=== output_shifter_register_flat ===
==> output_shifter_register_flat/layer_met4.png <==
Cells faint in the background.
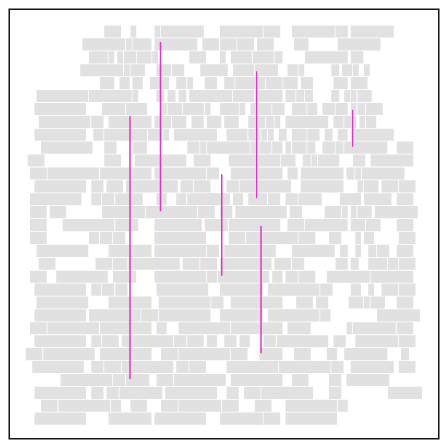
==> output_shifter_register_flat/congestion.png <==
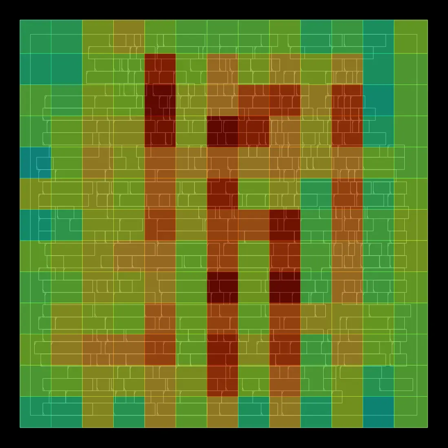
**src/rtl/output_shifter_register_if.sv**
```systemverilog
// output_shifter_register_if
//   Bus between an array column's result stream and its output shifter.
//   master: column/drain controller side (drives in_valid, in, out_en).
//   slave : output_shifter_register side (drives out, out_valid, full,
//           busy, skew_cnt and, with OUTPUT_SHIFTER_OVF_EN, ovf).
//   skew_cnt is a debug observation of the shifter's skew countdown.
// Global macros: DATASIZE, ARRAYWIDTH, DSP_DELAY (defaults below).
// Optional feature macro: OUTPUT_SHIFTER_OVF_EN (adds ovf).

`ifndef DATASIZE
`define DATASIZE 16
`endif
`ifndef ARRAYWIDTH
`define ARRAYWIDTH 4
`endif
`ifndef DSP_DELAY
`define DSP_DELAY 3
`endif

interface output_shifter_register_if;
    logic                 in_valid;
    logic [`DATASIZE-1:0] in;
    logic                 out_en;
    logic [`DATASIZE-1:0] out;
    logic                 out_valid;
    logic                 full;
    logic                 busy;
    logic [7:0]           skew_cnt;
`ifdef OUTPUT_SHIFTER_OVF_EN
    logic                 ovf;
`endif

    modport master (
        output in_valid,
        output in,
        output out_en,
`ifdef OUTPUT_SHIFTER_OVF_EN
        input  ovf,
`endif
        input  out,
        input  out_valid,
        input  full,
        input  busy,
        input  skew_cnt
    );

    modport slave (
        input  in_valid,
        input  in,
        input  out_en,
`ifdef OUTPUT_SHIFTER_OVF_EN
        output ovf,
`endif
        output out,
        output out_valid,
        output full,
        output busy,
        output skew_cnt
    );
endinterface

```
**src/rtl/output_shifter_register.sv**
```systemverilog
// output_shifter_register
//   Per-column result collector at the bottom of the systolic array.
//   Captures ARRAYWIDTH serial results in arrival order, holds them, then
//   drains them on a broadcast out_en so all columns emit the same row on
//   the same cycle, removing the input-side skew.
// Ports:
//   clk  - rising-edge clock
//   rst  - asynchronous active-low reset
//   bus  - output_shifter_register_if.slave
//          in_valid/in : column result stream
//          out_en      : drain request (common to all columns)
//          out/out_valid : registered drained word (out=0 when not valid)
//          full        : whole tile captured, not yet draining
//          busy        : not idle
//          skew_cnt    : debug skew countdown, no behavioural effect
//          ovf         : sticky dropped-write flag (OUTPUT_SHIFTER_OVF_EN)
// Parameter: DELAY_NUM - column index, only sets skew_cnt reset value.
// Optional feature macro: OUTPUT_SHIFTER_OVF_EN.

`ifndef DATASIZE
`define DATASIZE 16
`endif
`ifndef ARRAYWIDTH
`define ARRAYWIDTH 4
`endif
`ifndef DSP_DELAY
`define DSP_DELAY 3
`endif

module output_shifter_register #(
    parameter int DELAY_NUM = 0
) (
    input logic                       clk,
    input logic                       rst,
    output_shifter_register_if.slave  bus
);
    localparam int AW        = `ARRAYWIDTH;
    localparam int DW        = `DATASIZE;
    localparam int IDXW      = (AW > 1) ? $clog2(AW) : 1;
    localparam int SKEW_PROD = (`DSP_DELAY - 1) * DELAY_NUM;
    localparam logic [7:0] SKEW_INIT = (SKEW_PROD > 0) ? 8'(SKEW_PROD) : 8'd0;
    localparam logic [7:0] LAST_IDX  = 8'(AW - 1);
    localparam logic [7:0] AW_CNT    = 8'(AW);

    typedef enum logic [1:0] {
        IDLE,
        CAPTURE,
        HOLD,
        DRAIN
    } state_t;

    state_t          state_q;
    logic [7:0]      wcnt_q;
    logic [7:0]      rcnt_q;
    logic [7:0]      skew_cnt_q;
    logic [DW-1:0]   out_q;
    logic            out_valid_q;

    logic [DW-1:0]   mem [AW];

    logic            wr_en;
    logic [IDXW-1:0] wr_idx;
    logic [IDXW-1:0] rd_idx;

    always_comb begin
        wr_en  = bus.in_valid && ((state_q == IDLE) || (state_q == CAPTURE));
        wr_idx = (state_q == IDLE) ? '0 : wcnt_q[IDXW-1:0];
        rd_idx = (state_q == HOLD) ? '0 : rcnt_q[IDXW-1:0];
    end

    // Storage is deliberately not reset; contents are don't-care until written.
    always_ff @(posedge clk) begin
        if (wr_en) begin
            mem[wr_idx] <= bus.in;
        end
    end

    always_ff @(posedge clk or negedge rst) begin
        if (!rst) begin
            state_q     <= IDLE;
            wcnt_q      <= '0;
            rcnt_q      <= '0;
            skew_cnt_q  <= SKEW_INIT;
            out_q       <= '0;
            out_valid_q <= 1'b0;
        end else begin
            out_q       <= '0;
            out_valid_q <= 1'b0;
            case (state_q)
                IDLE: begin
                    // in_valid takes priority; out_en is meaningless here.
                    if (bus.in_valid) begin
                        wcnt_q  <= 8'd1;
                        state_q <= (AW == 1) ? HOLD : CAPTURE;
                    end
                end
                CAPTURE: begin
                    if (skew_cnt_q != '0) begin
                        skew_cnt_q <= skew_cnt_q - 8'd1;
                    end
                    if (bus.in_valid) begin
                        wcnt_q <= wcnt_q + 8'd1;
                        if (wcnt_q == LAST_IDX) begin
                            state_q <= HOLD;
                        end
                    end
                end
                HOLD: begin
                    // Word 0 is issued on the HOLD->DRAIN edge, so the read
                    // pointer restarts at 0 and is already advanced past it.
                    if (bus.out_en) begin
                        out_q       <= mem[rd_idx];
                        out_valid_q <= 1'b1;
                        rcnt_q      <= 8'd1;
                        state_q     <= DRAIN;
                    end
                end
                DRAIN: begin
                    // Leave one cycle after the last word so busy drops
                    // the cycle after the final valid output.
                    if (rcnt_q == AW_CNT) begin
                        state_q <= IDLE;
                        wcnt_q  <= '0;
                    end else if (bus.out_en) begin
                        out_q       <= mem[rd_idx];
                        out_valid_q <= 1'b1;
                        rcnt_q      <= rcnt_q + 8'd1;
                    end
                end
                default: begin
                    state_q <= IDLE;
                end
            endcase
        end
    end

    assign bus.out       = out_q;
    assign bus.out_valid = out_valid_q;
    assign bus.full      = (state_q == HOLD);
    assign bus.busy      = (state_q != IDLE);
    assign bus.skew_cnt  = skew_cnt_q;

`ifdef OUTPUT_SHIFTER_OVF_EN
    logic ovf_q;

    always_ff @(posedge clk or negedge rst) begin
        if (!rst) begin
            ovf_q <= 1'b0;
        end else if (bus.in_valid && ((state_q == HOLD) || (state_q == DRAIN))) begin
            ovf_q <= 1'b1;
        end
    end

    assign bus.ovf = ovf_q;
`else
    // Writes arriving in HOLD or DRAIN are dropped without any indication.
`endif

endmodule

```
**src/flat_wrapper.sv**
```systemverilog
// flat-port wrapper written by rule: the top's interface ports become plain ports
module output_shifter_register_flat 
#(
    parameter int DELAY_NUM = 0
)
  (clk, rst, bus_in_valid, bus_in, bus_out_en, bus_out, bus_out_valid, bus_full, bus_busy, bus_skew_cnt);
  output_shifter_register_if bus_i ();
  input logic clk;
  input logic rst;
  input wire logic [$bits(bus_i.in_valid)-1:0] bus_in_valid;
  input wire logic [$bits(bus_i.in)-1:0] bus_in;
  input wire logic [$bits(bus_i.out_en)-1:0] bus_out_en;
  output wire logic [$bits(bus_i.out)-1:0] bus_out;
  output wire logic [$bits(bus_i.out_valid)-1:0] bus_out_valid;
  output wire logic [$bits(bus_i.full)-1:0] bus_full;
  output wire logic [$bits(bus_i.busy)-1:0] bus_busy;
  output wire logic [$bits(bus_i.skew_cnt)-1:0] bus_skew_cnt;
  assign bus_i.in_valid = bus_in_valid;
  assign bus_i.in = bus_in;
  assign bus_i.out_en = bus_out_en;
  assign bus_out = bus_i.out;
  assign bus_out_valid = bus_i.out_valid;
  assign bus_full = bus_i.full;
  assign bus_busy = bus_i.busy;
  assign bus_skew_cnt = bus_i.skew_cnt;
  output_shifter_register #(.DELAY_NUM(DELAY_NUM)) u_core (.clk(clk), .rst(rst), .bus(bus_i));
endmodule
```
**config.mk**
```make
export PLATFORM = sky130hd
export DESIGN_NAME = output_shifter_register_flat
export DESIGN_NICKNAME = d
export VERILOG_FILES = /design/src/rtl/output_shifter_register_if.sv /design/src/rtl/output_shifter_register.sv /design/src/flat_wrapper.sv
export SDC_FILE = /design/constraint.sdc
export NUM_CORES = 1
export LEC_CHECK = 0
export CAP_MARGIN = 20
export CORE_MARGIN = 2
export CORE_UTILIZATION = 61
export CTS_CLUSTER_SIZE = 28
export DETAILED_ROUTE_END_ITERATION = 12
export PLACE_DENSITY = 0.85
export SETUP_SLACK_MARGIN = 0.05
export SYNTH_ARGS = -nofsm -noshare
export SYNTH_HDL_FRONTEND = slang
export SYNTH_SLANG_ARGS = --single-unit
export TNS_END_PERCENT = 100
```
**constraint.sdc**
```tcl
create_clock -name clk -period 5.7 [get_ports clk]
set_input_delay 0.855 -clock clk [delete_from_list [all_inputs] [get_ports clk]]
set_output_delay 0.855 -clock clk [all_outputs]
set_load 0.005 [all_outputs]
```
==> GITHUB_STEP_SUMMARY <==
## PnR job results

| Metric | Value |
|---|---|
| Max_cap viols | 0 |
| Reg2Reg Launch Point | u_core.state_q[0]$_DFFE_PN0P_ |
| Cts bufs inserted | 9 |
| Total Wirelength | 8160 µm |
| Cell Pwr Density | 317 nW/µm² |
| Critical path type | register to primary output |
| Post-Syn Area per Cell | 13.9 µm² |
| Storage cell area | 3000 µm² |
| Bufs on Longest Clock Path | 2 |
| CTS H-tree lvls | 3 |
| Pre-Place Util | 0.629 |
| Slew Limit Fails | 0 |
| CTS Hold Bufs | 0 |
| Yosys warnings | 0 |
| Pint | 1.19 mW |
| Net count after synthesis | 356 |
| Sum of negative setup slack | 0 ns |
| Reg2reg setup slack | 3.18 ns |
| Most numerous logic cells after layout | edfxtp_1 (64), clkdlybuf4s50_1 (45), dfrtp_1 (43), a211oi_1 (34), mux2i_1 (19) |
| DP Area | 5070 µm² |
| Yosys Instances | 326 |
| Share of layout cells above drive strength 1 | 0.0928 |
| Flop share of the area | 0.564 |
| IO Count | 47 |
| Layout Area Growth over Synthesis | 17.3% |
| Outcome | completed |
| Post-CTS Repair Setup Buffers | 0 |
| Clock Skew | 0.0158 ns |
| VDD IR max | 0.205 mV |
| Fillers | 500 |
| Routed WL per cell | 17.1 µm |
About output_shifter_register_flat/layer_met4.png:
The layer carries 172 µm of wire. 4 nets have wire on it. The wires run mostly vertical.

About output_shifter_register_flat/congestion.png:
met1 GRT Util: 0.279
met2 usage: 0.362
Overall Global Routing Usage: 0.218
GRT met3 Usage: 0.0352
GRT Max-Usage Layer: met2

[cells by family (layout without fill, tap and decap cells)]
family | Yosys count | after routing | share of synthesized area
compound gates | 70 | 70 | 0.119
xor+xnor | 7 | 7 | 0.0135
fa+ha+maj | 10 | 10 | 0.0276
buf+inv | 28 | 79 | 0.0279
flops | 107 | 107 | 0.661
mux | 21 | 21 | 0.0469
simple gates | 83 | 83 | 0.104
[per-stage QoR]
| step | std cells | hold WS [ns] | setup slack (ns) |
|---|---|---|---|
| floorplan | 326 | 0.488 | 2.69 |
| global placement | 458 | 0.512 | 3.10 |
| detailed placement | 458 | 0.521 | 3.04 |
| CTS | 474 | 0.535 | 2.84 |
| global route | 476 | 0.382 | 2.78 |
| finish | 476 | 0.372 | 2.85 |
[flip-flops by register name, summed over array words and instances (netlist names)]
signal	cells
u_core.state_q	2
u_core.rcnt_q	8
u_core.bus.out	16
u_core.bus.skew_cnt	8
u_core.mem	64
u_core.bus.out_valid	1
u_core.wcnt_q	8
[layer usage]
layer / GRT usage / share of wire
met1: 0.279 / 0.43
met2: 0.362 / 0.51
met3: 0.0352 / 0.038
met4: 0.112 / 0.021
met5: 0 / 0

=== pipe_stage_ctrl ===
==> pipe_stage_ctrl/wires.png <==
The bar under the picture is 20 µm long.
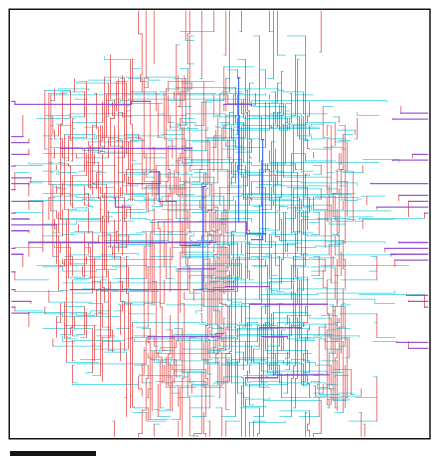
[config.mk]
export PLATFORM = sky130hd
export DESIGN_NAME = pipe_stage_ctrl
export DESIGN_NICKNAME = d
export VERILOG_FILES = /design/src/rtl/pipe_stage_pkg.sv /design/src/rtl/stage_data_reg.sv /design/src/rtl/pipe_stage_ctrl.sv
export SDC_FILE = /design/constraint.sdc
export NUM_CORES = 1
export LEC_CHECK = 0
export ABC_CLOCK_PERIOD_IN_PS = 2300
export CAP_MARGIN = 0
export CELL_PAD_IN_SITES_DETAIL_PLACEMENT = 1
export CELL_PAD_IN_SITES_GLOBAL_PLACEMENT = 1
export CORE_AREA = 2 2 95 97
export CTS_BUF_LIST = sky130_fd_sc_hd__clkbuf_8
export CTS_CLUSTER_DIAMETER = 30
export CTS_CLUSTER_SIZE = 20
export DETAILED_ROUTE_END_ITERATION = 6
export DIE_AREA = 0 0 97 99
export PLACE_DENSITY = 0.89
export SYNTH_ARGS = -nofsm -noshare
export SYNTH_HDL_FRONTEND = slang
export SYNTH_SLANG_ARGS = --single-unit
[constraint.sdc]
create_clock -name clk -period 2.3 [get_ports clk]
set_input_delay 0.575 -clock clk [delete_from_list [all_inputs] [get_ports clk]]
set_output_delay 0.575 -clock clk [all_outputs]
set_load 0.005 [all_outputs]
[src/rtl/pipe_stage_pkg.sv]
// Shared types for the pipeline stage controller: FSM state encoding and occupancy codes.
// Imported by pipe_stage_ctrl; no logic of its own.
package pipe_stage_pkg;

  typedef enum logic [1:0] {
    EMPTY = 2'd0,
    BUSY  = 2'd1,
    FULL  = 2'd2
  } stage_state_t;

  localparam logic [1:0] OCC_EMPTY = 2'd0;
  localparam logic [1:0] OCC_BUSY  = 2'd1;
  localparam logic [1:0] OCC_FULL  = 2'd2;

  function automatic logic [1:0] occ_of(input stage_state_t s);
    case (s)
      BUSY:    occ_of = OCC_BUSY;
      FULL:    occ_of = OCC_FULL;
      default: occ_of = OCC_EMPTY;
    endcase
  endfunction

endpackage

[src/rtl/stage_data_reg.sv]
// WIDTH-wide enable register built from per-bit enable DFFs, sync active-high clear.
// Latency: 1 cycle from en to q. No flow control of its own; the controller drives en.
module stage_data_reg #(
  parameter int WIDTH = 32
) (
  input  logic             clk,
  input  logic             reset,
  input  logic             en,
  input  logic [WIDTH-1:0] d,
  output logic [WIDTH-1:0] q
);

  genvar i;
  generate
    for (i = 0; i < WIDTH; i++) begin : g_bit
      logic q_bit;
      always_ff @(posedge clk) begin
        if (reset)   q_bit <= 1'b0;
        else if (en) q_bit <= d[i];
      end
      assign q[i] = q_bit;
    end
  endgenerate

endmodule

[src/rtl/pipe_stage_ctrl.sv]
// Valid/ready stage controller with main+skid registers; 1-cycle latency, full throughput.
// in_ready is decoded from registered state only, so backpressure releases one cycle late.
// Optional PIPE_STALL_CNT_EN adds a 32-bit stall_cycles counter (out_valid & !out_ready).
module pipe_stage_ctrl
  import pipe_stage_pkg::*;
#(
  parameter int WIDTH = 32
) (
  input  logic             clk,
  input  logic             reset,
  input  logic             flush,
  input  logic             in_valid,
  input  logic [WIDTH-1:0] in_data,
  output logic             in_ready,
  output logic             out_valid,
  output logic [WIDTH-1:0] out_data,
  input  logic             out_ready,
`ifdef PIPE_STALL_CNT_EN
  output logic [31:0]      stall_cycles,
`endif
  output logic [1:0]       occupancy
);

  stage_state_t state, state_nxt;
  logic             load_in, load_skid, main_en, skid_en;
  logic [WIDTH-1:0] main_d, skid_q;

  always_ff @(posedge clk) begin
    if (reset) state <= EMPTY;
    else       state <= state_nxt;
  end

  always_comb begin
    state_nxt = state;
    if (flush) begin
      state_nxt = EMPTY;
    end else begin
      case (state)
        EMPTY: if (in_valid) state_nxt = BUSY;
        BUSY: begin
          if (in_valid && !out_ready)      state_nxt = FULL;
          else if (!in_valid && out_ready) state_nxt = EMPTY;
        end
        FULL:    if (out_ready) state_nxt = BUSY;
        default: state_nxt = EMPTY;
      endcase
    end
  end

  always_comb begin
    in_ready  = (state != FULL);
    out_valid = (state != EMPTY);
    occupancy = occ_of(state);
  end

  // Items offered during a flush are dropped, so no data wall is loaded in that cycle.
  assign load_in   = !flush && in_valid &&
                     ((state == EMPTY) || ((state == BUSY) && out_ready));
  assign load_skid = !flush && (state == FULL) && out_ready;
  assign main_en   = load_in || load_skid;
  assign main_d    = load_skid ? skid_q : in_data;
  assign skid_en   = !flush && (state == BUSY) && in_valid && !out_ready;

  stage_data_reg #(.WIDTH(WIDTH)) u_main (
    .clk   (clk),
    .reset (reset),
    .en    (main_en),
    .d     (main_d),
    .q     (out_data)
  );

  stage_data_reg #(.WIDTH(WIDTH)) u_skid (
    .clk   (clk),
    .reset (reset),
    .en    (skid_en),
    .d     (in_data),
    .q     (skid_q)
  );

`ifdef PIPE_STALL_CNT_EN
  always_ff @(posedge clk) begin
    if (reset)                        stall_cycles <= 32'd0;
    else if (out_valid && !out_ready) stall_cycles <= stall_cycles + 32'd1;
  end
`endif

endmodule
==> GITHUB_STEP_SUMMARY <==
## PnR job results

| Metric | Value |
|---|---|
| Final core occ | 0.480 |
| Yosys Instances | 354 |
| Flop share of the area | 0.323 |
| CTS tree | yes |
| GPL Wtd Cong | 0.804 |
| Vias | 2,939 |
| Synth area leader | dfxtp_1 |
| N_taps | 108 |
| Biggest area cells | dfxtp_1 (40%), a311oi_1 (17%), mux2i_1 (10%) |
| Number of diodes | 0 |
| Leakage | 1.27 nW |
| Via density | 5.99 |
| Critical path depth | 3 |
| # clock sinks | 66 |
| Pint | 1.79 mW |
| GRT Max-Usage Layer | met2 |
| Routed WL per cell | 20.1 µm |
| Clock buffers | 10 |
| Required @ worst endpoint | 1.73 ns |
| Die H | 99 µm |
| Hold path depth | 2 |
| Count of tool warnings | 26 |
| Total Wirelength | 9860 µm |
| Comb/total area | 0.370 |
| Registers | 66 |
| CP endpoint | occupancy[1] |
| Post-detail-place hpwl | 6390 µm |
| Critical Path Start | state[1]$_SDFFE_PP0P_ |
| CP top delay family | buffers and inverters |
| Unique cell types | 26 |
| Sequential power share | 0.502 |
| Chip area | 9600 µm² |
| Bufs on Longest Clock Path | 2 |
| Die X | 97 µm |
| Reg2Reg Depth | 4 |
| Met1 GRT Util | 0.255 |
| Cell Pwr Density | 592 nW/µm² |
| Reg2reg setup slack | 0.65 ns |
| Sum of negative setup slack | 0 ns |
| 1st-iter DRT viols | 246 |
| Met2 usage | 0.357 |
| Outcome | completed |
Notes on pipe_stage_ctrl/wires.png above:
Blue shows metal 4, wire length 87.0 µm. Cyan shows metal 1, wire length 4,270 µm. Purple shows metal 3, wire length 471 µm. Red shows metal 2, wire length 5,040 µm.

logic make-up after synthesis:
logic type | after synthesis
flops | 66
buf+inv | 81
mux | 33
fa+ha+maj | 1
simple gates | 42
compound gates | 131
tightest hold or removal path: cells and delay by family, from the launching register on:
kind	cells	cell delay, ns
flip-flops	1	0.31
AND-OR/OR-AND	2	0.12
sequential cells by signal, indices dropped and copies added, names as in the netlist:
register and cells:
state 2, u_main.g_bit.q_bit 32, u_skid.g_bit.q_bit 32
stage by stage:
step	power (mW)	cell area, µm²	std cells	hold slack, ns
after global routing	2.54	4100	491	0.497
after global placement	1.61	3940	477	0.459
after floorplan	1.46	3320	354	0.454
after detailed placement	1.63	3940	477	0.468
final	2.43	4100	491	0.480
after CTS	2.45	4100	491	0.478
cell usage after synthesis:
cell type,number
nand4bb_1,1
nand3_1,32
a32oi_1,1
inv_1,2
o21ai_0,28
a311oi_1,64
nor4bb_1,1
or2_2,1
buf_6,6
o21ai_1,4
nand2b_1,1
a21oi_1,32
a2bb2oi_1,1
inv_2,1
clkinv_1,1
buf_4,32
a22o_4,1
mux2i_1,33
buf_8,2
nor2b_1,3
buf_2,8
ha_1,1
clkbuf_1,29
nor3_1,2
and4bb_1,1
dfxtp_1,66

=== l1i_miss_handler_flat ===
==> l1i_miss_handler_flat/congestion.png <==
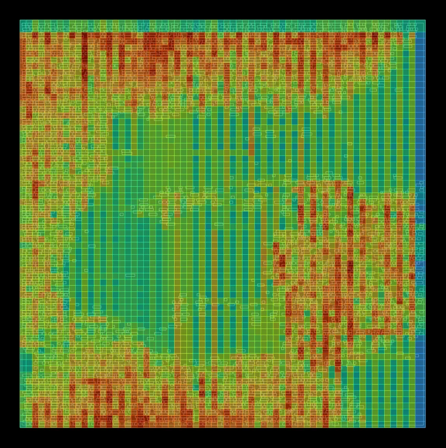
[src/rtl/l1i_miss_handler_pkg.sv]
// Shared types for the icache miss/fill path.
// Line geometry, index types and the miss entry bundle.
package l1i_miss_handler_pkg;

  localparam int THREADS_PER_CORE = 4;
  localparam int L1I_WAYS = 4;
  localparam int L1I_SETS = 64;
  localparam int CACHE_LINE_BYTES = 64;
  localparam int PADDR_W = 32;
  localparam int OFFSET_W = $clog2(CACHE_LINE_BYTES);
  localparam int SET_W = $clog2(L1I_SETS);
  localparam int LINE_W = PADDR_W - OFFSET_W;
  localparam int TAG_W = LINE_W - SET_W;
  localparam int LINE_BITS = CACHE_LINE_BYTES * 8;

  typedef logic [$clog2(THREADS_PER_CORE)-1:0] local_thread_idx_t;
  typedef logic [THREADS_PER_CORE-1:0] local_thread_bitmap_t;
  typedef logic [$clog2(THREADS_PER_CORE)-1:0] l1i_miss_entry_idx_t;
  typedef logic [LINE_W-1:0] cache_line_index_t;
  typedef logic [LINE_BITS-1:0] cache_line_data_t;
  typedef logic [SET_W-1:0] l1i_set_idx_t;
  typedef logic [TAG_W-1:0] l1i_tag_t;
  typedef logic [$clog2(L1I_WAYS)-1:0] l1i_way_idx_t;
  typedef logic [L1I_WAYS-1:0] l1i_way_bitmap_t;

  typedef struct packed {
    logic                 valid;
    logic                 sent;
    cache_line_index_t    line;
    local_thread_bitmap_t waiters;
  } l1i_miss_entry_t;

  function automatic l1i_set_idx_t line_set(
    input cache_line_index_t l
  );
    return l[SET_W-1:0];
  endfunction

  function automatic l1i_tag_t line_tag(
    input cache_line_index_t l
  );
    return l[LINE_W-1:SET_W];
  endfunction

  function automatic l1i_way_bitmap_t way_oh(
    input l1i_way_idx_t w
  );
    return l1i_way_bitmap_t'(1) << w;
  endfunction

  function automatic local_thread_bitmap_t thread_oh(
    input local_thread_idx_t t
  );
    return local_thread_bitmap_t'(1) << t;
  endfunction

endpackage

[src/rtl/l1i_miss_handler_if.sv]
// L2 request/response channel of the icache fill path.
// master = miss handler, slave = L2 arbiter/response side.
interface l1i_miss_handler_if;
  import l1i_miss_handler_pkg::*;

  logic                l2i_request_valid;
  cache_line_index_t   l2i_request_addr;
  l1i_miss_entry_idx_t l2i_request_entry;
  logic                l2_request_ack;
  logic                l2_response_valid;
  l1i_miss_entry_idx_t l2_response_entry;
  cache_line_data_t    l2_response_data;

  modport master (
    output l2i_request_valid,
    output l2i_request_addr,
    output l2i_request_entry,
    input  l2_request_ack,
    input  l2_response_valid,
    input  l2_response_entry,
    input  l2_response_data
  );

  modport slave (
    input  l2i_request_valid,
    input  l2i_request_addr,
    input  l2i_request_entry,
    output l2_request_ack,
    output l2_response_valid,
    output l2_response_entry,
    output l2_response_data
  );

endinterface

[src/rtl/l1i_miss_entry.sv]
// One miss entry: state flops, line CAM compare,
// allocate / merge waiters / mark sent / free.
module l1i_miss_entry
  import l1i_miss_handler_pkg::*;
(
  input  logic                 clk,
  input  logic                 reset_n,
  input  logic                 miss,
  input  cache_line_index_t    miss_line,
  input  local_thread_bitmap_t miss_oh,
  input  logic                 alloc,
  input  logic                 send,
  input  logic                 free,
  output logic                 cam_hit,
  output l1i_miss_entry_t      entry
);

  l1i_miss_entry_t q;

  assign cam_hit = q.valid && (q.line == miss_line);
  assign entry = q;

  // free wins: a same-line miss during the final fill
  // cycle is woken directly by the top level
  always_ff @(posedge clk or negedge reset_n) begin
    if (!reset_n) begin
      q <= '0;
    end else if (free) begin
      q <= '0;
    end else if (alloc) begin
      q.valid   <= 1'b1;
      q.sent    <= 1'b0;
      q.line    <= miss_line;
      q.waiters <= miss_oh;
    end else begin
      if (send)
        q.sent <= 1'b1;
      if (miss && cam_hit)
        q.waiters <= q.waiters | miss_oh;
    end
  end

endmodule

[src/rtl/l1i_miss_handler.sv]
// Icache miss handler: merges per-line misses, issues one L2
// request per line, fills tag/data via LRU victim, wakes threads.
module l1i_miss_handler
  import l1i_miss_handler_pkg::*;
#(
  parameter int NUM_ENTRIES = THREADS_PER_CORE
) (
  input  logic                 clk,
  input  logic                 reset_n,
  input  logic                 ifd_cache_miss,
  input  logic [PADDR_W-1:0]   ifd_cache_miss_paddr,
  input  local_thread_idx_t    ifd_cache_miss_thread_idx,
  l1i_miss_handler_if.master   l2,
  output logic                 l2i_icache_lru_fill_en,
  output l1i_set_idx_t         l2i_icache_lru_fill_set,
  input  l1i_way_idx_t         ift_fill_lru,
  output l1i_way_bitmap_t      l2i_itag_update_en,
  output l1i_set_idx_t         l2i_itag_update_set,
  output l1i_tag_t             l2i_itag_update_tag,
  output logic                 l2i_itag_update_valid,
  output logic                 l2i_idata_update_en,
  output l1i_way_idx_t         l2i_idata_update_way,
  output l1i_set_idx_t         l2i_idata_update_set,
  output cache_line_data_t     l2i_idata_update_data,
  output local_thread_bitmap_t l2i_icache_wake_bitmap
);

  cache_line_index_t    miss_line;
  local_thread_bitmap_t miss_oh;
  logic                 unused_offset;

  logic [NUM_ENTRIES-1:0] cam_hit;
  logic [NUM_ENTRIES-1:0] valid;
  logic [NUM_ENTRIES-1:0] sent;
  logic [NUM_ENTRIES-1:0] req;
  logic [NUM_ENTRIES-1:0] alloc;
  logic [NUM_ENTRIES-1:0] send;
  logic [NUM_ENTRIES-1:0] free;
  l1i_miss_entry_t        entries [NUM_ENTRIES];

  logic                alloc_found;
  logic                rr_found;
  l1i_miss_entry_idx_t rr_idx;
  l1i_miss_entry_idx_t cand;
  l1i_miss_entry_idx_t last_q;
  logic                hold_q;
  l1i_miss_entry_idx_t hold_idx_q;
  logic                req_valid;
  logic                req_fire;
  l1i_miss_entry_idx_t grant_idx;

  logic                s1_valid;
  l1i_miss_entry_idx_t s1_entry;
  cache_line_data_t    s1_data;
  logic                s2_valid;
  l1i_miss_entry_idx_t s2_entry;
  cache_line_data_t    s2_data;
  cache_line_index_t   s2_line;
  logic                s2_same_miss;

  assign miss_line = ifd_cache_miss_paddr[PADDR_W-1:OFFSET_W];
  assign miss_oh = thread_oh(ifd_cache_miss_thread_idx);
  assign unused_offset = ^ifd_cache_miss_paddr[OFFSET_W-1:0];

  for (genvar i = 0; i < NUM_ENTRIES; i++) begin : g_entry
    l1i_miss_entry u_entry (
      .clk       (clk),
      .reset_n   (reset_n),
      .miss      (ifd_cache_miss),
      .miss_line (miss_line),
      .miss_oh   (miss_oh),
      .alloc     (alloc[i]),
      .send      (send[i]),
      .free      (free[i]),
      .cam_hit   (cam_hit[i]),
      .entry     (entries[i])
    );
    assign valid[i] = entries[i].valid;
    assign sent[i]  = entries[i].sent;
  end

  // lowest free slot; a slot being freed is still valid here
  always_comb begin
    alloc = '0;
    alloc_found = 1'b0;
    for (int i = 0; i < NUM_ENTRIES; i++) begin
      if (!valid[i] && !alloc_found) begin
        alloc[i] = ifd_cache_miss && !(|cam_hit);
        alloc_found = 1'b1;
      end
    end
  end

  assign req = valid & ~sent;

  always_comb begin
    rr_idx = '0;
    rr_found = 1'b0;
    cand = '0;
    for (int k = 1; k <= NUM_ENTRIES; k++) begin
      cand = l1i_miss_entry_idx_t'((int'(last_q) + k) % NUM_ENTRIES);
      if (req[cand] && !rr_found) begin
        rr_idx = cand;
        rr_found = 1'b1;
      end
    end
  end

  // once presented, a request is locked until the arbiter acks
  assign req_valid = hold_q || (|req);
  assign grant_idx = hold_q ? hold_idx_q : rr_idx;
  assign req_fire  = req_valid && l2.l2_request_ack;

  assign l2.l2i_request_valid = req_valid;
  assign l2.l2i_request_entry = req_valid ? grant_idx : '0;
  assign l2.l2i_request_addr  =
    req_valid ? entries[grant_idx].line : '0;

  always_ff @(posedge clk or negedge reset_n) begin
    if (!reset_n) begin
      hold_q     <= 1'b0;
      hold_idx_q <= '0;
      last_q     <= l1i_miss_entry_idx_t'(NUM_ENTRIES - 1);
    end else begin
      hold_q <= req_valid && !l2.l2_request_ack;
      if (req_valid && !l2.l2_request_ack)
        hold_idx_q <= grant_idx;
      if (req_fire)
        last_q <= grant_idx;
    end
  end

  always_comb begin
    send = '0;
    free = '0;
    for (int i = 0; i < NUM_ENTRIES; i++) begin
      send[i] = req_fire &&
                (grant_idx == l1i_miss_entry_idx_t'(i));
      free[i] = s2_valid &&
                (s2_entry == l1i_miss_entry_idx_t'(i));
    end
  end

  always_ff @(posedge clk or negedge reset_n) begin
    if (!reset_n) begin
      s1_valid <= 1'b0;
      s1_entry <= '0;
      s1_data  <= '0;
      s2_valid <= 1'b0;
      s2_entry <= '0;
      s2_data  <= '0;
    end else begin
      s1_valid <= l2.l2_response_valid;
      s1_entry <= l2.l2_response_entry;
      s1_data  <= l2.l2_response_data;
      s2_valid <= s1_valid;
      s2_entry <= s1_entry;
      s2_data  <= s1_data;
    end
  end

  assign l2i_icache_lru_fill_en  = s1_valid;
  assign l2i_icache_lru_fill_set =
    s1_valid ? line_set(entries[s1_entry].line) : '0;

  assign s2_line = entries[s2_entry].line;
  assign s2_same_miss = s2_valid && ifd_cache_miss && cam_hit[s2_entry];

  assign l2i_itag_update_en =
    s2_valid ? way_oh(ift_fill_lru) : '0;
  assign l2i_itag_update_set   = s2_valid ? line_set(s2_line) : '0;
  assign l2i_itag_update_tag   = s2_valid ? line_tag(s2_line) : '0;
  assign l2i_itag_update_valid = s2_valid;
  assign l2i_idata_update_en   = s2_valid;
  assign l2i_idata_update_way  = s2_valid ? ift_fill_lru : '0;
  assign l2i_idata_update_set  = s2_valid ? line_set(s2_line) : '0;
  assign l2i_idata_update_data = s2_valid ? s2_data : '0;

  assign l2i_icache_wake_bitmap =
    s2_valid ? (entries[s2_entry].waiters |
                (s2_same_miss ? miss_oh : '0)) : '0;

  a_no_free: assert property (
    @(posedge clk) disable iff (!reset_n)
    ifd_cache_miss |-> ((|cam_hit) || !(&valid)));

  a_resp_entry: assert property (
    @(posedge clk) disable iff (!reset_n)
    l2.l2_response_valid |->
      (valid[l2.l2_response_entry] && sent[l2.l2_response_entry]));

endmodule

[src/flat_wrapper.sv]
// flat-port wrapper written by rule: the top's interface ports become plain ports
module l1i_miss_handler_flat import l1i_miss_handler_pkg::*;
#(
  parameter int NUM_ENTRIES = THREADS_PER_CORE
)
  (clk, reset_n, ifd_cache_miss, ifd_cache_miss_paddr, ifd_cache_miss_thread_idx, l2i_icache_lru_fill_en, l2i_icache_lru_fill_set, ift_fill_lru, l2i_itag_update_en, l2i_itag_update_set, l2i_itag_update_tag, l2i_itag_update_valid, l2i_idata_update_en, l2i_idata_update_way, l2i_idata_update_set, l2i_idata_update_data, l2i_icache_wake_bitmap, l2_l2i_request_valid, l2_l2i_request_addr, l2_l2i_request_entry, l2_l2_request_ack, l2_l2_response_valid, l2_l2_response_entry, l2_l2_response_data);
  l1i_miss_handler_if l2_i ();
  input  logic clk;
  input  logic reset_n;
  input  logic ifd_cache_miss;
  input  logic [PADDR_W-1:0] ifd_cache_miss_paddr;
  input  local_thread_idx_t ifd_cache_miss_thread_idx;
  output logic l2i_icache_lru_fill_en;
  output l1i_set_idx_t l2i_icache_lru_fill_set;
  input  l1i_way_idx_t ift_fill_lru;
  output l1i_way_bitmap_t l2i_itag_update_en;
  output l1i_set_idx_t l2i_itag_update_set;
  output l1i_tag_t l2i_itag_update_tag;
  output logic l2i_itag_update_valid;
  output logic l2i_idata_update_en;
  output l1i_way_idx_t l2i_idata_update_way;
  output l1i_set_idx_t l2i_idata_update_set;
  output cache_line_data_t l2i_idata_update_data;
  output local_thread_bitmap_t l2i_icache_wake_bitmap;
  output wire logic [$bits(l2_i.l2i_request_valid)-1:0] l2_l2i_request_valid;
  output wire logic [$bits(l2_i.l2i_request_addr)-1:0] l2_l2i_request_addr;
  output wire logic [$bits(l2_i.l2i_request_entry)-1:0] l2_l2i_request_entry;
  input wire logic [$bits(l2_i.l2_request_ack)-1:0] l2_l2_request_ack;
  input wire logic [$bits(l2_i.l2_response_valid)-1:0] l2_l2_response_valid;
  input wire logic [$bits(l2_i.l2_response_entry)-1:0] l2_l2_response_entry;
  input wire logic [$bits(l2_i.l2_response_data)-1:0] l2_l2_response_data;
  assign l2_l2i_request_valid = l2_i.l2i_request_valid;
  assign l2_l2i_request_addr = l2_i.l2i_request_addr;
  assign l2_l2i_request_entry = l2_i.l2i_request_entry;
  assign l2_i.l2_request_ack = l2_l2_request_ack;
  assign l2_i.l2_response_valid = l2_l2_response_valid;
  assign l2_i.l2_response_entry = l2_l2_response_entry;
  assign l2_i.l2_response_data = l2_l2_response_data;
  l1i_miss_handler #(.NUM_ENTRIES(NUM_ENTRIES)) u_core (.clk(clk), .reset_n(reset_n), .ifd_cache_miss(ifd_cache_miss), .ifd_cache_miss_paddr(ifd_cache_miss_paddr), .ifd_cache_miss_thread_idx(ifd_cache_miss_thread_idx), .l2(l2_i), .l2i_icache_lru_fill_en(l2i_icache_lru_fill_en), .l2i_icache_lru_fill_set(l2i_icache_lru_fill_set), .ift_fill_lru(ift_fill_lru), .l2i_itag_update_en(l2i_itag_update_en), .l2i_itag_update_set(l2i_itag_update_set), .l2i_itag_update_tag(l2i_itag_update_tag), .l2i_itag_update_valid(l2i_itag_update_valid), .l2i_idata_update_en(l2i_idata_update_en), .l2i_idata_update_way(l2i_idata_update_way), .l2i_idata_update_set(l2i_idata_update_set), .l2i_idata_update_data(l2i_idata_update_data), .l2i_icache_wake_bitmap(l2i_icache_wake_bitmap));
endmodule
[config.mk]
export PLATFORM = sky130hd
export DESIGN_NAME = l1i_miss_handler_flat
export DESIGN_NICKNAME = d
export VERILOG_FILES = /design/src/rtl/l1i_miss_handler_pkg.sv /design/src/rtl/l1i_miss_handler_if.sv /design/src/rtl/l1i_miss_entry.sv /design/src/rtl/l1i_miss_handler.sv /design/src/flat_wrapper.sv
export SDC_FILE = /design/constraint.sdc
export NUM_CORES = 1
export LEC_CHECK = 0
export CAP_MARGIN = 20
export CELL_PAD_IN_SITES_DETAIL_PLACEMENT = 1
export CELL_PAD_IN_SITES_GLOBAL_PLACEMENT = 2
export CORE_AREA = 2 2 451 453
export DETAILED_ROUTE_END_ITERATION = 10
export DIE_AREA = 0 0 453 455
export HOLD_SLACK_MARGIN = 0.15
export PLACE_DENSITY = 0.58
export SYNTH_ARGS = -nofsm -noshare
export SYNTH_HDL_FRONTEND = slang
export SYNTH_HIERARCHICAL = 1
export SYNTH_SLANG_ARGS = --single-unit
[constraint.sdc]
create_clock -name clk -period 2.6 [get_ports clk]
set_clock_uncertainty 0.1 [all_clocks]
set_input_delay 0.52 -clock clk [delete_from_list [all_inputs] [get_ports clk]]
set_output_delay 0.52 -clock clk [all_outputs]
set_load 0.05 [all_outputs]
==> GITHUB_STEP_SUMMARY <==
## PnR job results

| Metric | Value |
|---|---|
| Outcome | finished, violations left |
| Failing checks | negative setup slack |
| P_comb | 19.3 mW |
| Yosys adder share | 0 |
| Post-detail-place hpwl | 134,000 µm |
| Chip area | 206,000 µm² |
| Commonest cells post-synth | dfrtp_1 (1,161), and2_1 (596), nor2_1 (126) |
| Syn Inst Count | 2,437 |
| Mapped cell area | 38,400 µm² |
| Simple share | 0.129 |
| Crit path buf inv count | 2 |
| Largest Pwr Group | clock |
| Max incr delay on CP | 0.59 ns |
| Synth mux share | 0.0689 |
| Placed Cells | 6,424 |
| Layout Area Growth over Synthesis | 96.0% |
| Leakage | 32.8 nW |
| Nets | 5,111 |
| Via density | 3.81 |
| Critical path depth | 10 |
| Critical Path Start | ifd_cache_miss_paddr[25] |
| Startpoint types | primary input |
| Cycle use final | 1.57 |
| RSZ-0062 raised after global routing | yes |
| Sequential fraction of the synthesis area | 0.757 |
| Root Driver | clkbuf_16 |
| Non-filler cells, final | 7,366 |
| IO Count | 1,147 |
| GPL Wtd Cong | 0.827 |
| Final setup viols | 718 |
| Seq cells post-synth | 1,163 |
| Share of layout cells above drive strength 1 | 0.382 |
| Switch share | 0.311 |
| Initial antenna violation count | 64 |
| Minimum clock period | 4.07 ns |
| CTS H-tree lvls | 4 |
| Die H | 455 µm |
| Hold Startpoint | u_core/s1_data[410]$_DFF_PN0_ |
| Post-route setup slack | -1.47 ns |
| Bufs on Longest Clock Path | 3 |
| CTS tree | yes |
## Picture notes: l1i_miss_handler_flat/congestion.png
met1 GRT Util: 0.202
final core occ: 0.374
Routed WL per cell: 25.8 µm
GRT Max-Usage Layer: met2
Overall Global Routing Usage: 0.176

-- metrics by stage --
stage	worst slack [ns]	hold WS, ns	util
after floorplan	-0.212	0.124	-
after global placement	-1.69	0.231	0.298
after detailed placement	-1.68	0.236	0.298
after CTS	-1.58	0.155	0.365
after global routing	-1.52	0.181	0.374
final	-1.47	0.218	0.374
-- layout make-up --
type | count | area [µm²]
flip-flops and latches | 1163 | 29100
multi-input cells | 1156 | 10300
clock inverters | 51 | 925
fillers | 20475 | 126000
repair buffers | 2094 | 27400
diodes | 26 | 65.1
inverters | 2 | 7.51
clock buffers | 202 | 4180
well taps | 2672 | 3340
-- state kept, by name, indices dropped and copies added, names as in the netlist, 2 cells and up --
name                          flops
u_core/s1_data                  512
u_core/s2_data                  512
u_core/g_entry.u_entry/entry    128
u_core/hold_idx_q                 2
u_core/last_q                     2
u_core/s1_entry                   2
u_core/s2_entry                   2
-- routing by layer --
metal | share of wire | track usage | vias up
met5 | 0.00037 | 0 | -
met4 | 0.032 | 0.0552 | 10
li1 | - | - | 12182
met3 | 0.050 | 0.0435 | 298
met2 | 0.53 | 0.318 | 823
met1 | 0.38 | 0.202 | 14758

=== alu_sequencer ===
<file path="config.mk">
export PLATFORM = sky130hd
export DESIGN_NAME = alu_sequencer
export DESIGN_NICKNAME = d
export VERILOG_FILES = /design/src/rtl/alu_sequencer.sv
export SDC_FILE = /design/constraint.sdc
export NUM_CORES = 1
export LEC_CHECK = 0
export CAP_MARGIN = 20
export CORE_MARGIN = 2
export CORE_UTILIZATION = 40
export CTS_CLUSTER_SIZE = 12
export DETAILED_ROUTE_END_ITERATION = 10
export GPL_TIMING_DRIVEN = 0
export PLACE_DENSITY = 0.71
export SLEW_MARGIN = 40
export SYNTH_ARGS = -nofsm -noshare
export SYNTH_HDL_FRONTEND = slang
export SYNTH_SLANG_ARGS = --single-unit
</file>
<file path="constraint.sdc">
create_clock -name clk -period 3.9 [get_ports clk]
set_clock_uncertainty 0.2 [all_clocks]
set_input_delay 0.78 -clock clk [delete_from_list [all_inputs] [get_ports clk]]
set_output_delay 0.78 -clock clk [all_outputs]
set_load 0.05 [all_outputs]
</file>
<file path="src/rtl/alu_sequencer.sv">
// Multi-cycle sequencer that maps 6502-style arithmetic/logic requests onto an
// external 8-bit combinational ALU, including two-pass 16-bit address math.
module alu_sequencer #(
  parameter logic [2:0] ALU_ADD = 3'b000,
  parameter logic [2:0] ALU_SR  = 3'b001,
  parameter logic [2:0] ALU_AND = 3'b010,
  parameter logic [2:0] ALU_OR  = 3'b011,
  parameter logic [2:0] ALU_XOR = 3'b100
) (
  input  logic        clk,
  input  logic        reset,
  input  logic        req_valid,
  output logic        req_ready,
  input  logic [3:0]  req_op,
  input  logic [15:0] req_a,
  input  logic [15:0] req_b,
  input  logic        req_c,
  input  logic        req_v,
  output logic        rsp_valid,
  input  logic        rsp_ready,
  output logic [15:0] rsp_result,
  output logic        rsp_n,
  output logic        rsp_z,
  output logic        rsp_c,
  output logic        rsp_v,
  output logic        rsp_wb,
  output logic        rsp_err,
  output logic [2:0]  alu_control,
  output logic [7:0]  alu_AI,
  output logic [7:0]  alu_BI,
  output logic        alu_carry_in,
  input  logic [7:0]  alu_Y,
  input  logic        alu_carry_out
);

  localparam logic [3:0] OP_ADC   = 4'h0;
  localparam logic [3:0] OP_SBC   = 4'h1;
  localparam logic [3:0] OP_CMP   = 4'h2;
  localparam logic [3:0] OP_AND   = 4'h3;
  localparam logic [3:0] OP_ORA   = 4'h4;
  localparam logic [3:0] OP_EOR   = 4'h5;
  localparam logic [3:0] OP_ASL   = 4'h6;
  localparam logic [3:0] OP_LSR   = 4'h7;
  localparam logic [3:0] OP_ROL   = 4'h8;
  localparam logic [3:0] OP_ROR   = 4'h9;
  localparam logic [3:0] OP_INC   = 4'hA;
  localparam logic [3:0] OP_DEC   = 4'hB;
  localparam logic [3:0] OP_ADD16 = 4'hC;
  localparam logic [3:0] OP_INC16 = 4'hD;

  typedef enum logic [1:0] {IDLE, LO, HI, DONE} state_t;

  state_t      state_reg, state_next;
  logic [3:0]  op_reg;
  logic [15:0] a_reg, b_reg;
  logic        c_reg, v_reg;
  logic [7:0]  lo_reg;
  logic        carry_lo_reg;
  logic        is16, illegal_req, v_calc;
  logic        carry_flag, ovf_flag;

  assign is16        = (op_reg == OP_ADD16) || (op_reg == OP_INC16);
  assign illegal_req = (req_op == 4'hE) || (req_op == 4'hF);
  assign req_ready   = (state_reg == IDLE);
  assign rsp_valid   = (state_reg == DONE);

  always_ff @(posedge clk) begin
    if (reset) state_reg <= IDLE;
    else       state_reg <= state_next;
  end

  always_comb begin
    state_next = state_reg;
    case (state_reg)
      IDLE: if (req_valid) state_next = illegal_req ? DONE : LO;
      LO:   state_next = is16 ? HI : DONE;
      HI:   state_next = DONE;
      DONE: if (rsp_ready) state_next = IDLE;
      default: state_next = IDLE;
    endcase
  end

  // ALU is idle-parked on ADD with zero operands outside the compute passes.
  always_comb begin
    alu_control  = ALU_ADD;
    alu_AI       = 8'h00;
    alu_BI       = 8'h00;
    alu_carry_in = 1'b0;
    if (state_reg == LO) begin
      alu_AI = a_reg[7:0];
      case (op_reg)
        OP_ADC:   begin alu_BI = b_reg[7:0];  alu_carry_in = c_reg; end
        OP_SBC:   begin alu_BI = ~b_reg[7:0]; alu_carry_in = c_reg; end
        OP_CMP:   begin alu_BI = ~b_reg[7:0]; alu_carry_in = 1'b1;  end
        OP_AND:   begin alu_BI = b_reg[7:0];  alu_control = ALU_AND; end
        OP_ORA:   begin alu_BI = b_reg[7:0];  alu_control = ALU_OR;  end
        OP_EOR:   begin alu_BI = b_reg[7:0];  alu_control = ALU_XOR; end
        OP_ASL:   alu_BI = a_reg[7:0];
        OP_ROL:   begin alu_BI = a_reg[7:0];  alu_carry_in = c_reg; end
        OP_LSR:   alu_control = ALU_SR;
        OP_ROR:   begin alu_control = ALU_SR; alu_carry_in = c_reg; end
        OP_INC:   alu_carry_in = 1'b1;
        OP_DEC:   alu_BI = 8'hFF;
        OP_ADD16: alu_BI = b_reg[7:0];
        OP_INC16: alu_carry_in = 1'b1;
        default:  alu_AI = 8'h00;
      endcase
    end else if (state_reg == HI) begin
      alu_AI       = a_reg[15:8];
      alu_BI       = (op_reg == OP_ADD16) ? b_reg[15:8] : 8'h00;
      alu_carry_in = carry_lo_reg;
    end
  end

  // Signed overflow from the operands actually presented on the final pass.
  assign v_calc = (alu_AI[7] ~^ alu_BI[7]) & (alu_AI[7] ^ alu_Y[7]);

  always_comb begin
    carry_flag = c_reg;
    ovf_flag   = v_reg;
    case (op_reg)
      OP_ADC, OP_SBC, OP_ADD16: begin carry_flag = alu_carry_out; ovf_flag = v_calc; end
      OP_CMP, OP_ASL, OP_LSR, OP_ROL, OP_ROR, OP_INC16: carry_flag = alu_carry_out;
      default: carry_flag = c_reg;
    endcase
  end

  always_ff @(posedge clk) begin
    if (reset) begin
      op_reg       <= 4'h0;
      a_reg        <= 16'h0000;
      b_reg        <= 16'h0000;
      c_reg        <= 1'b0;
      v_reg        <= 1'b0;
      lo_reg       <= 8'h00;
      carry_lo_reg <= 1'b0;
      rsp_result   <= 16'h0000;
      rsp_n        <= 1'b0;
      rsp_z        <= 1'b0;
      rsp_c        <= 1'b0;
      rsp_v        <= 1'b0;
      rsp_wb       <= 1'b0;
      rsp_err      <= 1'b0;
    end else begin
      case (state_reg)
        IDLE: if (req_valid) begin
          op_reg <= req_op;
          a_reg  <= req_a;
          b_reg  <= req_b;
          c_reg  <= req_c;
          v_reg  <= req_v;
          if (illegal_req) begin
            rsp_result <= 16'h0000;
            rsp_n      <= 1'b0;
            rsp_z      <= 1'b0;
            rsp_c      <= 1'b0;
            rsp_v      <= 1'b0;
            rsp_wb     <= 1'b0;
            rsp_err    <= 1'b1;
          end
        end
        LO: begin
          lo_reg       <= alu_Y;
          carry_lo_reg <= alu_carry_out;
          if (!is16) begin
            rsp_result <= {8'h00, alu_Y};
            rsp_n      <= alu_Y[7];
            rsp_z      <= (alu_Y == 8'h00);
            rsp_c      <= carry_flag;
            rsp_v      <= ovf_flag;
            rsp_wb     <= (op_reg != OP_CMP);
            rsp_err    <= 1'b0;
          end
        end
        HI: begin
          rsp_result <= {alu_Y, lo_reg};
          rsp_n      <= alu_Y[7];
          rsp_z      <= ({alu_Y, lo_reg} == 16'h0000);
          rsp_c      <= carry_flag;
          rsp_v      <= ovf_flag;
          rsp_wb     <= 1'b1;
          rsp_err    <= 1'b0;
        end
        default: ;
      endcase
    end
  end

endmodule

</file>
==> alu_sequencer/flops_by_reg.png <==
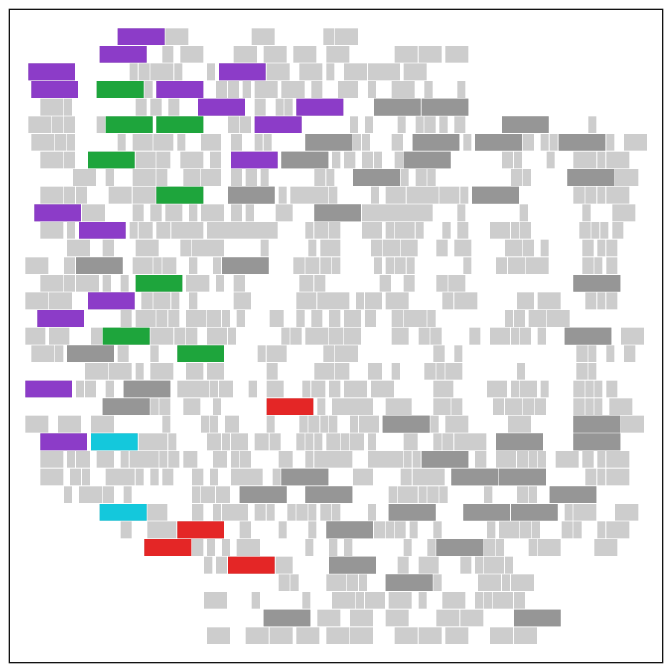
Green shows lo_reg, placed flops 8. Red shows op_reg, placed flops 4. Purple shows rsp_result, placed flops 16, where north-west. Cyan shows state_reg, placed flops 2.
Another 41 sequential cells are not coloured.

==> alu_sequencer/clk_routes.png <==
The bar under the picture is 20 µm long.
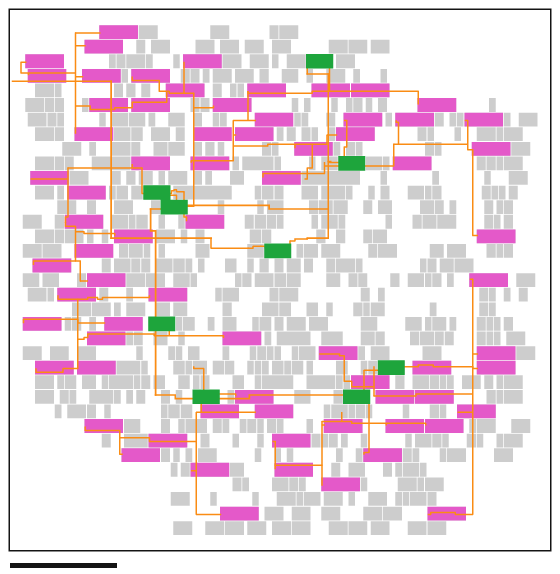
Green shows clock drivers, count 9. Orange shows clock wires, length 976 µm. Magenta shows flip-flops, count 71.
Position of the flops: widely spread.

==> alu_sequencer/congestion.png <==
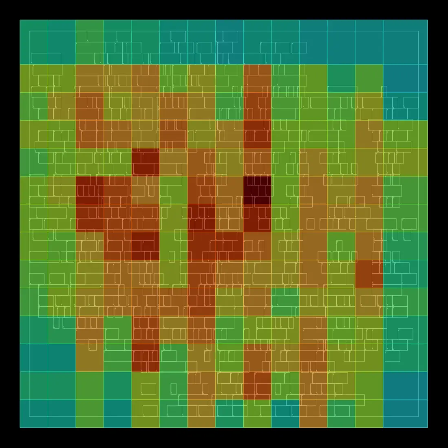
met2 usage: 0.424
Overall Global Routing Usage: 0.244
final core occ: 0.546
met1 GRT Util: 0.299

==> GITHUB_STEP_SUMMARY <==
## PnR job results

| Metric | Value |
|---|---|
| Fmax | 266 MHz |
| Critical path type | register to primary output |
| Via density | 5.52 |
| Share of layout cells above drive strength 1 | 0.0636 |
| Clock Network Area Fraction | 0.0443 |
| Net count after synthesis | 560 |
| Post-synth EDFFs | 0 |
| VDD IR max | 0.338 mV |
| Outcome | completed |
| CP top delay family | buffers and inverters |
| Total Wirelength | 12,100 µm |
| CTS Hold Bufs | 0 |
| Max_cap viols | 0 |
| Smallest hold slack | 0.256 ns |
| Nets | 663 |
| CP endpoint | alu_control[2] |
| Minimum clock period | 3.76 ns |
| Inverters, non-clock | 17 |
| Flop share of the area | 0.284 |
| Bufs w/o clock | 136 |
| WHS Endpoint | rsp_result[5]$_SDFFE_PP0P_ |
| Chip area | 10,100 µm² |
| Layout Area Growth over Synthesis | 33.6% |
| Slowest CP cell | dlygate4sd2_1 |
[per-stage QoR]
stage | cell area, µm² | utilization
CTS | 5010 | 0.548
floorplan | 3740 | -
global route | 5000 | 0.546
finish | 5000 | 0.546
detailed placement | 4800 | 0.525
global placement | 4800 | 0.524
[layer usage]
layer  global-route usage  up-vias  wire length [µm]
met5                    0        -                 0
met4               0.0717        0               227
met3               0.0569       22               838
met2                0.424      147              5980
met1                0.299     1857              5100
li1                     -     1967                 -
[cell usage in the layout (no fill, tap or decap), drive strengths merged, types with 3 or more instances in the layout]
cell type	n
dlygate4sd2	3
nor3	7
dfxtp	71
and2	5
nand3	19
a2bb2oi	8
nor2	27
a211oi	17
buf	14
inv	17
a22o	15
clkbuf	45
a21oi	86
clkdlybuf4s50	82
mux2i	17
nor4	7
nand2	117
clkinv	3
a31oi	3
ha	4
nand4	3
nor2b	3
o21ai	13
[cells by family after synthesis]
kind of cell,synth area share
and+or+nand+nor,0.236
AOI/OAI and AO/OA,0.252
DFF,0.380
buffers and inverters,0.0709
muxes,0.0455
adders and majority gates,0.0134
xor gates and xnor gates,0.00234

=== voice_allocator ===
==> voice_allocator/wires.png <==
The bar under the picture is 20 µm long.
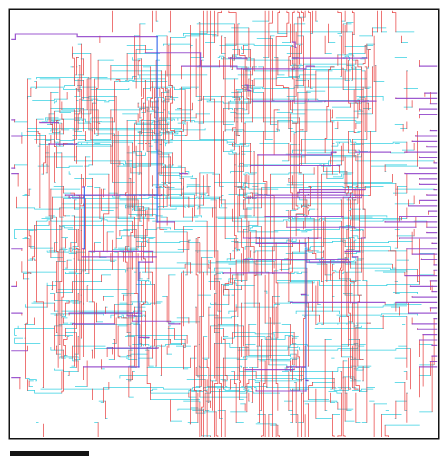
==> voice_allocator/congestion.png <==
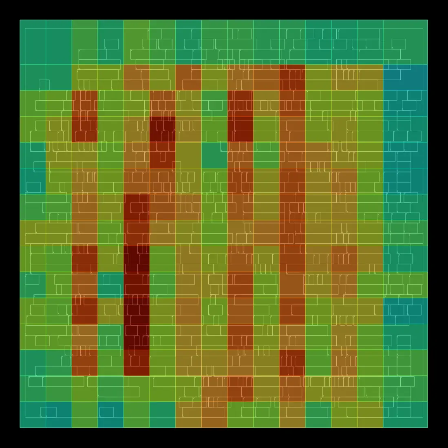
==> voice_allocator/io_placement.png <==
Pins as bars across the die edge, other pins in grey.
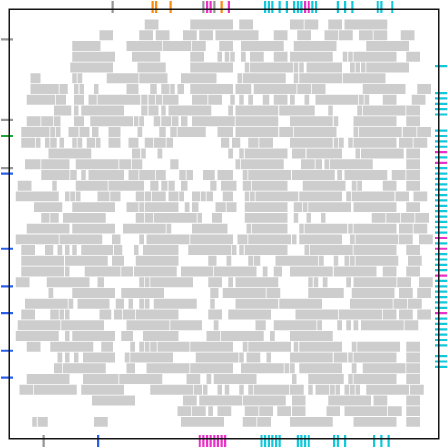
==> config.mk <==
export PLATFORM = sky130hd
export DESIGN_NAME = voice_allocator
export DESIGN_NICKNAME = d
export VERILOG_FILES = /design/src/rtl/voice_allocator.sv
export SDC_FILE = /design/constraint.sdc
export NUM_CORES = 1
export LEC_CHECK = 0
export CORE_UTILIZATION = 51
export DETAILED_ROUTE_END_ITERATION = 6
export GPL_TIMING_DRIVEN = 0
export PLACE_DENSITY_LB_ADDON = 0.1
export SETUP_SLACK_MARGIN = 0.02
export SLEW_MARGIN = 20
export SYNTH_ARGS = -nofsm -noshare
export SYNTH_HDL_FRONTEND = slang
export SYNTH_SLANG_ARGS = --single-unit
export TNS_END_PERCENT = 1
==> constraint.sdc <==
create_clock -name clk48m -period 2.9 [get_ports clk48m]
set_input_delay 0.58 -clock clk48m [delete_from_list [all_inputs] [get_ports clk48m]]
set_output_delay 0.58 -clock clk48m [all_outputs]
set_load 0.02 [all_outputs]
==> src/rtl/voice_allocator.sv <==
// voice_allocator: assigns note events to NUM_VOICES oscillator slots; define VOICE_STEAL_EN to steal the oldest slot when all are busy
module voice_allocator #(
  parameter int NUM_VOICES = 4
) (
  input  logic                       clk48m,
  input  logic                       rst,
  input  logic                       ev_valid,
  output logic                       ev_ready,
  input  logic                       ev_on,
  input  logic [6:0]                 ev_note,
  input  logic [18:0]                ev_period,
  input  logic                       all_off,
  output logic [19*NUM_VOICES-1:0]   voice_period,
  output logic [NUM_VOICES-1:0]      voice_active,
  output logic                       ev_dropped,
  output logic                       ev_stolen
);
  localparam int IW = $clog2(NUM_VOICES);
  typedef enum logic [1:0] {IDLE, SCAN, APPLY} state_t;
  state_t state, state_n;
  logic [IW-1:0] idx;
  logic [6:0] note [NUM_VOICES];
  logic [18:0] period [NUM_VOICES];
  logic [7:0] stamp [NUM_VOICES];
  logic [7:0] seq;
  logic l_on;
  logic [6:0] l_note;
  logic [18:0] l_period;
  logic hit_ok, free_ok;
  logic [IW-1:0] hit_idx, free_idx;
  logic last;
  assign last = idx == IW'(NUM_VOICES - 1);
`ifdef VOICE_STEAL_EN
  logic old_ok;
  logic [IW-1:0] old_idx;
  logic [7:0] old_age, age;
  assign age = seq - stamp[idx];
`endif
  // Inactive slots always hold period 0, so the period store drives the outputs directly.
  for (genvar v = 0; v < NUM_VOICES; v++) begin : g_out
    assign voice_period[19*v +: 19] = period[v];
  end
  // Next state: panic returns to IDLE from anywhere.
  always_comb begin
    state_n = all_off ? IDLE :
              state == IDLE ? (ev_valid ? SCAN : IDLE) :
              state == SCAN ? (last ? APPLY : SCAN) : IDLE;
  end
  // State register, with ready registered from the next state.
  always_ff @(posedge clk48m) begin
    state <= rst ? IDLE : state_n;
    ev_ready <= rst || state_n == IDLE;
  end
  // Event latch, slot scan and commit of the allocation decision.
  always_ff @(posedge clk48m) begin
    ev_dropped <= 1'b0;
    ev_stolen <= 1'b0;
    if (rst) begin
      seq <= '0;
      idx <= '0;
      voice_active <= '0;
      for (int i = 0; i < NUM_VOICES; i++) begin
        note[i] <= '0;
        period[i] <= '0;
        stamp[i] <= '0;
      end
    end else if (all_off) begin
      voice_active <= '0;
      for (int i = 0; i < NUM_VOICES; i++) period[i] <= '0;
    end else if (state == IDLE) begin
      if (ev_valid) begin
        l_on <= ev_on && ev_period != '0;
        l_note <= ev_note;
        l_period <= ev_period;
        idx <= '0;
        hit_ok <= 1'b0;
        free_ok <= 1'b0;
`ifdef VOICE_STEAL_EN
        old_ok <= 1'b0;
`endif
      end
    end else if (state == SCAN) begin
      idx <= idx + IW'(1);
      if (voice_active[idx] && note[idx] == l_note && !hit_ok) begin
        hit_ok <= 1'b1;
        hit_idx <= idx;
      end
      if (!voice_active[idx] && !free_ok) begin
        free_ok <= 1'b1;
        free_idx <= idx;
      end
`ifdef VOICE_STEAL_EN
      if (voice_active[idx] && (!old_ok || age > old_age)) begin
        old_ok <= 1'b1;
        old_idx <= idx;
        old_age <= age;
      end
`endif
    end else begin
      if (!l_on) begin
        if (hit_ok) begin
          voice_active[hit_idx] <= 1'b0;
          period[hit_idx] <= '0;
        end
      end else if (hit_ok) begin
        period[hit_idx] <= l_period;
        stamp[hit_idx] <= seq;
        seq <= seq + 8'd1;
      end else if (free_ok) begin
        voice_active[free_idx] <= 1'b1;
        note[free_idx] <= l_note;
        period[free_idx] <= l_period;
        stamp[free_idx] <= seq;
        seq <= seq + 8'd1;
      end else begin
`ifdef VOICE_STEAL_EN
        note[old_idx] <= l_note;
        period[old_idx] <= l_period;
        stamp[old_idx] <= seq;
        seq <= seq + 8'd1;
        ev_stolen <= 1'b1;
`else
        ev_dropped <= 1'b1;
`endif
      end
    end
  end
endmodule

==> GITHUB_STEP_SUMMARY <==
## PnR job results

| Metric | Value |
|---|---|
| IO Count | 114 |
| CP top delay family | buffers and inverters |
| Initial antenna violation count | 0 |
| CP cell instances | clkdlybuf4s50_1 -> or3b_1 -> buf_6 -> nor2_2 -> buf_4 -> nor2_1 -> o21ai_1 -> buf_4 -> nand2_2 |
| Sum of negative setup slack | 0 ns |
| Hold Startpoint | rst |
| Clock power share | 0.435 |
| Biggest area cells | edfxtp_1 (71%), nor2_1 (6.8%), dfxtp_1 (4.2%) |
| Critical path type | primary input to register |
| Post-CTS Repair Setup Buffers | 0 |
| Crit. End Element | register |
| GRT overflow | 0 |
| Largest net degree at the start of global routing | 29 |
| P_sw | 1.01 mW |
| Top reg by flops | period |
| Synth Flop Type | edfxtp_1 |
| Outcome | completed |
| Top Registers | period (76), note (28), l_period (19) |
| Count leader, synth | edfxtp_1 |
| Fmax | 367 MHz |
| Number of diodes | 0 |
Notes on voice_allocator/wires.png above:
Blue shows metal 4, wire length 127 µm. Cyan shows metal 1, wire length 4,680 µm. Red shows metal 2, wire length 6,250 µm. Purple shows metal 3, wire length 886 µm.

Notes on voice_allocator/congestion.png above:
Overall Global Routing Usage: 0.216
final core occ: 0.699
GRT Max-Usage Layer: met2
GRT met3 Usage: 0.0579
Routed WL per cell: 17.4 µm

Notes on voice_allocator/io_placement.png above:
Cyan shows voice_period, pins 76, direction output, edge 44 east, 16 north, 16 south. Magenta shows ev_period, pins 19, direction input, edge 8 south, 6 east, 5 north. Blue shows ev_note, pins 7, direction input, edge 6 west, 1 south. Green shows all_off, pins 1, direction input, edge west. Orange shows voice_active, pins 4, direction output, edge north.
All pins by edge: 50 east, 28 north, 26 south, 10 west.

## final cells by class
type,count,share of cell area
clock inverters,14,0.0177
plain buffers,20,0.0183
multi-input cells,226,0.166
inverters,9,0.00442
repair buffers,111,0.145
flip-flops and latches,149,0.569
clock buffers,18,0.0561
well taps,140,0.0229
## routing by layer
layer | up-vias | part of all wire | global-route usage
li1 | 1697 | - | -
met5 | - | 0 | 0
met2 | 155 | 0.52 | 0.373
met3 | 11 | 0.074 | 0.0579
met4 | 0 | 0.011 | 0.0820
met1 | 1727 | 0.39 | 0.258
## layout by cell type (no fill, tap or decap), types with 2 or more instances in the layout
cell type and n:
a21o_1 2, a21oi_1 7, and2_1 9, buf_1 2, buf_2 4, buf_4 8, buf_6 4, bufinv_16 2
clkbuf_1 3, clkbuf_16 17, clkdlybuf4s50_1 111, clkinv_2 6, clkinv_4 2, clkinvlp_4 2, dfxtp_1 12, edfxtp_1 137
inv_1 9, mux4_2 8, nand2_1 32, nand2_2 2, nand2_4 2, nand2b_1 3, nand3b_1 3, nand4_1 2
nor2_1 104, nor2_2 3, nor2b_1 2, nor3_1 3, nor3b_1 3, nor4_1 5, o21ai_0 8, or2_2 3
xnor2_1 5, xor2_1 2

=== fft_agu_pipe ===
==> fft_agu_pipe/clk_routes.png <==
The bar under the picture is 50 µm long.
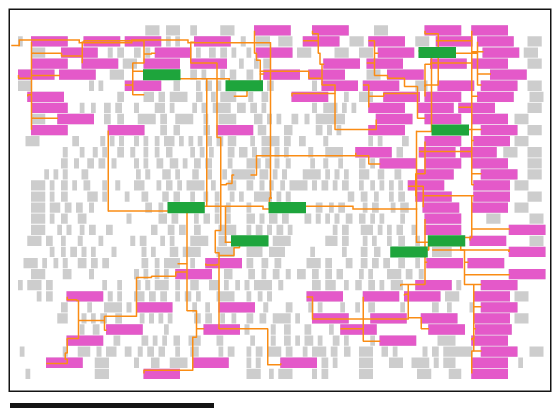
==> fft_agu_pipe/flops_by_reg.png <==
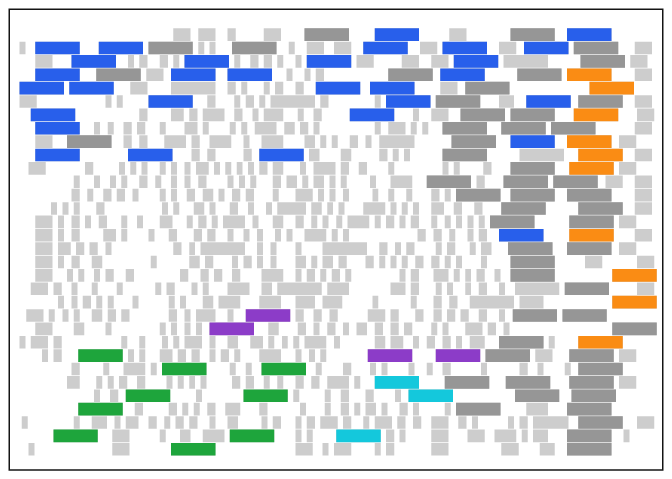
$ cat config.mk
export PLATFORM = sky130hd
export DESIGN_NAME = fft_agu_pipe
export DESIGN_NICKNAME = d
export VERILOG_FILES = /design/src/rtl/fft_consts.sv /design/src/rtl/fft_agu_wr_pipe.sv /design/src/rtl/fft_agu_pipe.sv
export SDC_FILE = /design/constraint.sdc
export NUM_CORES = 1
export LEC_CHECK = 0
export ABC_AREA = 1
export CAP_MARGIN = 20
export CELL_PAD_IN_SITES_DETAIL_PLACEMENT = 1
export CELL_PAD_IN_SITES_GLOBAL_PLACEMENT = 1
export CORE_ASPECT_RATIO = 0.7
export CORE_UTILIZATION = 45
export DETAILED_ROUTE_END_ITERATION = 16
export GPL_ROUTABILITY_DRIVEN = 0
export PLACE_DENSITY_LB_ADDON = 0.1
export RECOVER_POWER = 100
export SETUP_SLACK_MARGIN = 0.15
export SLEW_MARGIN = 20
export SYNTH_ARGS = -nofsm -noshare
export SYNTH_HDL_FRONTEND = slang
export SYNTH_SLANG_ARGS = --single-unit
$ cat constraint.sdc
create_clock -name clk -period 7.5 [get_ports clk]
set_clock_uncertainty 0.15 [all_clocks]
set_input_delay 1.5 -clock clk [delete_from_list [all_inputs] [get_ports clk]]
set_output_delay 1.5 -clock clk [all_outputs]
set_load 0.02 [all_outputs]
$ cat src/rtl/fft_consts.sv
// Shared types and helpers for the FFT address generator: FSM state encoding and
// a bit-reversal function usable at any width up to 32 bits.
package fft_consts;

  typedef enum logic [2:0] {
    ST_IDLE  = 3'd0,
    ST_LOAD  = 3'd1,
    ST_RUN   = 3'd2,
    ST_SWAIT = 3'd3,
    ST_DRAIN = 3'd4,
    ST_DONE  = 3'd5
  } agu_state_t;

  // Reverses the low w bits of v; bits at and above w come back as zero.
  function automatic logic [31:0] bitrev(input logic [31:0] v, input int w);
    logic [31:0] r;
    r = '0;
    for (int i = 0; i < 32; i++) begin
      if (i < w) r[5'(w - 1 - i)] = v[5'(i)];
    end
    return r;
  endfunction

endpackage

$ cat src/rtl/fft_agu_wr_pipe.sv
// Write-back delay line for the FFT AGU: replays each accepted read pair LAT cycles
// later and tracks how many writes are still in flight.
module fft_agu_wr_pipe #(
  parameter int AW  = 11,
  parameter int LAT = 4
) (
  input  logic          clk,
  input  logic          rst_n,
  input  logic          acc_i,
  input  logic [AW-1:0] addr_a_i,
  input  logic [AW-1:0] addr_b_i,
  input  logic          bank_i,
  output logic          wr_valid,
  output logic [AW-1:0] wr_addr_a,
  output logic [AW-1:0] wr_addr_b,
  output logic          wr_bank,
  output logic          empty
);

  localparam int CW = $clog2(LAT + 2);

  logic [LAT-1:0] v_q, v_d, bk_q, bk_d;
  logic [AW-1:0]  a_q [LAT];
  logic [AW-1:0]  a_d [LAT];
  logic [AW-1:0]  b_q [LAT];
  logic [AW-1:0]  b_d [LAT];
  logic [CW-1:0]  cnt_q, cnt_d;

  always_comb begin
    v_d[0]  = acc_i;
    bk_d[0] = bank_i;
    a_d[0]  = addr_a_i;
    b_d[0]  = addr_b_i;
    for (int i = 1; i < LAT; i++) begin
      v_d[i]  = v_q[i-1];
      bk_d[i] = bk_q[i-1];
      a_d[i]  = a_q[i-1];
      b_d[i]  = b_q[i-1];
    end
    cnt_d = cnt_q + CW'(acc_i) - CW'(v_q[LAT-1]);
  end

  always_ff @(posedge clk or negedge rst_n) begin
    if (!rst_n) begin
      v_q   <= '0;
      bk_q  <= '0;
      cnt_q <= '0;
      for (int i = 0; i < LAT; i++) begin
        a_q[i] <= '0;
        b_q[i] <= '0;
      end
    end else begin
      v_q   <= v_d;
      bk_q  <= bk_d;
      cnt_q <= cnt_d;
      for (int i = 0; i < LAT; i++) begin
        a_q[i] <= a_d[i];
        b_q[i] <= b_d[i];
      end
    end
  end

  assign wr_valid  = v_q[LAT-1];
  assign wr_bank   = bk_q[LAT-1];
  assign wr_addr_a = a_q[LAT-1];
  assign wr_addr_b = b_q[LAT-1];
  // "Empty after this cycle": lets the FSM leave a wait state on the last write itself.
  assign empty     = (cnt_d == '0);

endmodule

$ cat src/rtl/fft_agu_pipe.sv
// Radix-2 DIT FFT address generator with latency-matched write-back and per-stage bank
// ping-pong. Define FFT_AGU_BITREV_LOAD_EN to add a bit-reversed input load phase.
// Handshake: a read pair is accepted on a cycle with rd_valid && bfly_ready; while
// not accepted, every rd_* output holds. ld_* follows the same rule with ld_ready.
module fft_agu_pipe
  import fft_consts::*;
#(
  parameter int N_LOG2   = 10,
  parameter int NUM_CH   = 1,
  parameter int BFLY_LAT = 4,
  localparam int CH_W    = (NUM_CH > 1) ? $clog2(NUM_CH) : 1,
  localparam int AW      = N_LOG2 + CH_W,
  localparam int SW      = $clog2(N_LOG2)
) (
  input  logic              clk,
  input  logic              rst_n,
  input  logic              start,
  input  logic              bfly_ready,
  output logic              rd_valid,
  output logic [AW-1:0]     rd_addr_a,
  output logic [AW-1:0]     rd_addr_b,
  output logic [N_LOG2-2:0] twiddle_idx,
  output logic [SW-1:0]     stage,
  output logic              rd_bank,
  output logic              wr_valid,
  output logic [AW-1:0]     wr_addr_a,
  output logic [AW-1:0]     wr_addr_b,
  output logic              wr_bank,
  output logic              busy,
  output logic              done,
  output logic              final_bank,
`ifdef FFT_AGU_BITREV_LOAD_EN
  input  logic              ld_ready,
  output logic              ld_valid,
  output logic [AW-1:0]     ld_addr,
`endif
  output agu_state_t        dbg_state
);

  localparam int HW = N_LOG2 - 1;

  agu_state_t        state_q, state_d;
  logic [HW-1:0]     p_q, p_d;
  logic [CH_W-1:0]   ch_q, ch_d;
  logic [SW-1:0]     stage_q, stage_d;
  logic              bank_q, bank_d, fbank_q, fbank_d;
  logic [N_LOG2-1:0] p_ext, idx_a, idx_b;
  logic [HW-1:0]     j, tw;
  int unsigned       st;
  logic              acc, ch_last, p_last, stage_last, wr_empty;
`ifdef FFT_AGU_BITREV_LOAD_EN
  logic [N_LOG2-1:0] ln_q, ln_d;
  logic              ld_acc;
`endif

  assign rd_valid   = (state_q == ST_RUN);
  assign acc        = rd_valid && bfly_ready;
  assign ch_last    = (ch_q == CH_W'(NUM_CH - 1));
  assign p_last     = &p_q;
  assign stage_last = (stage_q == SW'(N_LOG2 - 1));

  // Pair index p walks groups then j; inserting a zero at bit 'stage' yields the upper operand.
  always_comb begin
    st    = 32'(stage_q);
    p_ext = {1'b0, p_q};
    idx_a = ((p_ext >> st) << (st + 1)) | (p_ext & ((N_LOG2'(1) << st) - N_LOG2'(1)));
    idx_b = idx_a + (N_LOG2'(1) << st);
    j     = p_q & ((HW'(1) << st) - HW'(1));
    tw    = j << (32'(HW) - st);
  end

  assign rd_addr_a   = rd_valid ? {ch_q, idx_a} : '0;
  assign rd_addr_b   = rd_valid ? {ch_q, idx_b} : '0;
  assign twiddle_idx = rd_valid ? tw : '0;
  assign stage       = stage_q;
  assign rd_bank     = bank_q;
  assign busy        = (state_q != ST_IDLE);
  assign done        = (state_q == ST_DONE);
  assign final_bank  = fbank_q;
  assign dbg_state   = state_q;

`ifdef FFT_AGU_BITREV_LOAD_EN
  assign ld_valid = (state_q == ST_LOAD);
  assign ld_acc   = ld_valid && ld_ready;
  assign ld_addr  = ld_valid ? {ch_q, N_LOG2'(bitrev(32'(ln_q), N_LOG2))} : '0;
`endif

  always_comb begin
    state_d = state_q;
    p_d     = p_q;
    ch_d    = ch_q;
    stage_d = stage_q;
    bank_d  = bank_q;
    fbank_d = fbank_q;
`ifdef FFT_AGU_BITREV_LOAD_EN
    ln_d    = ln_q;
`endif
    case (state_q)
      ST_IDLE: begin
        if (start) begin
          p_d     = '0;
          ch_d    = '0;
          stage_d = '0;
          bank_d  = 1'b0;
`ifdef FFT_AGU_BITREV_LOAD_EN
          ln_d    = '0;
          state_d = ST_LOAD;
`else
          state_d = ST_RUN;
`endif
        end
      end
`ifdef FFT_AGU_BITREV_LOAD_EN
      ST_LOAD: begin
        if (ld_acc) begin
          ln_d = ln_q + N_LOG2'(1);
          if (&ln_q) begin
            ch_d = ch_q + CH_W'(1);
            if (ch_last) begin
              ch_d    = '0;
              state_d = ST_RUN;
            end
          end
        end
      end
`endif
      ST_RUN: begin
        if (acc) begin
          p_d = p_q + HW'(1);
          if (p_last) begin
            ch_d = ch_q + CH_W'(1);
            if (ch_last) begin
              ch_d = '0;
              if (stage_last) begin
                fbank_d = ~bank_q;
                state_d = ST_DRAIN;
              end else begin
                state_d = ST_SWAIT;
              end
            end
          end
        end
      end
      // Next stage reads only after the previous stage's final write has landed.
      ST_SWAIT: begin
        if (wr_valid && wr_empty) begin
          stage_d = stage_q + SW'(1);
          bank_d  = ~bank_q;
          state_d = ST_RUN;
        end
      end
      ST_DRAIN: begin
        if (wr_valid && wr_empty) state_d = ST_DONE;
      end
      ST_DONE: state_d = ST_IDLE;
      default: state_d = ST_IDLE;
    endcase
  end

  always_ff @(posedge clk or negedge rst_n) begin
    if (!rst_n) begin
      state_q <= ST_IDLE;
      p_q     <= '0;
      ch_q    <= '0;
      stage_q <= '0;
      bank_q  <= 1'b0;
      fbank_q <= 1'b0;
`ifdef FFT_AGU_BITREV_LOAD_EN
      ln_q    <= '0;
`endif
    end else begin
      state_q <= state_d;
      p_q     <= p_d;
      ch_q    <= ch_d;
      stage_q <= stage_d;
      bank_q  <= bank_d;
      fbank_q <= fbank_d;
`ifdef FFT_AGU_BITREV_LOAD_EN
      ln_q    <= ln_d;
`endif
    end
  end

  fft_agu_wr_pipe #(
    .AW  (AW),
    .LAT (BFLY_LAT)
  ) u_wr_pipe (
    .clk       (clk),
    .rst_n     (rst_n),
    .acc_i     (acc),
    .addr_a_i  (rd_addr_a),
    .addr_b_i  (rd_addr_b),
    .bank_i    (~bank_q),
    .wr_valid  (wr_valid),
    .wr_addr_a (wr_addr_a),
    .wr_addr_b (wr_addr_b),
    .wr_bank   (wr_bank),
    .empty     (wr_empty)
  );

endmodule

==> GITHUB_STEP_SUMMARY <==
## PnR job results

| Metric | Value |
|---|---|
| Max_cap viols | 3 |
| Worst Path Arrival | 4.93 ns |
| Sequential fraction of the synthesis area | 0.508 |
| Post-route setup slack | 0.922 ns |
| Slew Limit Fails | 123 |
| Pre-Place Util | 0.474 |
| Clk latency late pin | 0.36 ns |
| Biggest area cells | dfrtp_1 (51%), nand2_1 (8.7%), ha_1 (5.1%) |
| Met1 GRT Util | 0.377 |
| Most numerous logic cells after layout | nand2_1 (125), dfrtp_1 (109), inv_1 (66), dlygate4sd3_1 (63), nor2_1 (58) |
| Failing checks | max-capacitance violations, max-slew violations |
| Cell Pwr Density | 355 nW/µm² |
| Total power | 2.22 mW |
| Chip area | 12,400 µm² |
| Number of global-route vias before repair | 4,393 |
| Reg2Reg Depth | 16 |
| Outcome | finished, violations left |
| Max layer used | met4 |
| Cycle use final | 0.877 |
| Smallest hold slack | 0.192 ns |
| Root Driver | clkbuf_16 |
| Minimum clock period | 6.58 ns |
| GRT met3 Usage | 0.0417 |
About fft_agu_pipe/clk_routes.png:
Magenta shows flip-flops, count 109. Green shows clock drivers, count 9. Orange shows clock wires, length 1,260 µm.
There are 10 routed clock nets. Position of the flops: widely spread.

About fft_agu_pipe/flops_by_reg.png:
Orange shows u_wr_pipe.wr_addr_a, placed flops 10. Blue shows u_wr_pipe.b_d, placed flops 30, where a band across the top. Green shows p_q, placed flops 9, where south-west. Purple shows stage, placed flops 4, where south. Cyan shows dbg_state, placed flops 3.

==> stage by stage <==
step / util / cells / area (µm²)
6_report: 0.552 / 821 / 6250
5_1_grt: 0.552 / 821 / 6250
4_1_cts: 0.555 / 821 / 6290
3_5_place_dp: 0.528 / 805 / 5990
3_3_place_gp: 0.528 / 805 / 5990
2_1_floorplan: - / 621 / 5380
==> cells by family (layout without fill, tap and decap cells) <==
kind of cell / after synthesis / after routing / synth area share
and+or+nand+nor: 274 / 274 / 0.226
other: 1 / 4 / 0.000698
DFF: 109 / 109 / 0.508
buffers and inverters: 110 / 157 / 0.101
adders and majority gates: 24 / 24 / 0.0587
AOI/OAI and AO/OA: 97 / 97 / 0.102
xor gates and xnor gates: 3 / 3 / 0.00489
==> final cells by class <==
class,instances,area share
well taps,153,0.0306
clock buffers,10,0.0382
multi-input cells,402,0.333
clock inverters,6,0.0102
flip-flops and latches,109,0.436
inverters,72,0.0436
repair buffers,69,0.108
==> report_power, final <==
part / internal [mW] / switching [mW] / total (mW) / leakage (nW)
combinational: 0.301 / 0.636 / 0.937 / 1.67
clock: 0.244 / 0.233 / 0.477 / 0.146
sequential: 0.741 / 0.0650 / 0.805 / 1.47
total: 1.29 / 0.934 / 2.22 / 3.28

=== scs8hd_deglitch_2 ===
==> scs8hd_deglitch_2/flops_by_reg.png <==
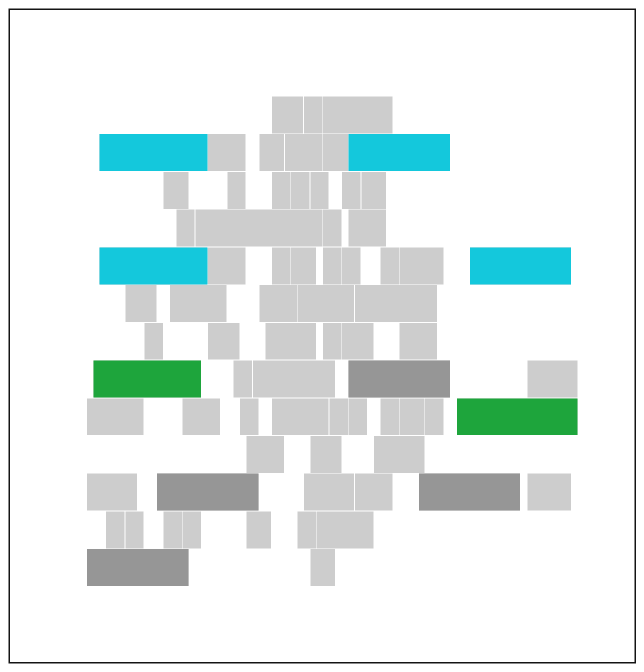
$ cat config.mk
export PLATFORM = sky130hd
export DESIGN_NAME = scs8hd_deglitch_2
export DESIGN_NICKNAME = d
export VERILOG_FILES = /design/src/rtl/scs8hd_deglitch_2.sv
export SDC_FILE = /design/constraint.sdc
export NUM_CORES = 1
export LEC_CHECK = 0
export ABC_AREA = 1
export CORE_AREA = 4 4 41 43
export DETAILED_ROUTE_END_ITERATION = 8
export DIE_AREA = 0 0 45 47
export PLACE_DENSITY_LB_ADDON = 0.05
export SETUP_SLACK_MARGIN = 0.05
export SYNTH_ARGS = -nofsm -noshare
export SYNTH_HDL_FRONTEND = slang
export SYNTH_SLANG_ARGS = --single-unit
$ cat constraint.sdc
create_clock -name CLK -period 1.15 [get_ports CLK]
set_input_delay 0.23 -clock CLK [delete_from_list [all_inputs] [get_ports CLK]]
set_output_delay 0.23 -clock CLK [all_outputs]
set_load 0.01 [all_outputs]
$ cat src/rtl/scs8hd_deglitch_2.sv
// Synchronizing level deglitcher: Q follows D only after FILTER_CYCLES consecutive agreeing samples.
// Optional abort counter on GLITCH_CNT when SCS8HD_DEGLITCH_GLITCH_CNT_EN is defined.
module scs8hd_deglitch_2 #(
  parameter int unsigned FILTER_CYCLES = 4,
  parameter int unsigned SYNC_STAGES   = 2
) (
  input  logic       CLK,
  input  logic       RESET,
  input  logic       D,
  output logic       Q,
  output logic       Q_N,
  output logic       RISE,
  output logic       FALL,
  output logic       BUSY
`ifdef SCS8HD_DEGLITCH_GLITCH_CNT_EN
  ,
  output logic [7:0] GLITCH_CNT
`endif
);

  if ((FILTER_CYCLES == 0) || (FILTER_CYCLES > 15) || (SYNC_STAGES < 2) || (SYNC_STAGES > 3))
  begin : g_bad_params
    $error("scs8hd_deglitch_2: FILTER_CYCLES must be 1..15 and SYNC_STAGES 2 or 3");
  end

  typedef enum logic [1:0] {
    S_LOW    = 2'd0,
    S_QUAL_H = 2'd1,
    S_HIGH   = 2'd2,
    S_QUAL_L = 2'd3
  } state_t;

  localparam logic [3:0] LAST    = 4'(FILTER_CYCLES - 1);
  localparam bit         DIRECT  = (FILTER_CYCLES == 1);

  logic [SYNC_STAGES-1:0] sync;
  logic                   ds;
  state_t                 state, state_nx;
  logic [3:0]             cnt, cnt_nx;
  logic                   q_nx;
  logic                   abort;

  always_ff @(posedge CLK) begin
    if (RESET) sync <= '0;
    else       sync <= {sync[SYNC_STAGES-2:0], D};
  end

  assign ds = sync[SYNC_STAGES-1];

  always_comb begin
    state_nx = state;
    cnt_nx   = cnt;
    abort    = 1'b0;
    unique case (state)
      S_LOW: begin
        if (ds) begin
          if (DIRECT) begin
            state_nx = S_HIGH;
            cnt_nx   = '0;
          end else begin
            state_nx = S_QUAL_H;
            cnt_nx   = 4'd1;
          end
        end
      end
      S_QUAL_H: begin
        if (!ds) begin
          state_nx = S_LOW;
          cnt_nx   = '0;
          abort    = 1'b1;
        end else if (cnt == LAST) begin
          state_nx = S_HIGH;
          cnt_nx   = '0;
        end else begin
          cnt_nx = cnt + 4'd1;
        end
      end
      S_HIGH: begin
        if (!ds) begin
          if (DIRECT) begin
            state_nx = S_LOW;
            cnt_nx   = '0;
          end else begin
            state_nx = S_QUAL_L;
            cnt_nx   = 4'd1;
          end
        end
      end
      S_QUAL_L: begin
        if (ds) begin
          state_nx = S_HIGH;
          cnt_nx   = '0;
          abort    = 1'b1;
        end else if (cnt == LAST) begin
          state_nx = S_LOW;
          cnt_nx   = '0;
        end else begin
          cnt_nx = cnt + 4'd1;
        end
      end
      default: begin
        state_nx = S_LOW;
        cnt_nx   = '0;
      end
    endcase
  end

  // Q is held in its own flop (not decoded) so edge pulses compare old vs. new level.
  assign q_nx = (state_nx == S_HIGH) || (state_nx == S_QUAL_L);

  always_ff @(posedge CLK) begin
    if (RESET) begin
      state <= S_LOW;
      cnt   <= '0;
      Q     <= 1'b0;
      RISE  <= 1'b0;
      FALL  <= 1'b0;
    end else begin
      state <= state_nx;
      cnt   <= cnt_nx;
      Q     <= q_nx;
      RISE  <= q_nx & ~Q;
      FALL  <= ~q_nx & Q;
    end
  end

  assign Q_N  = ~Q;
  assign BUSY = (state == S_QUAL_H) || (state == S_QUAL_L);

`ifdef SCS8HD_DEGLITCH_GLITCH_CNT_EN
  always_ff @(posedge CLK) begin
    if (RESET)                            GLITCH_CNT <= '0;
    else if (abort && (GLITCH_CNT != '1)) GLITCH_CNT <= GLITCH_CNT + 8'd1;
  end
`endif

endmodule
==> GITHUB_STEP_SUMMARY <==
## PnR job results

| Metric | Value |
|---|---|
| Worst R2R End | state[0]$_SDFF_PP0_ |
| Initial antenna violation count | 0 |
| Die X | 45 µm |
| Cell Pwr Density | 1110 nW/µm² |
| Synth mux share | 0.0254 |
| Placed Cells | 83 |
| Simple share | 0.333 |
| CP endpoint | FALL |
| Fmax | 939 MHz |
| DRT antenna net count | 0 |
| Crit. End Element | primary output |
| Die H | 47 µm |
| Sum of negative setup slack | 0 ns |
| Clock Skew | 0.00667 ns |
| Total power | 727 µW |
| Critical path type | register to primary output |
| Reg2Reg Launch Point | cnt[1]$_SDFFE_PP0P_ |
| GRT met3 Usage | 0.0230 |
| IO Count | 8 |
| Port Buf Inserts | 7 |
| Cycle use final | 0.926 |
| Outcome | completed |
| Nets | 78 |
| WHS Endpoint | sync[1]$_SDFF_PP0_ |
| Worst-Margin Slew | 0.263 ns |
| Met1 GRT Util | 0.124 |
| Synth Flop Type | dfxtp_1 |
| Overall Global Routing Usage | 0.0934 |
| Post-Syn Area per Cell | 7.77 µm² |
| Rel. slew slack | 0.825 |
| Number of diodes | 0 |
| Fillers | 141 |
| Sequential fraction of the synthesis area | 0.452 |
| Chip area | 2120 µm² |
| Clock-pin slew on the worst setup and hold paths | 0.08 ns |
| Bufs on Longest Clock Path | 2 |
| Met2 usage | 0.121 |
| Required @ worst endpoint | 0.92 ns |
| Root Driver | clkbuf_4 |
| Most numerous logic cell after layout | nand2_1 |
| Crit Path Max Fanout | 1 |
About scs8hd_deglitch_2/flops_by_reg.png:
Cyan shows cnt, placed flops 4. Green shows state, placed flops 2.
Another 4 sequential cells are not coloured.

==> layout make-up <==
class,instances,area [µm²],area share
clock buffers,4,36.3,0.0554
inverters,8,30.0,0.0459
multi-input cells,37,245,0.375
flip-flops and latches,10,208,0.317
well taps,15,18.8,0.0287
repair buffers,14,116,0.178
==> registers in the layout, indices dropped and copies added (netlist names) <==
signal	flops
state	2
FALL	1
RISE	1
cnt	4
sync	2
==> cell usage after synthesis (2+ instances only) <==
master and instances:
nand4_1 2, o21ai_0 2, dfxtp_1 10, inv_2 2
nand2_1 10, nor2_1 7, inv_1 6, a21oi_1 3
clkbuf_1 2, nor3_2 2, nand2_2 2, nand3_1 3
==> power by group <==
group	internal, mW	total [mW]	switching, mW
combinational	0.0235	0.0458	0.0223
clock	0.192	0.327	0.135
sequential	0.350	0.354	0.00388
==> per-layer routing <==
metal / wire [µm] / vias up
li1: - / 217
met4: 9 / 0
met2: 361 / 7
met3: 38 / 2
met1: 467 / 177
met5: 0 / -
==> worst register-to-register path, cell delays in order, from the launching register on <==
cell,delay [ns]
dfxtp_2,0.36
ha_4,0.16
nand2_4,0.05
nor3_4,0.17
or2_1,0.17
nor2_1,0.05

=== dsm_rx_demod ===
==> dsm_rx_demod/flops_by_reg.png <==
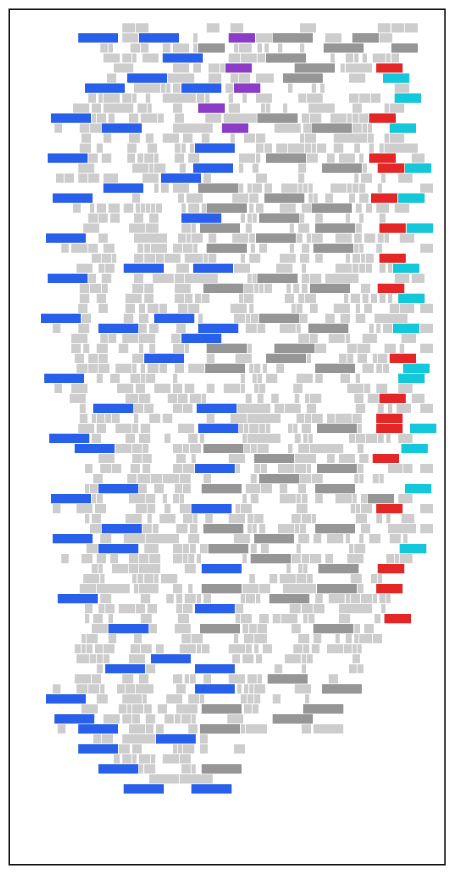
==> dsm_rx_demod/layer_met4.png <==
Cells faint in the background.
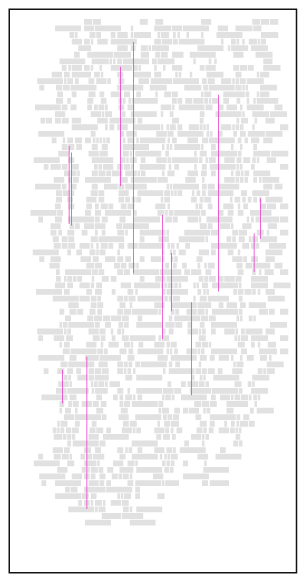
## config.mk

```make
export PLATFORM = sky130hd
export DESIGN_NAME = dsm_rx_demod
export DESIGN_NICKNAME = d
export VERILOG_FILES = /design/src/rtl/dsm_rx_pkg.sv /design/src/rtl/dsm_rx_cic.sv /design/src/rtl/dsm_rx_demod.sv
export SDC_FILE = /design/constraint.sdc
export NUM_CORES = 1
export LEC_CHECK = 0
export CAP_MARGIN = 20
export CORE_AREA = 2 2 116 230
export CTS_CLUSTER_DIAMETER = 40
export DETAILED_ROUTE_END_ITERATION = 6
export DIE_AREA = 0 0 118 232
export MAX_ROUTING_LAYER = met4
export SYNTH_ARGS = -nofsm -noshare
export SYNTH_HDL_FRONTEND = slang
export SYNTH_HIERARCHICAL = 1
export SYNTH_SLANG_ARGS = --single-unit
export TNS_END_PERCENT = 1
```

## constraint.sdc

```tcl
create_clock -name clock -period 7.1 [get_ports clock]
set_input_delay 1.775 -clock clock [delete_from_list [all_inputs] [get_ports clock]]
set_output_delay 1.775 -clock clock [all_outputs]
set_load 0.03 [all_outputs]
```

## src/rtl/dsm_rx_pkg.sv

```systemverilog
// -----------------------------------------------------------------------------
// dsm_rx_pkg -- shared constants, types and helpers for the delta-sigma
// receive demodulator (dsm_rx_demod / dsm_rx_cic).
//
// Contents:
//   CIC_N / CIC_R / CIC_W  CIC order, decimation ratio, datapath width
//   OUT_W                  width of the recovered output sample
//   sym_code_e             2-bit line code of one delta-sigma symbol
//   LO_WEIGHT              local-oscillator weight indexed by LO phase
//   sym_decode()           line code -> signed symbol value (illegal -> 0)
//   sat_out()              saturate a CIC-width value to OUT_W bits
// -----------------------------------------------------------------------------
package dsm_rx_pkg;

  localparam int CIC_N = 3;
  localparam int CIC_R = 32;
  localparam int CIC_W = 18;
  localparam int OUT_W = 15;
  localparam int CNT_W = $clog2(CIC_R);

  // Same encoding as the transmit-side LO/mixer.
  typedef enum logic [1:0] {
    SYM_ZERO = 2'b00,
    SYM_POS  = 2'b01,
    SYM_NEG  = 2'b10,
    SYM_ILL  = 2'b11
  } sym_code_e;

  typedef logic signed [1:0]       sym_t;
  typedef logic signed [CIC_W-1:0] acc_t;
  typedef logic signed [OUT_W-1:0] out_t;

  // Weight applied at LO phase 0..3: +1, 0, -1, 0.
  localparam sym_t LO_WEIGHT [4] = '{2'sd1, 2'sd0, -2'sd1, 2'sd0};

  localparam acc_t SAT_HI = CIC_W'((1 << (OUT_W - 1)) - 1);
  localparam acc_t SAT_LO = CIC_W'(-(1 << (OUT_W - 1)));

  function automatic sym_t sym_decode(input logic [1:0] code);
    case (code)
      SYM_POS: return 2'sd1;
      SYM_NEG: return -2'sd1;
      default: return 2'sd0;  // zero and the illegal code both count as 0
    endcase
  endfunction

  function automatic out_t sat_out(input acc_t v);
    if (v > SAT_HI)      return SAT_HI[OUT_W-1:0];
    else if (v < SAT_LO) return SAT_LO[OUT_W-1:0];
    else                 return v[OUT_W-1:0];
  endfunction

endpackage

```

## src/rtl/dsm_rx_cic.sv

```systemverilog
// -----------------------------------------------------------------------------
// dsm_rx_cic -- 3-stage CIC decimator, R=32, M=1, 18-bit wrap arithmetic.
//
// Ports:
//   clock    in   rising-edge clock
//   reset    in   synchronous active-high reset
//   en       in   accepts x this cycle (en=0 freezes integrators and counter)
//   x        in   signed 2-bit input sample (-1, 0, +1)
//   y        out  signed CIC_W-bit decimated result, held between updates
//   y_valid  out  one-cycle pulse, one cycle after the comb load
//
// Timing: the 32nd accepted sample updates the integrators on its edge and
// arms a load; the next edge runs the comb chain and registers y/y_valid.
// The load/output pipeline keeps moving when en drops so a completed frame
// always emerges with fixed latency.
// -----------------------------------------------------------------------------
module dsm_rx_cic
  import dsm_rx_pkg::*;
(
  input  logic       clock,
  input  logic       reset,
  input  logic       en,
  input  sym_t       x,
  output acc_t       y,
  output logic       y_valid
);

  acc_t             integ     [CIC_N];
  acc_t             integ_nxt [CIC_N];
  acc_t             dly       [CIC_N];
  acc_t             comb      [CIC_N];
  logic [CNT_W-1:0] dec_cnt;
  logic             load;

  // Integrators are cascaded within one sample so the chain adds no latency;
  // combs are evaluated only in the load cycle and their delays captured then.
  always_comb begin
    // NOTE: every element is assigned on every pass, so no latch can be inferred.
    integ_nxt[0] = integ[0] + acc_t'(x);
    for (int i = 1; i < CIC_N; i++) integ_nxt[i] = integ[i] + integ_nxt[i-1];
    comb[0] = integ[CIC_N-1] - dly[0];
    for (int i = 1; i < CIC_N; i++) comb[i] = comb[i-1] - dly[i];
  end

  always_ff @(posedge clock) begin
    if (reset) begin
      // NOTE: the integrator/comb arrays are a handful of flops, not RAM, and
      // must be cleared so a partial frame cannot leak into the next output.
      for (int i = 0; i < CIC_N; i++) begin
        integ[i] <= '0;
        dly[i]   <= '0;
      end
      dec_cnt <= '0;
      load    <= 1'b0;
      y       <= '0;
      y_valid <= 1'b0;
    end else begin
      // NOTE: non-blocking updates let the comb load read the integrator value
      // from the previous edge even when a new sample arrives this cycle.
      y_valid <= load;
      load    <= en && (dec_cnt == CNT_W'(CIC_R - 1));
      if (en) begin
        for (int i = 0; i < CIC_N; i++) integ[i] <= integ_nxt[i];
        dec_cnt <= dec_cnt + 1'b1;  // wraps 31 -> 0
      end
      if (load) begin
        dly[0] <= integ[CIC_N-1];
        for (int i = 1; i < CIC_N; i++) dly[i] <= comb[i-1];
        y <= comb[CIC_N-1];
      end
    end
  end

endmodule

```

## src/rtl/dsm_rx_demod.sv

```systemverilog
// -----------------------------------------------------------------------------
// dsm_rx_demod -- delta-sigma symbol receiver: decode, optional LO mixing,
// CIC decimation, scaling and saturation to a 15-bit sample.
//
// Ports:
//   clock       in   rising-edge clock
//   reset       in   synchronous active-high reset (wins over en/lo_sync)
//   en          in   symbol-accept strobe
//   lo_sync     in   one-cycle LO phase realign pulse
//   pwm_in      in   symbol code: 01=+1, 00=0, 10=-1, 11=illegal (used as 0)
//   dout        out  signed recovered sample, held between pulses
//   dout_valid  out  one-cycle pulse, two cycles after the 32nd symbol
//   code_err    out  one-cycle pulse the cycle after an accepted 11 symbol
//
// Build option DSM_RX_MIX_EN: when defined, each symbol is multiplied by the
// LO weight of its phase and dout = sat(cic). When undefined, symbols feed the
// CIC directly, lo_sync is ignored and dout = sat(cic >>> 1).
// -----------------------------------------------------------------------------
module dsm_rx_demod
  import dsm_rx_pkg::*;
(
  input  logic       clock,
  input  logic       reset,
  input  logic       en,
  input  logic       lo_sync,
  input  logic [1:0] pwm_in,
  output out_t       dout,
  output logic       dout_valid,
  output logic       code_err
);

  sym_t sym;
  sym_t cic_x;
  acc_t cic_y;
  logic cic_y_valid;
  acc_t scaled;

  assign sym = sym_decode(pwm_in);

`ifdef DSM_RX_MIX_EN
  logic [1:0]        lo_phase;
  logic [1:0]        eff_phase;
  logic signed [3:0] prod;

  // lo_sync forces phase 0 for a symbol accepted in the same cycle.
  always_comb begin
    eff_phase = lo_sync ? 2'd0 : lo_phase;
    prod      = sym * LO_WEIGHT[eff_phase];
    cic_x     = prod[1:0];  // product is always -1, 0 or +1
  end

  always_ff @(posedge clock) begin
    if (reset)        lo_phase <= 2'd0;
    else if (en)      lo_phase <= eff_phase + 2'd1;
    else if (lo_sync) lo_phase <= 2'd0;
  end

  assign scaled = cic_y;
`else
  logic unused_lo_sync;

  assign unused_lo_sync = lo_sync;
  assign cic_x          = sym;
  // DC gain of the CIC is 2^15; halving keeps full scale near the 15-bit limit.
  assign scaled         = cic_y >>> 1;
`endif

  dsm_rx_cic u_cic (
    .clock   (clock),
    .reset   (reset),
    .en      (en),
    .x       (cic_x),
    .y       (cic_y),
    .y_valid (cic_y_valid)
  );

  always_ff @(posedge clock) begin
    if (reset) begin
      dout       <= '0;
      dout_valid <= 1'b0;
      code_err   <= 1'b0;
    end else begin
      dout_valid <= cic_y_valid;
      code_err   <= en && (pwm_in == SYM_ILL);
      if (cic_y_valid) dout <= sat_out(scaled);
    end
  end

endmodule

```

==> GITHUB_STEP_SUMMARY <==
## PnR job results

| Metric | Value |
|---|---|
| Total Wirelength | 20,700 µm |
| DRC violations left | 0 |
| Clk latency late pin | 0.45 ns |
| Yosys warnings | 6 |
| WL met3 | 326 µm |
| Sum of negative setup slack | 0 ns |
| CTS tree | yes |
| M1 WL | 7510 µm |
| Share of layout cells above drive strength 1 | 0.144 |
| Vias | 7,526 |
| Die X | 118 µm |
| Mapped cell area | 10,100 µm² |
| Most numerous logic cell after layout | edfxtp_1 |
| Flop share of the area | 0.340 |
| Clock buffers | 20 |
| Bufs on Longest Clock Path | 2 |
| Non-filler cells, final | 1,475 |
| Final setup viols | 0 |
| Num rows | 83 |
| Storage cell area | 4060 µm² |
| Inverters, non-clock | 87 |
| DR pass1 iterations | 4 |
| Total power | 5.75 mW |
| Final hold vios | 0 |
| Max_cap viols | 0 |
| Met1 GRT Util | 0.135 |
| Registers | 149 |
| Worst Path Arrival | 6.99 ns |
| Die H | 232 µm |
| Comb/total area | 0.475 |
| Root Driver | clkbuf_16 |
| Outcome | completed |
| Via density | 5.10 |
| Count of tool warnings | 31 |
Notes on dsm_rx_demod/flops_by_reg.png above:
Red shows u_cic/y, placed flops 17. Blue shows u_cic/integ, placed flops 54. Purple shows u_cic/dec_cnt, placed flops 5, where north. Cyan shows dout, placed flops 15.

Notes on dsm_rx_demod/layer_met4.png above:
The layer carries 508 µm of wire. The wires run mostly vertical. The longest straight run is 95.2 µm.

what timing repair did:
item | 4_1_cts | 5_1_grt
pin swaps | 0 | 8
setup endpoints to repair | 1 | 3
setup buffers | 0 | 1
gates resized | 2 | 25
power breakdown:
group,total (mW),internal [mW],switching (mW)
logic,3.76,1.74,2.01
registers,1.08,1.03,0.0504
clock network,0.912,0.517,0.395
total,5.75,3.30,2.46
sequential cells by signal, indices dropped and copies added (netlist names):
signal	flops
u_cic/dly	54
u_cic/integ	54
u_cic/y	17
dout	15
u_cic/dec_cnt	5
code_err	1
dout_valid	1
u_cic/load	1
u_cic/y_valid	1
worst max-delay path: stages:
cell,delay (ns)
clkdlybuf4s50_1,0.48
inv_1,0.05
ha_2,0.30
inv_1,0.04
ha_1,0.22
fa_2,0.35
a21o_1,0.19
a21oi_1,0.14
buf_4,0.14
xnor2_1,0.15
ha_1,0.28
a21boi_1,0.14
o21ai_1,0.19
nor2b_2,0.21
xnor2_2,0.13
ha_1,0.26
a21o_1,0.20
or2_0,0.21
o32a_1,0.42
buf_4,0.17
a21o_1,0.18
a21o_1,0.19
a21o_1,0.19
a21oi_2,0.15
xor2_1,0.16
nor2_1,0.05

=== stopwatch_counter ===
`src/rtl/stopwatch_counter.sv`:
```
// BCD MM:SS.t stopwatch core driven by the 10 Hz tick.
// Run/pause/clear control plus manual adjust of seconds or minutes.
module stopwatch_counter #(
  parameter int MAX_MIN_TENS = 5,
  parameter int TENTHS_MAX   = 9
) (
  input  logic       clk,
  input  logic       reset,
  input  logic       tick_10hz,
  input  logic       pause_pulse,
  input  logic       clear_pulse,
  input  logic       adj,
  input  logic       adj_sel,
  input  logic       adj_tick,
  output logic [3:0] min_tens,
  output logic [3:0] min_ones,
  output logic [3:0] sec_tens,
  output logic [3:0] sec_ones,
  output logic [3:0] tenths,
  output logic       running,
  output logic       wrap
);

  localparam logic [3:0] MT_MAX = 4'(MAX_MIN_TENS);
  localparam logic [3:0] TE_MAX = 4'(TENTHS_MAX);

  typedef enum logic [1:0] {
    STOPPED,
    RUNNING,
    PAUSED,
    ADJUST
  } state_t;

  state_t state, next_state;

  logic [3:0] n_mt, n_mo, n_st, n_so, n_te;
  logic       n_wrap;
  logic       count_en, adj_en;

  always_ff @(posedge clk or negedge reset) begin
    if (!reset) state <= STOPPED;
    else        state <= next_state;
  end

  always_comb begin
    next_state = state;
    if (clear_pulse) begin
      next_state = adj ? ADJUST : STOPPED;
    end else if (adj) begin
      next_state = ADJUST;
    end else if (state == ADJUST) begin
      next_state = PAUSED;
    end else if (pause_pulse) begin
      next_state = (state == RUNNING) ? PAUSED : RUNNING;
    end
  end

  always_comb begin
    running = (state == RUNNING);
  end

  assign count_en = (state == RUNNING) && tick_10hz;
  assign adj_en   = (state == ADJUST) && adj_tick;

  // Running count ripples through every digit; adjust wraps one field only.
  always_comb begin
    n_mt   = min_tens;
    n_mo   = min_ones;
    n_st   = sec_tens;
    n_so   = sec_ones;
    n_te   = tenths;
    n_wrap = 1'b0;
    if (clear_pulse) begin
      n_mt = '0;
      n_mo = '0;
      n_st = '0;
      n_so = '0;
      n_te = '0;
    end else if (count_en) begin
      if (tenths != TE_MAX) begin
        n_te = tenths + 4'd1;
      end else begin
        n_te = '0;
        if (sec_ones != 4'd9) begin
          n_so = sec_ones + 4'd1;
        end else begin
          n_so = '0;
          if (sec_tens != 4'd5) begin
            n_st = sec_tens + 4'd1;
          end else begin
            n_st = '0;
            if (min_ones != 4'd9) begin
              n_mo = min_ones + 4'd1;
            end else begin
              n_mo = '0;
              if (min_tens != MT_MAX) begin
                n_mt = min_tens + 4'd1;
              end else begin
                n_mt   = '0;
                n_wrap = 1'b1;
              end
            end
          end
        end
      end
    end else if (adj_en) begin
      n_te = '0;
      if (adj_sel) begin
        if (min_ones != 4'd9) begin
          n_mo = min_ones + 4'd1;
        end else begin
          n_mo = '0;
          n_mt = (min_tens == MT_MAX) ? 4'd0 : min_tens + 4'd1;
        end
      end else begin
        if (sec_ones != 4'd9) begin
          n_so = sec_ones + 4'd1;
        end else begin
          n_so = '0;
          n_st = (sec_tens == 4'd5) ? 4'd0 : sec_tens + 4'd1;
        end
      end
    end
  end

  always_ff @(posedge clk or negedge reset) begin
    if (!reset) begin
      min_tens <= '0;
      min_ones <= '0;
      sec_tens <= '0;
      sec_ones <= '0;
      tenths   <= '0;
      wrap     <= 1'b0;
    end else begin
      min_tens <= n_mt;
      min_ones <= n_mo;
      sec_tens <= n_st;
      sec_ones <= n_so;
      tenths   <= n_te;
      wrap     <= n_wrap;
    end
  end

endmodule

```
`config.mk`:
```
export PLATFORM = sky130hd
export DESIGN_NAME = stopwatch_counter
export DESIGN_NICKNAME = d
export VERILOG_FILES = /design/src/rtl/stopwatch_counter.sv
export SDC_FILE = /design/constraint.sdc
export NUM_CORES = 1
export LEC_CHECK = 0
export CORE_UTILIZATION = 38
export DETAILED_ROUTE_END_ITERATION = 10
export PLACE_DENSITY = 0.71
export SYNTH_ARGS = -nofsm -noshare
export SYNTH_HDL_FRONTEND = slang
export SYNTH_SLANG_ARGS = --single-unit
```
`constraint.sdc`:
```
create_clock -name clk -period 3.7 [get_ports clk]
set_clock_uncertainty 0.2 [all_clocks]
set_input_delay 0.925 -clock clk [delete_from_list [all_inputs] [get_ports clk]]
set_output_delay 0.925 -clock clk [all_outputs]
set_load 0.01 [all_outputs]
```
==> stopwatch_counter/flops_by_reg.png <==
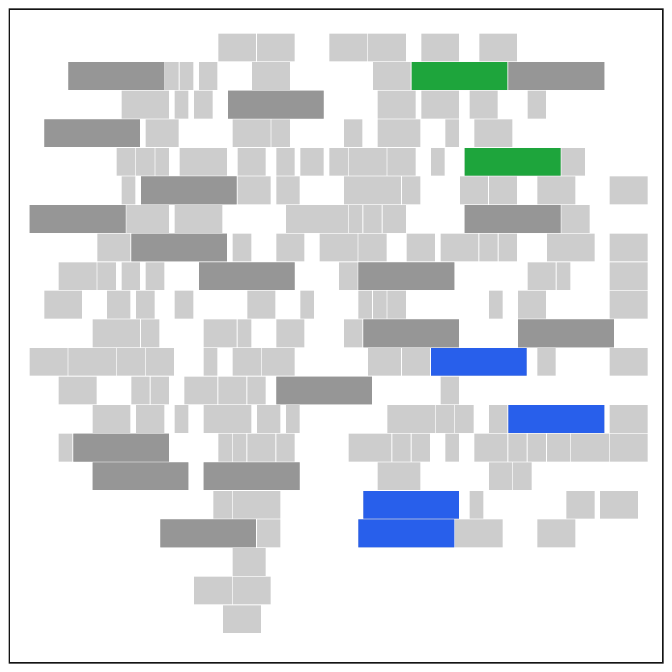
Blue shows sec_ones, placed flops 4. Green shows state, placed flops 2.

==> GITHUB_STEP_SUMMARY <==
## PnR job results

| Metric | Value |
|---|---|
| WHS Endpoint | min_tens[3]$_DFFE_PN0P_ |
| Pre-CTS setup slack | 0.694 ns |
| Layout Area Growth over Synthesis | 27.0% |
| Reg2Reg Depth | 6 |
| RSZ-0062 raised after global routing | no |
| Fillers | 323 |
| Max_cap viols | 0 |
| # clock sinks | 23 |
| Placed Cells | 214 |
| Root Driver | clkbuf_4 |
| Clock-pin slew on the worst setup and hold paths | 0.13 ns |
| Number of diodes | 0 |
| DRT antenna net count | 0 |
| Initial antenna violation count | 0 |
| Clock Network Area Fraction | 0.0158 |
| Required @ worst endpoint | 2.57 ns |
| Bufs on Longest Clock Path | 2 |
| Worst-Margin Slew | 0.539 ns |
| Synth Flop Type | dfrtp_1 |
| Outcome | completed |
| First-pass GRT wire length | 5030 µm |
| Post-CTS Repair Setup Buffers | 0 |
| Crit Path Max Fanout | 7 |
| Simple share | 0.225 |
==> report_power, final <==
group | switching, mW | internal, mW | leakage (nW)
clock | 0.0774 | 0.0406 | 0.0177
combinational | 0.0596 | 0.0694 | 0.383
sequential | 0.0285 | 0.270 | 0.309
==> critical path, cell delays in order, from the launching register on <==
cell,delay [ns]
dfrtp_1,0.48
inv_1,0.09
nor2_1,0.16
clkdlybuf4s50_1,0.56
==> cells in the mapped netlist, types with 2 or more instances <==
cell type   n
nand2_1    10
a21oi_1     8
dfrtp_1    23
and3b_1     4
mux2i_1     2
o21ai_1     6
nor3_1      5
ha_1        8
mux2_1      2
o31ai_1     3
nand3b_1    3
nor2_1      5
inv_1       7
nand2b_1    3
or4_1       4
o21bai_1    4
nand3_1     9
o21ai_0     9
nor2b_1     2
==> per-layer routing <==
| layer | up-vias | GRT usage | part of all wire |
|---|---|---|---|
| li1 | 596 | - | - |
| met1 | 611 | 0.233 | 0.47 |
| met2 | 29 | 0.284 | 0.48 |
| met3 | 4 | 0.0476 | 0.036 |
| met4 | 0 | 0.0508 | 0.0097 |
| met5 | - | 0 | 0 |

=== word_adder_seq ===
## src/rtl/word_adder_seq_pkg.sv

```systemverilog
// rtl/word_adder_seq_pkg.sv - shared state encoding and sizing helpers for word_adder_seq
package word_adder_seq_pkg;

  localparam int DEFAULT_WORD_BYTES = 4;

  typedef enum logic [1:0] {
    IDLE = 2'd0,
    RUN  = 2'd1,
    DONE = 2'd2
  } state_t;

  // Byte-index width; never narrower than one bit, even for a single-byte word.
  function automatic int lane_w(input int wb);
    return (wb <= 2) ? 1 : $clog2(wb);
  endfunction

endpackage

```

## src/rtl/eightBit_rippleCarryAdder.sv

```systemverilog
// rtl/eightBit_rippleCarryAdder.sv - 8-bit ripple-carry adder built from a full-adder chain
module eightBit_rippleCarryAdder (
  input  logic [7:0] a,
  input  logic [7:0] b,
  input  logic       cin,
  output logic [7:0] sum,
  output logic       cout
);

  logic [8:0] c;

  assign c[0] = cin;

  for (genvar i = 0; i < 8; i++) begin : g_fa
    assign sum[i]   = a[i] ^ b[i] ^ c[i];
    assign c[i + 1] = (a[i] & b[i]) | (c[i] & (a[i] ^ b[i]));
  end

  assign cout = c[8];

endmodule

```

## src/rtl/word_adder_seq.sv

```systemverilog
// rtl/word_adder_seq.sv - byte-serial modulo-2^N adder with an internal accumulator
// for chained multi-operand sums; one byte lane per cycle through a shared 8-bit adder.
module word_adder_seq
  import word_adder_seq_pkg::*;
#(
  parameter int WORD_BYTES = DEFAULT_WORD_BYTES
) (
  input  logic                    clk,
  input  logic                    rst,
  input  logic                    in_valid,
  output logic                    in_ready,
  input  logic [8*WORD_BYTES-1:0] a,
  input  logic [8*WORD_BYTES-1:0] b,
  input  logic                    cin,
  input  logic                    acc_mode,
  input  logic                    clr_acc,
  output logic                    out_valid,
  input  logic                    out_ready,
  output logic [8*WORD_BYTES-1:0] sum,
  output logic                    cout
);

  localparam int N  = 8 * WORD_BYTES;
  localparam int LW = lane_w(WORD_BYTES);

  state_t          state;
  logic [N-1:0]    op_a;
  logic [N-1:0]    op_b;
  logic [N-1:0]    acc;
  logic [LW-1:0]   idx;
  logic            carry;

  logic [7:0]      lane_a;
  logic [7:0]      lane_b;
  logic [7:0]      lane_sum;
  logic            lane_cout;
  logic            last_lane;

  assign lane_a    = op_a[8*idx +: 8];
  assign lane_b    = op_b[8*idx +: 8];
  assign last_lane = (idx == LW'(WORD_BYTES - 1));

  eightBit_rippleCarryAdder u_rca (
    .a    (lane_a),
    .b    (lane_b),
    .cin  (carry),
    .sum  (lane_sum),
    .cout (lane_cout)
  );

  always_ff @(posedge clk) begin
    if (rst) begin
      state     <= IDLE;
      in_ready  <= 1'b1;
      out_valid <= 1'b0;
      sum       <= '0;
      cout      <= 1'b0;
      acc       <= '0;
      idx       <= '0;
      carry     <= 1'b0;
      op_a      <= '0;
      op_b      <= '0;
    end else begin
      case (state)
        IDLE: begin
          if (clr_acc) acc <= '0;
          if (in_valid && in_ready) begin
            // A clear arriving with an accumulate request wins: the operation sees zero.
            op_a     <= acc_mode ? (clr_acc ? '0 : acc) : a;
            op_b     <= b;
            carry    <= cin;
            idx      <= '0;
            in_ready <= 1'b0;
            state    <= RUN;
          end
        end
        RUN: begin
          sum[8*idx +: 8] <= lane_sum;
          carry           <= lane_cout;
          idx             <= idx + LW'(1);
          if (last_lane) begin
            cout      <= lane_cout;
            out_valid <= 1'b1;
            state     <= DONE;
          end
        end
        DONE: begin
          if (out_ready) begin
            acc       <= sum;
            out_valid <= 1'b0;
            in_ready  <= 1'b1;
            state     <= IDLE;
          end
        end
        default: begin
          state     <= IDLE;
          in_ready  <= 1'b1;
          out_valid <= 1'b0;
        end
      endcase
    end
  end

endmodule
```

## config.mk

```make
export PLATFORM = sky130hd
export DESIGN_NAME = word_adder_seq
export DESIGN_NICKNAME = d
export VERILOG_FILES = /design/src/rtl/word_adder_seq_pkg.sv /design/src/rtl/eightBit_rippleCarryAdder.sv /design/src/rtl/word_adder_seq.sv
export SDC_FILE = /design/constraint.sdc
export NUM_CORES = 1
export LEC_CHECK = 0
export ABC_AREA = 0
export CAP_MARGIN = 25
export CELL_PAD_IN_SITES_DETAIL_PLACEMENT = 1
export CELL_PAD_IN_SITES_GLOBAL_PLACEMENT = 1
export CORE_MARGIN = 2
export CORE_UTILIZATION = 36
export CTS_CLUSTER_DIAMETER = 50
export DETAILED_ROUTE_END_ITERATION = 8
export PLACE_DENSITY = 0.84
export SYNTH_ARGS = -nofsm -noshare
export SYNTH_HDL_FRONTEND = slang
export SYNTH_SLANG_ARGS = --single-unit
```

## constraint.sdc

```tcl
create_clock -name clk -period 3.9 [get_ports clk]
set_input_delay 0.78 -clock clk [delete_from_list [all_inputs] [get_ports clk]]
set_output_delay 0.78 -clock clk [all_outputs]
set_load 0.02 [all_outputs]
```

==> word_adder_seq/clk_routes.png <==
The bar under the picture is 50 µm long.
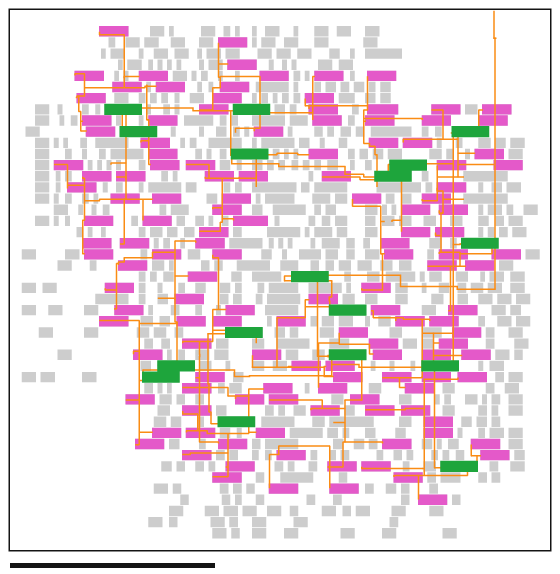
Orange shows clock wires, length 1,760 µm. Magenta shows flip-flops, count 136. Green shows clock drivers, count 17.
There are 18 routed clock nets.

==> word_adder_seq/io_placement.png <==
Pins as bars across the die edge, other pins in grey.
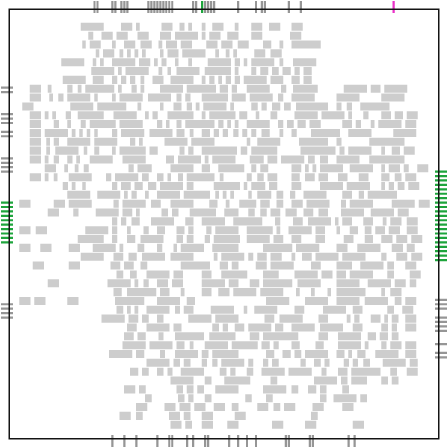
Green shows sum, pins 32, direction output, edge 21 east, 10 west, 1 north. Magenta shows clk, pins 1, direction input, edge north.
All pins by edge: 31 east, 30 north, 25 west, 20 south.

==> word_adder_seq/congestion.png <==
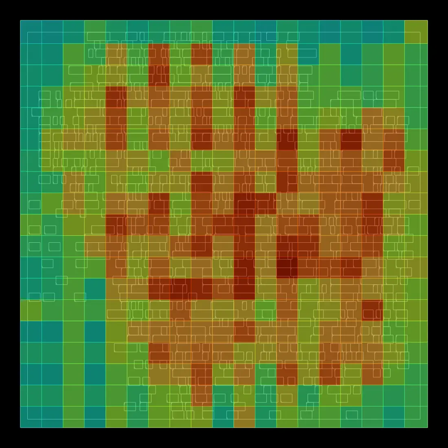
Routed WL per cell: 21.9 µm
met1 GRT Util: 0.290
GRT met3 Usage: 0.0652
GRT Max-Usage Layer: met2

==> GITHUB_STEP_SUMMARY <==
## PnR job results

| Metric | Value |
|---|---|
| Outcome | completed |
| Top-area cell share | 0.464 |
| Comb area | 2860 µm² |
| Leakage | 2.68 nW |
| Worst-Margin Slew | 1.08 ns |
| Pre-Place Util | 0.369 |
| Max_cap viols | 0 |
| Largest net degree at the start of global routing | 65 |
| Synth Flop Type | dfxtp_1 |
| # clock sinks | 136 |
| Simple share | 0.187 |
| Buffering overhead | 0.157 |
| Synth logic family | AND-OR/OR-AND gates |
| Yosys Instances | 609 |
| Final setup viols | 0 |
| Reg2Reg Launch Point | idx[0]$_SDFFE_PP0P_ |
| DP Area | 7110 µm² |
| Crit. End Element | register |
| Crit Path Max Fanout | 6 |
| Post-synthesis async set-or-reset flop share | 0 |
| Clock Skew | 0.00908 ns |
| Reg2Reg Depth | 12 |
| GPL Wtd Cong | 0.876 |
| WHS Endpoint | op_b[24]$_SDFFE_PP0P_ |
| Mapped cell area | 5870 µm² |
| Bufs w/o clock | 122 |
| Count leader, synth | dfxtp_1 |
| Chip area | 17,300 µm² |
| Post-detail-place hpwl | 13,800 µm |
| Reg2reg setup slack | 0.07 ns |
| Overall Global Routing Usage | 0.239 |
| IO Count | 106 |
| Biggest area cells | dfxtp_1 (46%), mux4_2 (6.1%), o2bb2ai_1 (5.8%) |
[flip-flops by register name, indices dropped and copies added (netlist names)]
signal,flops
acc,32
op_a,32
op_b,32
sum,32
idx,2
state,2
carry,1
cout,1
in_ready,1
out_valid,1
[stage by stage]
stage | setup WS [ns] | power, mW | utilization | setup TNS [ns] | hold slack (ns)
after floorplan | 0.0267 | 1.79 | - | 0 | 0.433
after CTS | 0.0343 | 3.81 | 0.490 | 0 | 0.456
after global routing | 0.00526 | 3.91 | 0.491 | 0 | 0.486
final | 0.0707 | 3.80 | 0.491 | 0 | 0.454
after global placement | 0.0295 | 1.97 | 0.446 | 0 | 0.445
after detailed placement | -0.0285 | 2.00 | 0.448 | -0.112 | 0.447
[power by group]
| group | total [mW] | internal [mW] | switching [mW] |
|---|---|---|---|
| Sequential | 1.51 | 1.45 | 0.0625 |
| Clock | 1.81 | 1.19 | 0.622 |
| Combinational | 0.476 | 0.221 | 0.255 |
[routing by layer]
metal,GRT usage,up-vias,part of all wire
met3,0.0652,47,0.073
met2,0.405,217,0.49
met4,0.0912,2,0.027
met5,0,-,0.00064
li1,-,2373,-
met1,0.290,2564,0.41

=== accel_avg ===
`src/rtl/accel_avg.sv`:
```
// Boxcar moving average over the last 2^LOG2_DEPTH accelerometer samples.
// Edge-detects the receiver's level valid and runs one update cycle per new sample.
module accel_avg #(
  parameter int LOG2_DEPTH = 3,
  parameter int WIDTH      = 14
) (
  input  logic                    clk,
  input  logic                    rst_n,
  input  logic signed [WIDTH-1:0] Xmeas,
  input  logic                    accel_vld,
  output logic signed [WIDTH-1:0] avg_X,
  output logic                    avg_vld,
  output logic                    full
);

  localparam int DEPTH = 1 << LOG2_DEPTH;
  localparam int SUM_W = WIDTH + LOG2_DEPTH;
  localparam logic [LOG2_DEPTH:0] DEPTH_C = (LOG2_DEPTH + 1)'(DEPTH);

  typedef enum logic {IDLE, UPD} state_t;

  state_t                    state, state_nxt;
  logic                      prev_vld;
  logic                      evt;
  logic                      pending, pending_nxt;
  logic signed [WIDTH-1:0]   sample_reg;
  logic signed [WIDTH-1:0]   win [DEPTH];
  logic [LOG2_DEPTH-1:0]     wr_ptr;
  logic [LOG2_DEPTH:0]       count;
  logic [LOG2_DEPTH:0]       count_inc;
  logic                      window_done;
  logic signed [SUM_W-1:0]   sum;
  logic signed [SUM_W-1:0]   new_sum;

  function automatic logic signed [SUM_W-1:0] sext(input logic signed [WIDTH-1:0] v);
    return $signed({{LOG2_DEPTH{v[WIDTH-1]}}, v});
  endfunction

  // Arithmetic shift: the average rounds toward negative infinity.
  function automatic logic signed [WIDTH-1:0] scale_avg(input logic signed [SUM_W-1:0] s);
    logic signed [SUM_W-1:0] q;
    q = s >>> LOG2_DEPTH;
    return q[WIDTH-1:0];
  endfunction

  assign evt         = accel_vld & ~prev_vld;
  assign new_sum     = sum + sext(sample_reg) - sext(win[wr_ptr]);
  assign count_inc   = count + 1'b1;
  assign window_done = (count_inc >= DEPTH_C);

  always_comb begin
    state_nxt   = state;
    pending_nxt = pending;
    case (state)
      IDLE: begin
        if (evt || pending) begin
          state_nxt   = UPD;
          pending_nxt = 1'b0;
        end
      end
      UPD: begin
        state_nxt = IDLE;
        // A sample arriving mid-update is parked for the following IDLE cycle.
        if (evt) pending_nxt = 1'b1;
      end
      default: state_nxt = IDLE;
    endcase
  end

  always_ff @(posedge clk or negedge rst_n) begin
    if (!rst_n) begin
      state      <= IDLE;
      prev_vld   <= 1'b0;
      pending    <= 1'b0;
      sample_reg <= '0;
      sum        <= '0;
      count      <= '0;
      wr_ptr     <= '0;
      avg_X      <= '0;
      avg_vld    <= 1'b0;
      full       <= 1'b0;
      for (int i = 0; i < DEPTH; i++) win[i] <= '0;
    end else begin
      state    <= state_nxt;
      prev_vld <= accel_vld;
      pending  <= pending_nxt;
      avg_vld  <= 1'b0;
      if (evt) sample_reg <= Xmeas;
      // Update stage: slide the window and publish the new average.
      if (state == UPD) begin
        win[wr_ptr] <= sample_reg;
        wr_ptr      <= wr_ptr + 1'b1;
        count       <= window_done ? DEPTH_C : count_inc;
        sum         <= new_sum;
        avg_X       <= scale_avg(new_sum);
        avg_vld     <= window_done;
        if (window_done) full <= 1'b1;
      end
    end
  end

endmodule

```
`config.mk`:
```
export PLATFORM = sky130hd
export DESIGN_NAME = accel_avg
export DESIGN_NICKNAME = d
export VERILOG_FILES = /design/src/rtl/accel_avg.sv
export SDC_FILE = /design/constraint.sdc
export NUM_CORES = 1
export LEC_CHECK = 0
export ABC_AREA = 1
export CORE_ASPECT_RATIO = 0.75
export CORE_UTILIZATION = 65
export CTS_BUF_LIST = sky130_fd_sc_hd__clkbuf_4
export CTS_CLUSTER_DIAMETER = 50
export CTS_CLUSTER_SIZE = 8
export DETAILED_ROUTE_END_ITERATION = 7
export PLACE_DENSITY = 0.86
export SKIP_LAST_GASP = 1
export SLEW_MARGIN = 20
export SYNTH_ARGS = -nofsm -noshare
export SYNTH_HDL_FRONTEND = slang
export SYNTH_SLANG_ARGS = --single-unit
```
`constraint.sdc`:
```
create_clock -name clk -period 4.85 [get_ports clk]
set_input_delay 0.97 -clock clk [delete_from_list [all_inputs] [get_ports clk]]
set_output_delay 0.97 -clock clk [all_outputs]
set_load 0.02 [all_outputs]
```
==> GITHUB_STEP_SUMMARY <==
## PnR job results

| Metric | Value |
|---|---|
| Pre-CTS setup slack | 1.33 ns |
| Pre-Place Util | 0.667 |
| Outcome | completed |
| Seq cells post-synth | 155 |
| Rel. slew slack | 0.326 |
| Critical path type | register to register |
| DP Area | 8420 µm² |
| Overall Global Routing Usage | 0.311 |
| Non-filler cells, final | 1,170 |
| Placed Cells | 1,138 |
| Worst-Margin Slew | 1.01 ns |
| Root Driver | clkbuf_4 |
| Startpoint types | register |
| Hold crit path type | primary input to async pin |
| Synth area leader | dfrtp_1 |
| Sequential fraction of the synthesis area | 0.474 |
| Reg2reg setup slack | 1.26 ns |
| Die X | 132 µm |
| Die H | 99.1 µm |
| Post-CTS Repair Setup Buffers | 0 |
## cells by family after synthesis
kind of cell / Yosys count / share of synthesized area
AOI/OAI and AO/OA: 232 / 0.156
adders and majority gates: 36 / 0.0698
and+or+nand+nor: 375 / 0.193
DFF: 155 / 0.474
buffers and inverters: 186 / 0.100
xor gates and xnor gates: 6 / 0.00643
## metal layers
metal  vias to the layer above  track usage  part of all wire
li1                       3157            -                 -
met2                       267        0.482              0.46
met5                         -            0                 0
met3                        35       0.0520             0.068
met4                         0       0.0948             0.018
met1                      3130        0.455              0.46
## layout make-up
cell class	count	area, µm²	area share
sequential	155	3880	0.447
multi-input combinational	649	3480	0.401
inverter	131	492	0.0566
timing repair buffer	37	359	0.0414
tap	166	208	0.0239
clock buffer	18	135	0.0156
clock inverter	14	130	0.0150
==> accel_avg/flops_by_reg.png <==
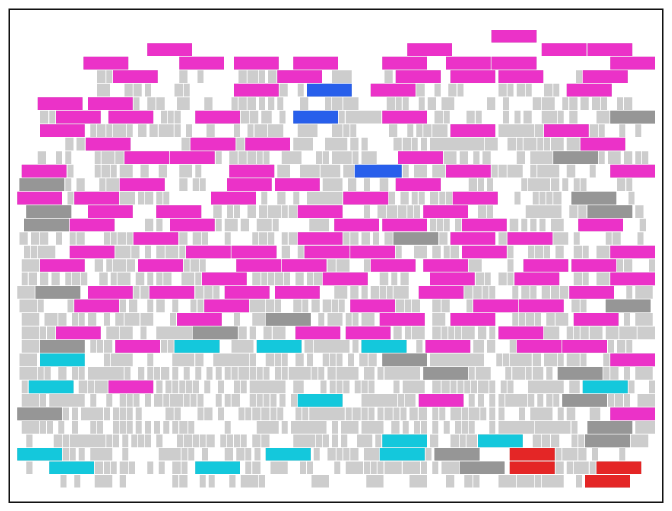
Magenta shows win, placed flops 112. Red shows count, placed flops 4, where south-east. Blue shows wr_ptr, placed flops 3. Cyan shows avg_X, placed flops 14.
Another 22 sequential cells are not coloured.

==> accel_avg/layer_met4.png <==
Cells faint in the background.
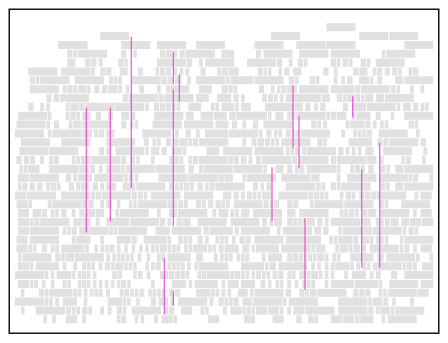
The layer carries 346 µm of wire. The wires run mostly vertical. The longest straight run is 46.2 µm. 11 nets have wire on it. The layer holds 1.8% of the routed length.



==> screenshots <==
Pin map.
Pins as bars across the die edge, other pins in grey.
Plate I
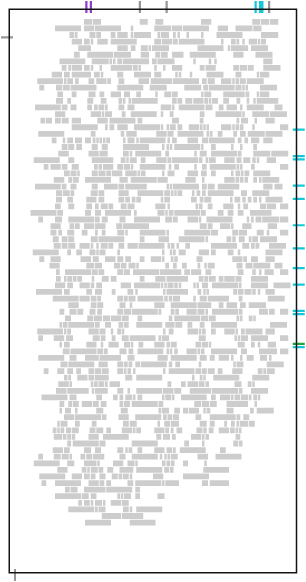
Plate II
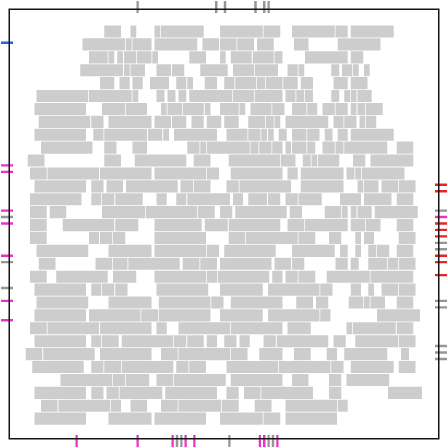
Plate III
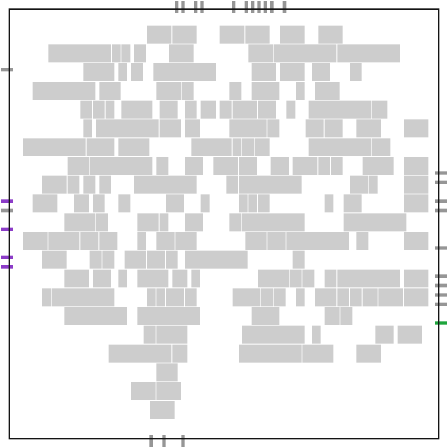
Plate IV
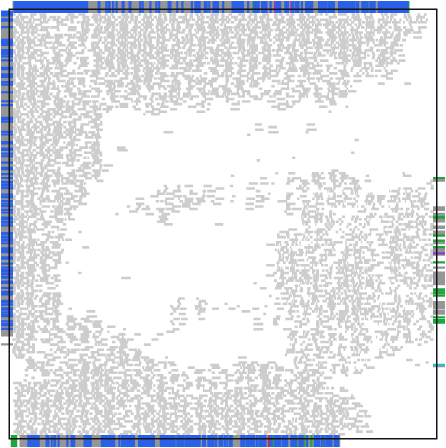
Plate V
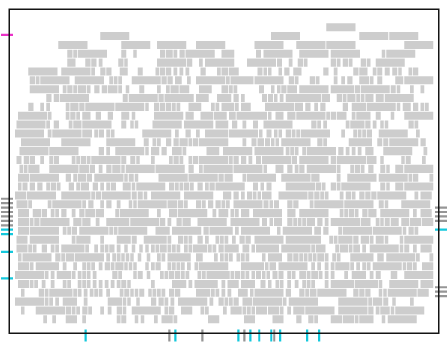
Plate VI
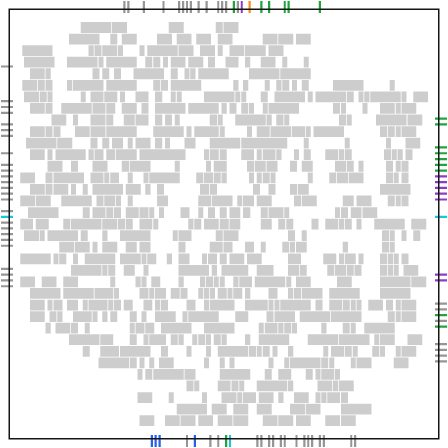
- most pins: Plate IV
- fewest pins: Plate I
| picture | from |
|---|---|
| Plate V | accel_avg |
| Plate IV | l1i_miss_handler_flat |
| Plate VI | alu_sequencer |
| Plate II | output_shifter_register_flat |
| Plate III | stopwatch_counter |
| Plate I | dsm_rx_demod |

Key to Plate II:
Magenta shows bus_in, pins 16, direction input, edge 8 south, 7 west, 1 east. Blue shows clk, pins 1, direction input, edge west. Red shows bus_skew_cnt, pins 8, direction output, edge east.


## Gallery

Clock wires, drivers and flops.
image #1
The bar under the picture is 50 µm long.
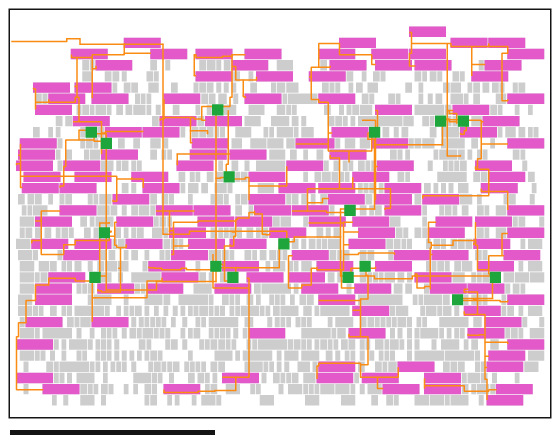
image #2
The bar under the picture is 100 µm long.
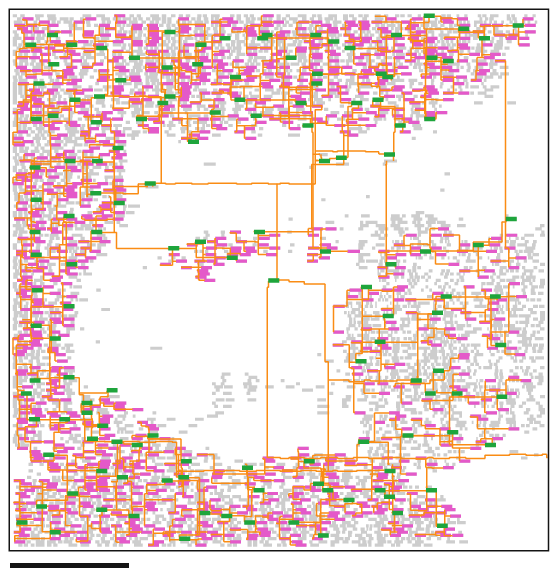
image #3
The bar under the picture is 20 µm long.
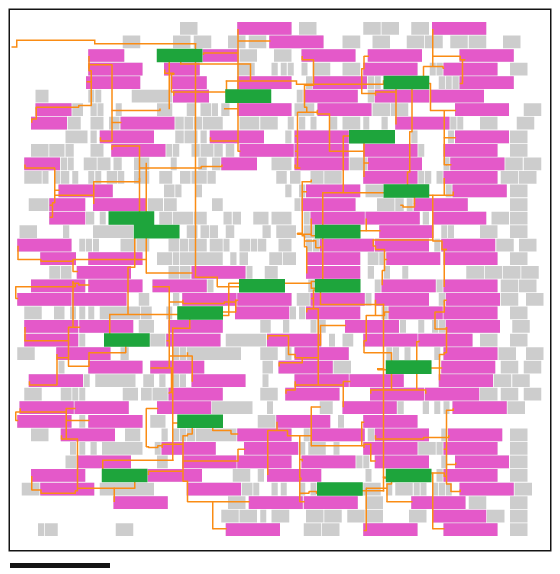
image #4
The bar under the picture is 20 µm long.
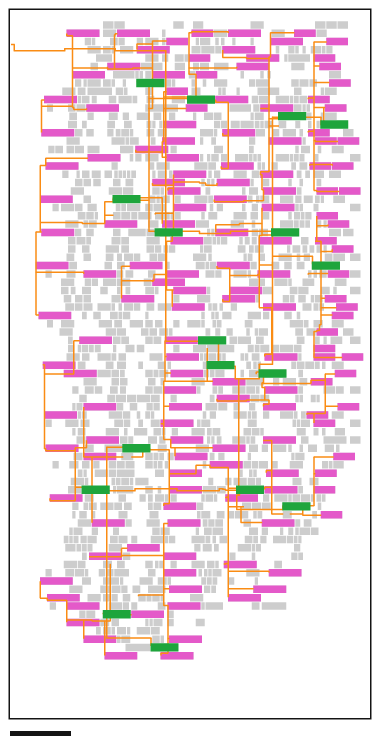
image #5
The bar under the picture is 10 µm long.
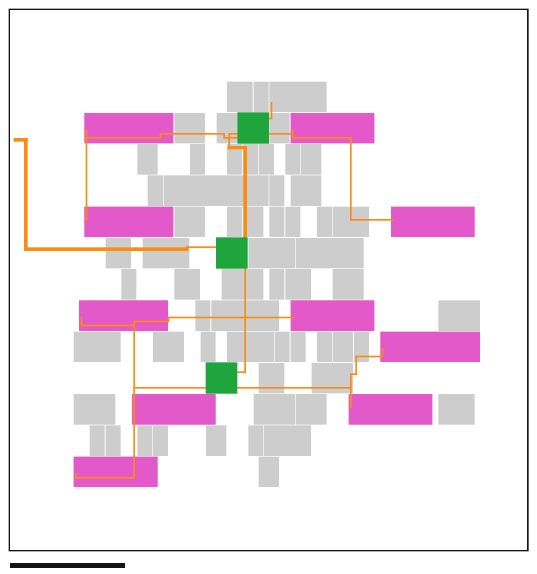
image #6
The bar under the picture is 20 µm long.
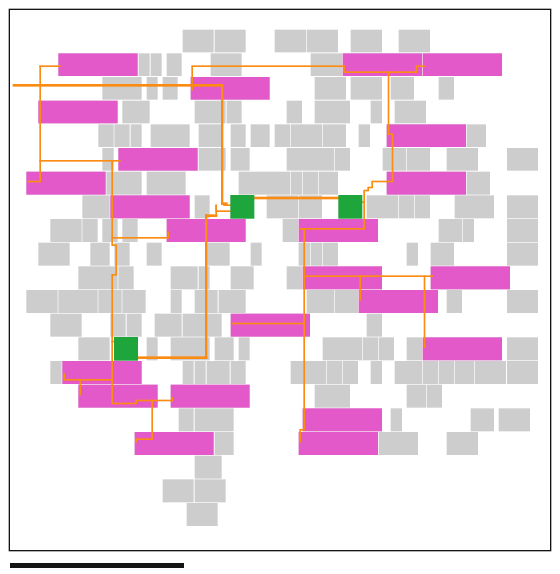
image #4 -> dsm_rx_demod
image #3 -> voice_allocator
image #1 -> accel_avg
image #6 -> stopwatch_counter
image #5 -> scs8hd_deglitch_2
image #2 -> l1i_miss_handler_flat
- fewest sequential cells: image #5
- smallest die: image #5

No activity file was given, so power comes from the tool's default toggle rates.
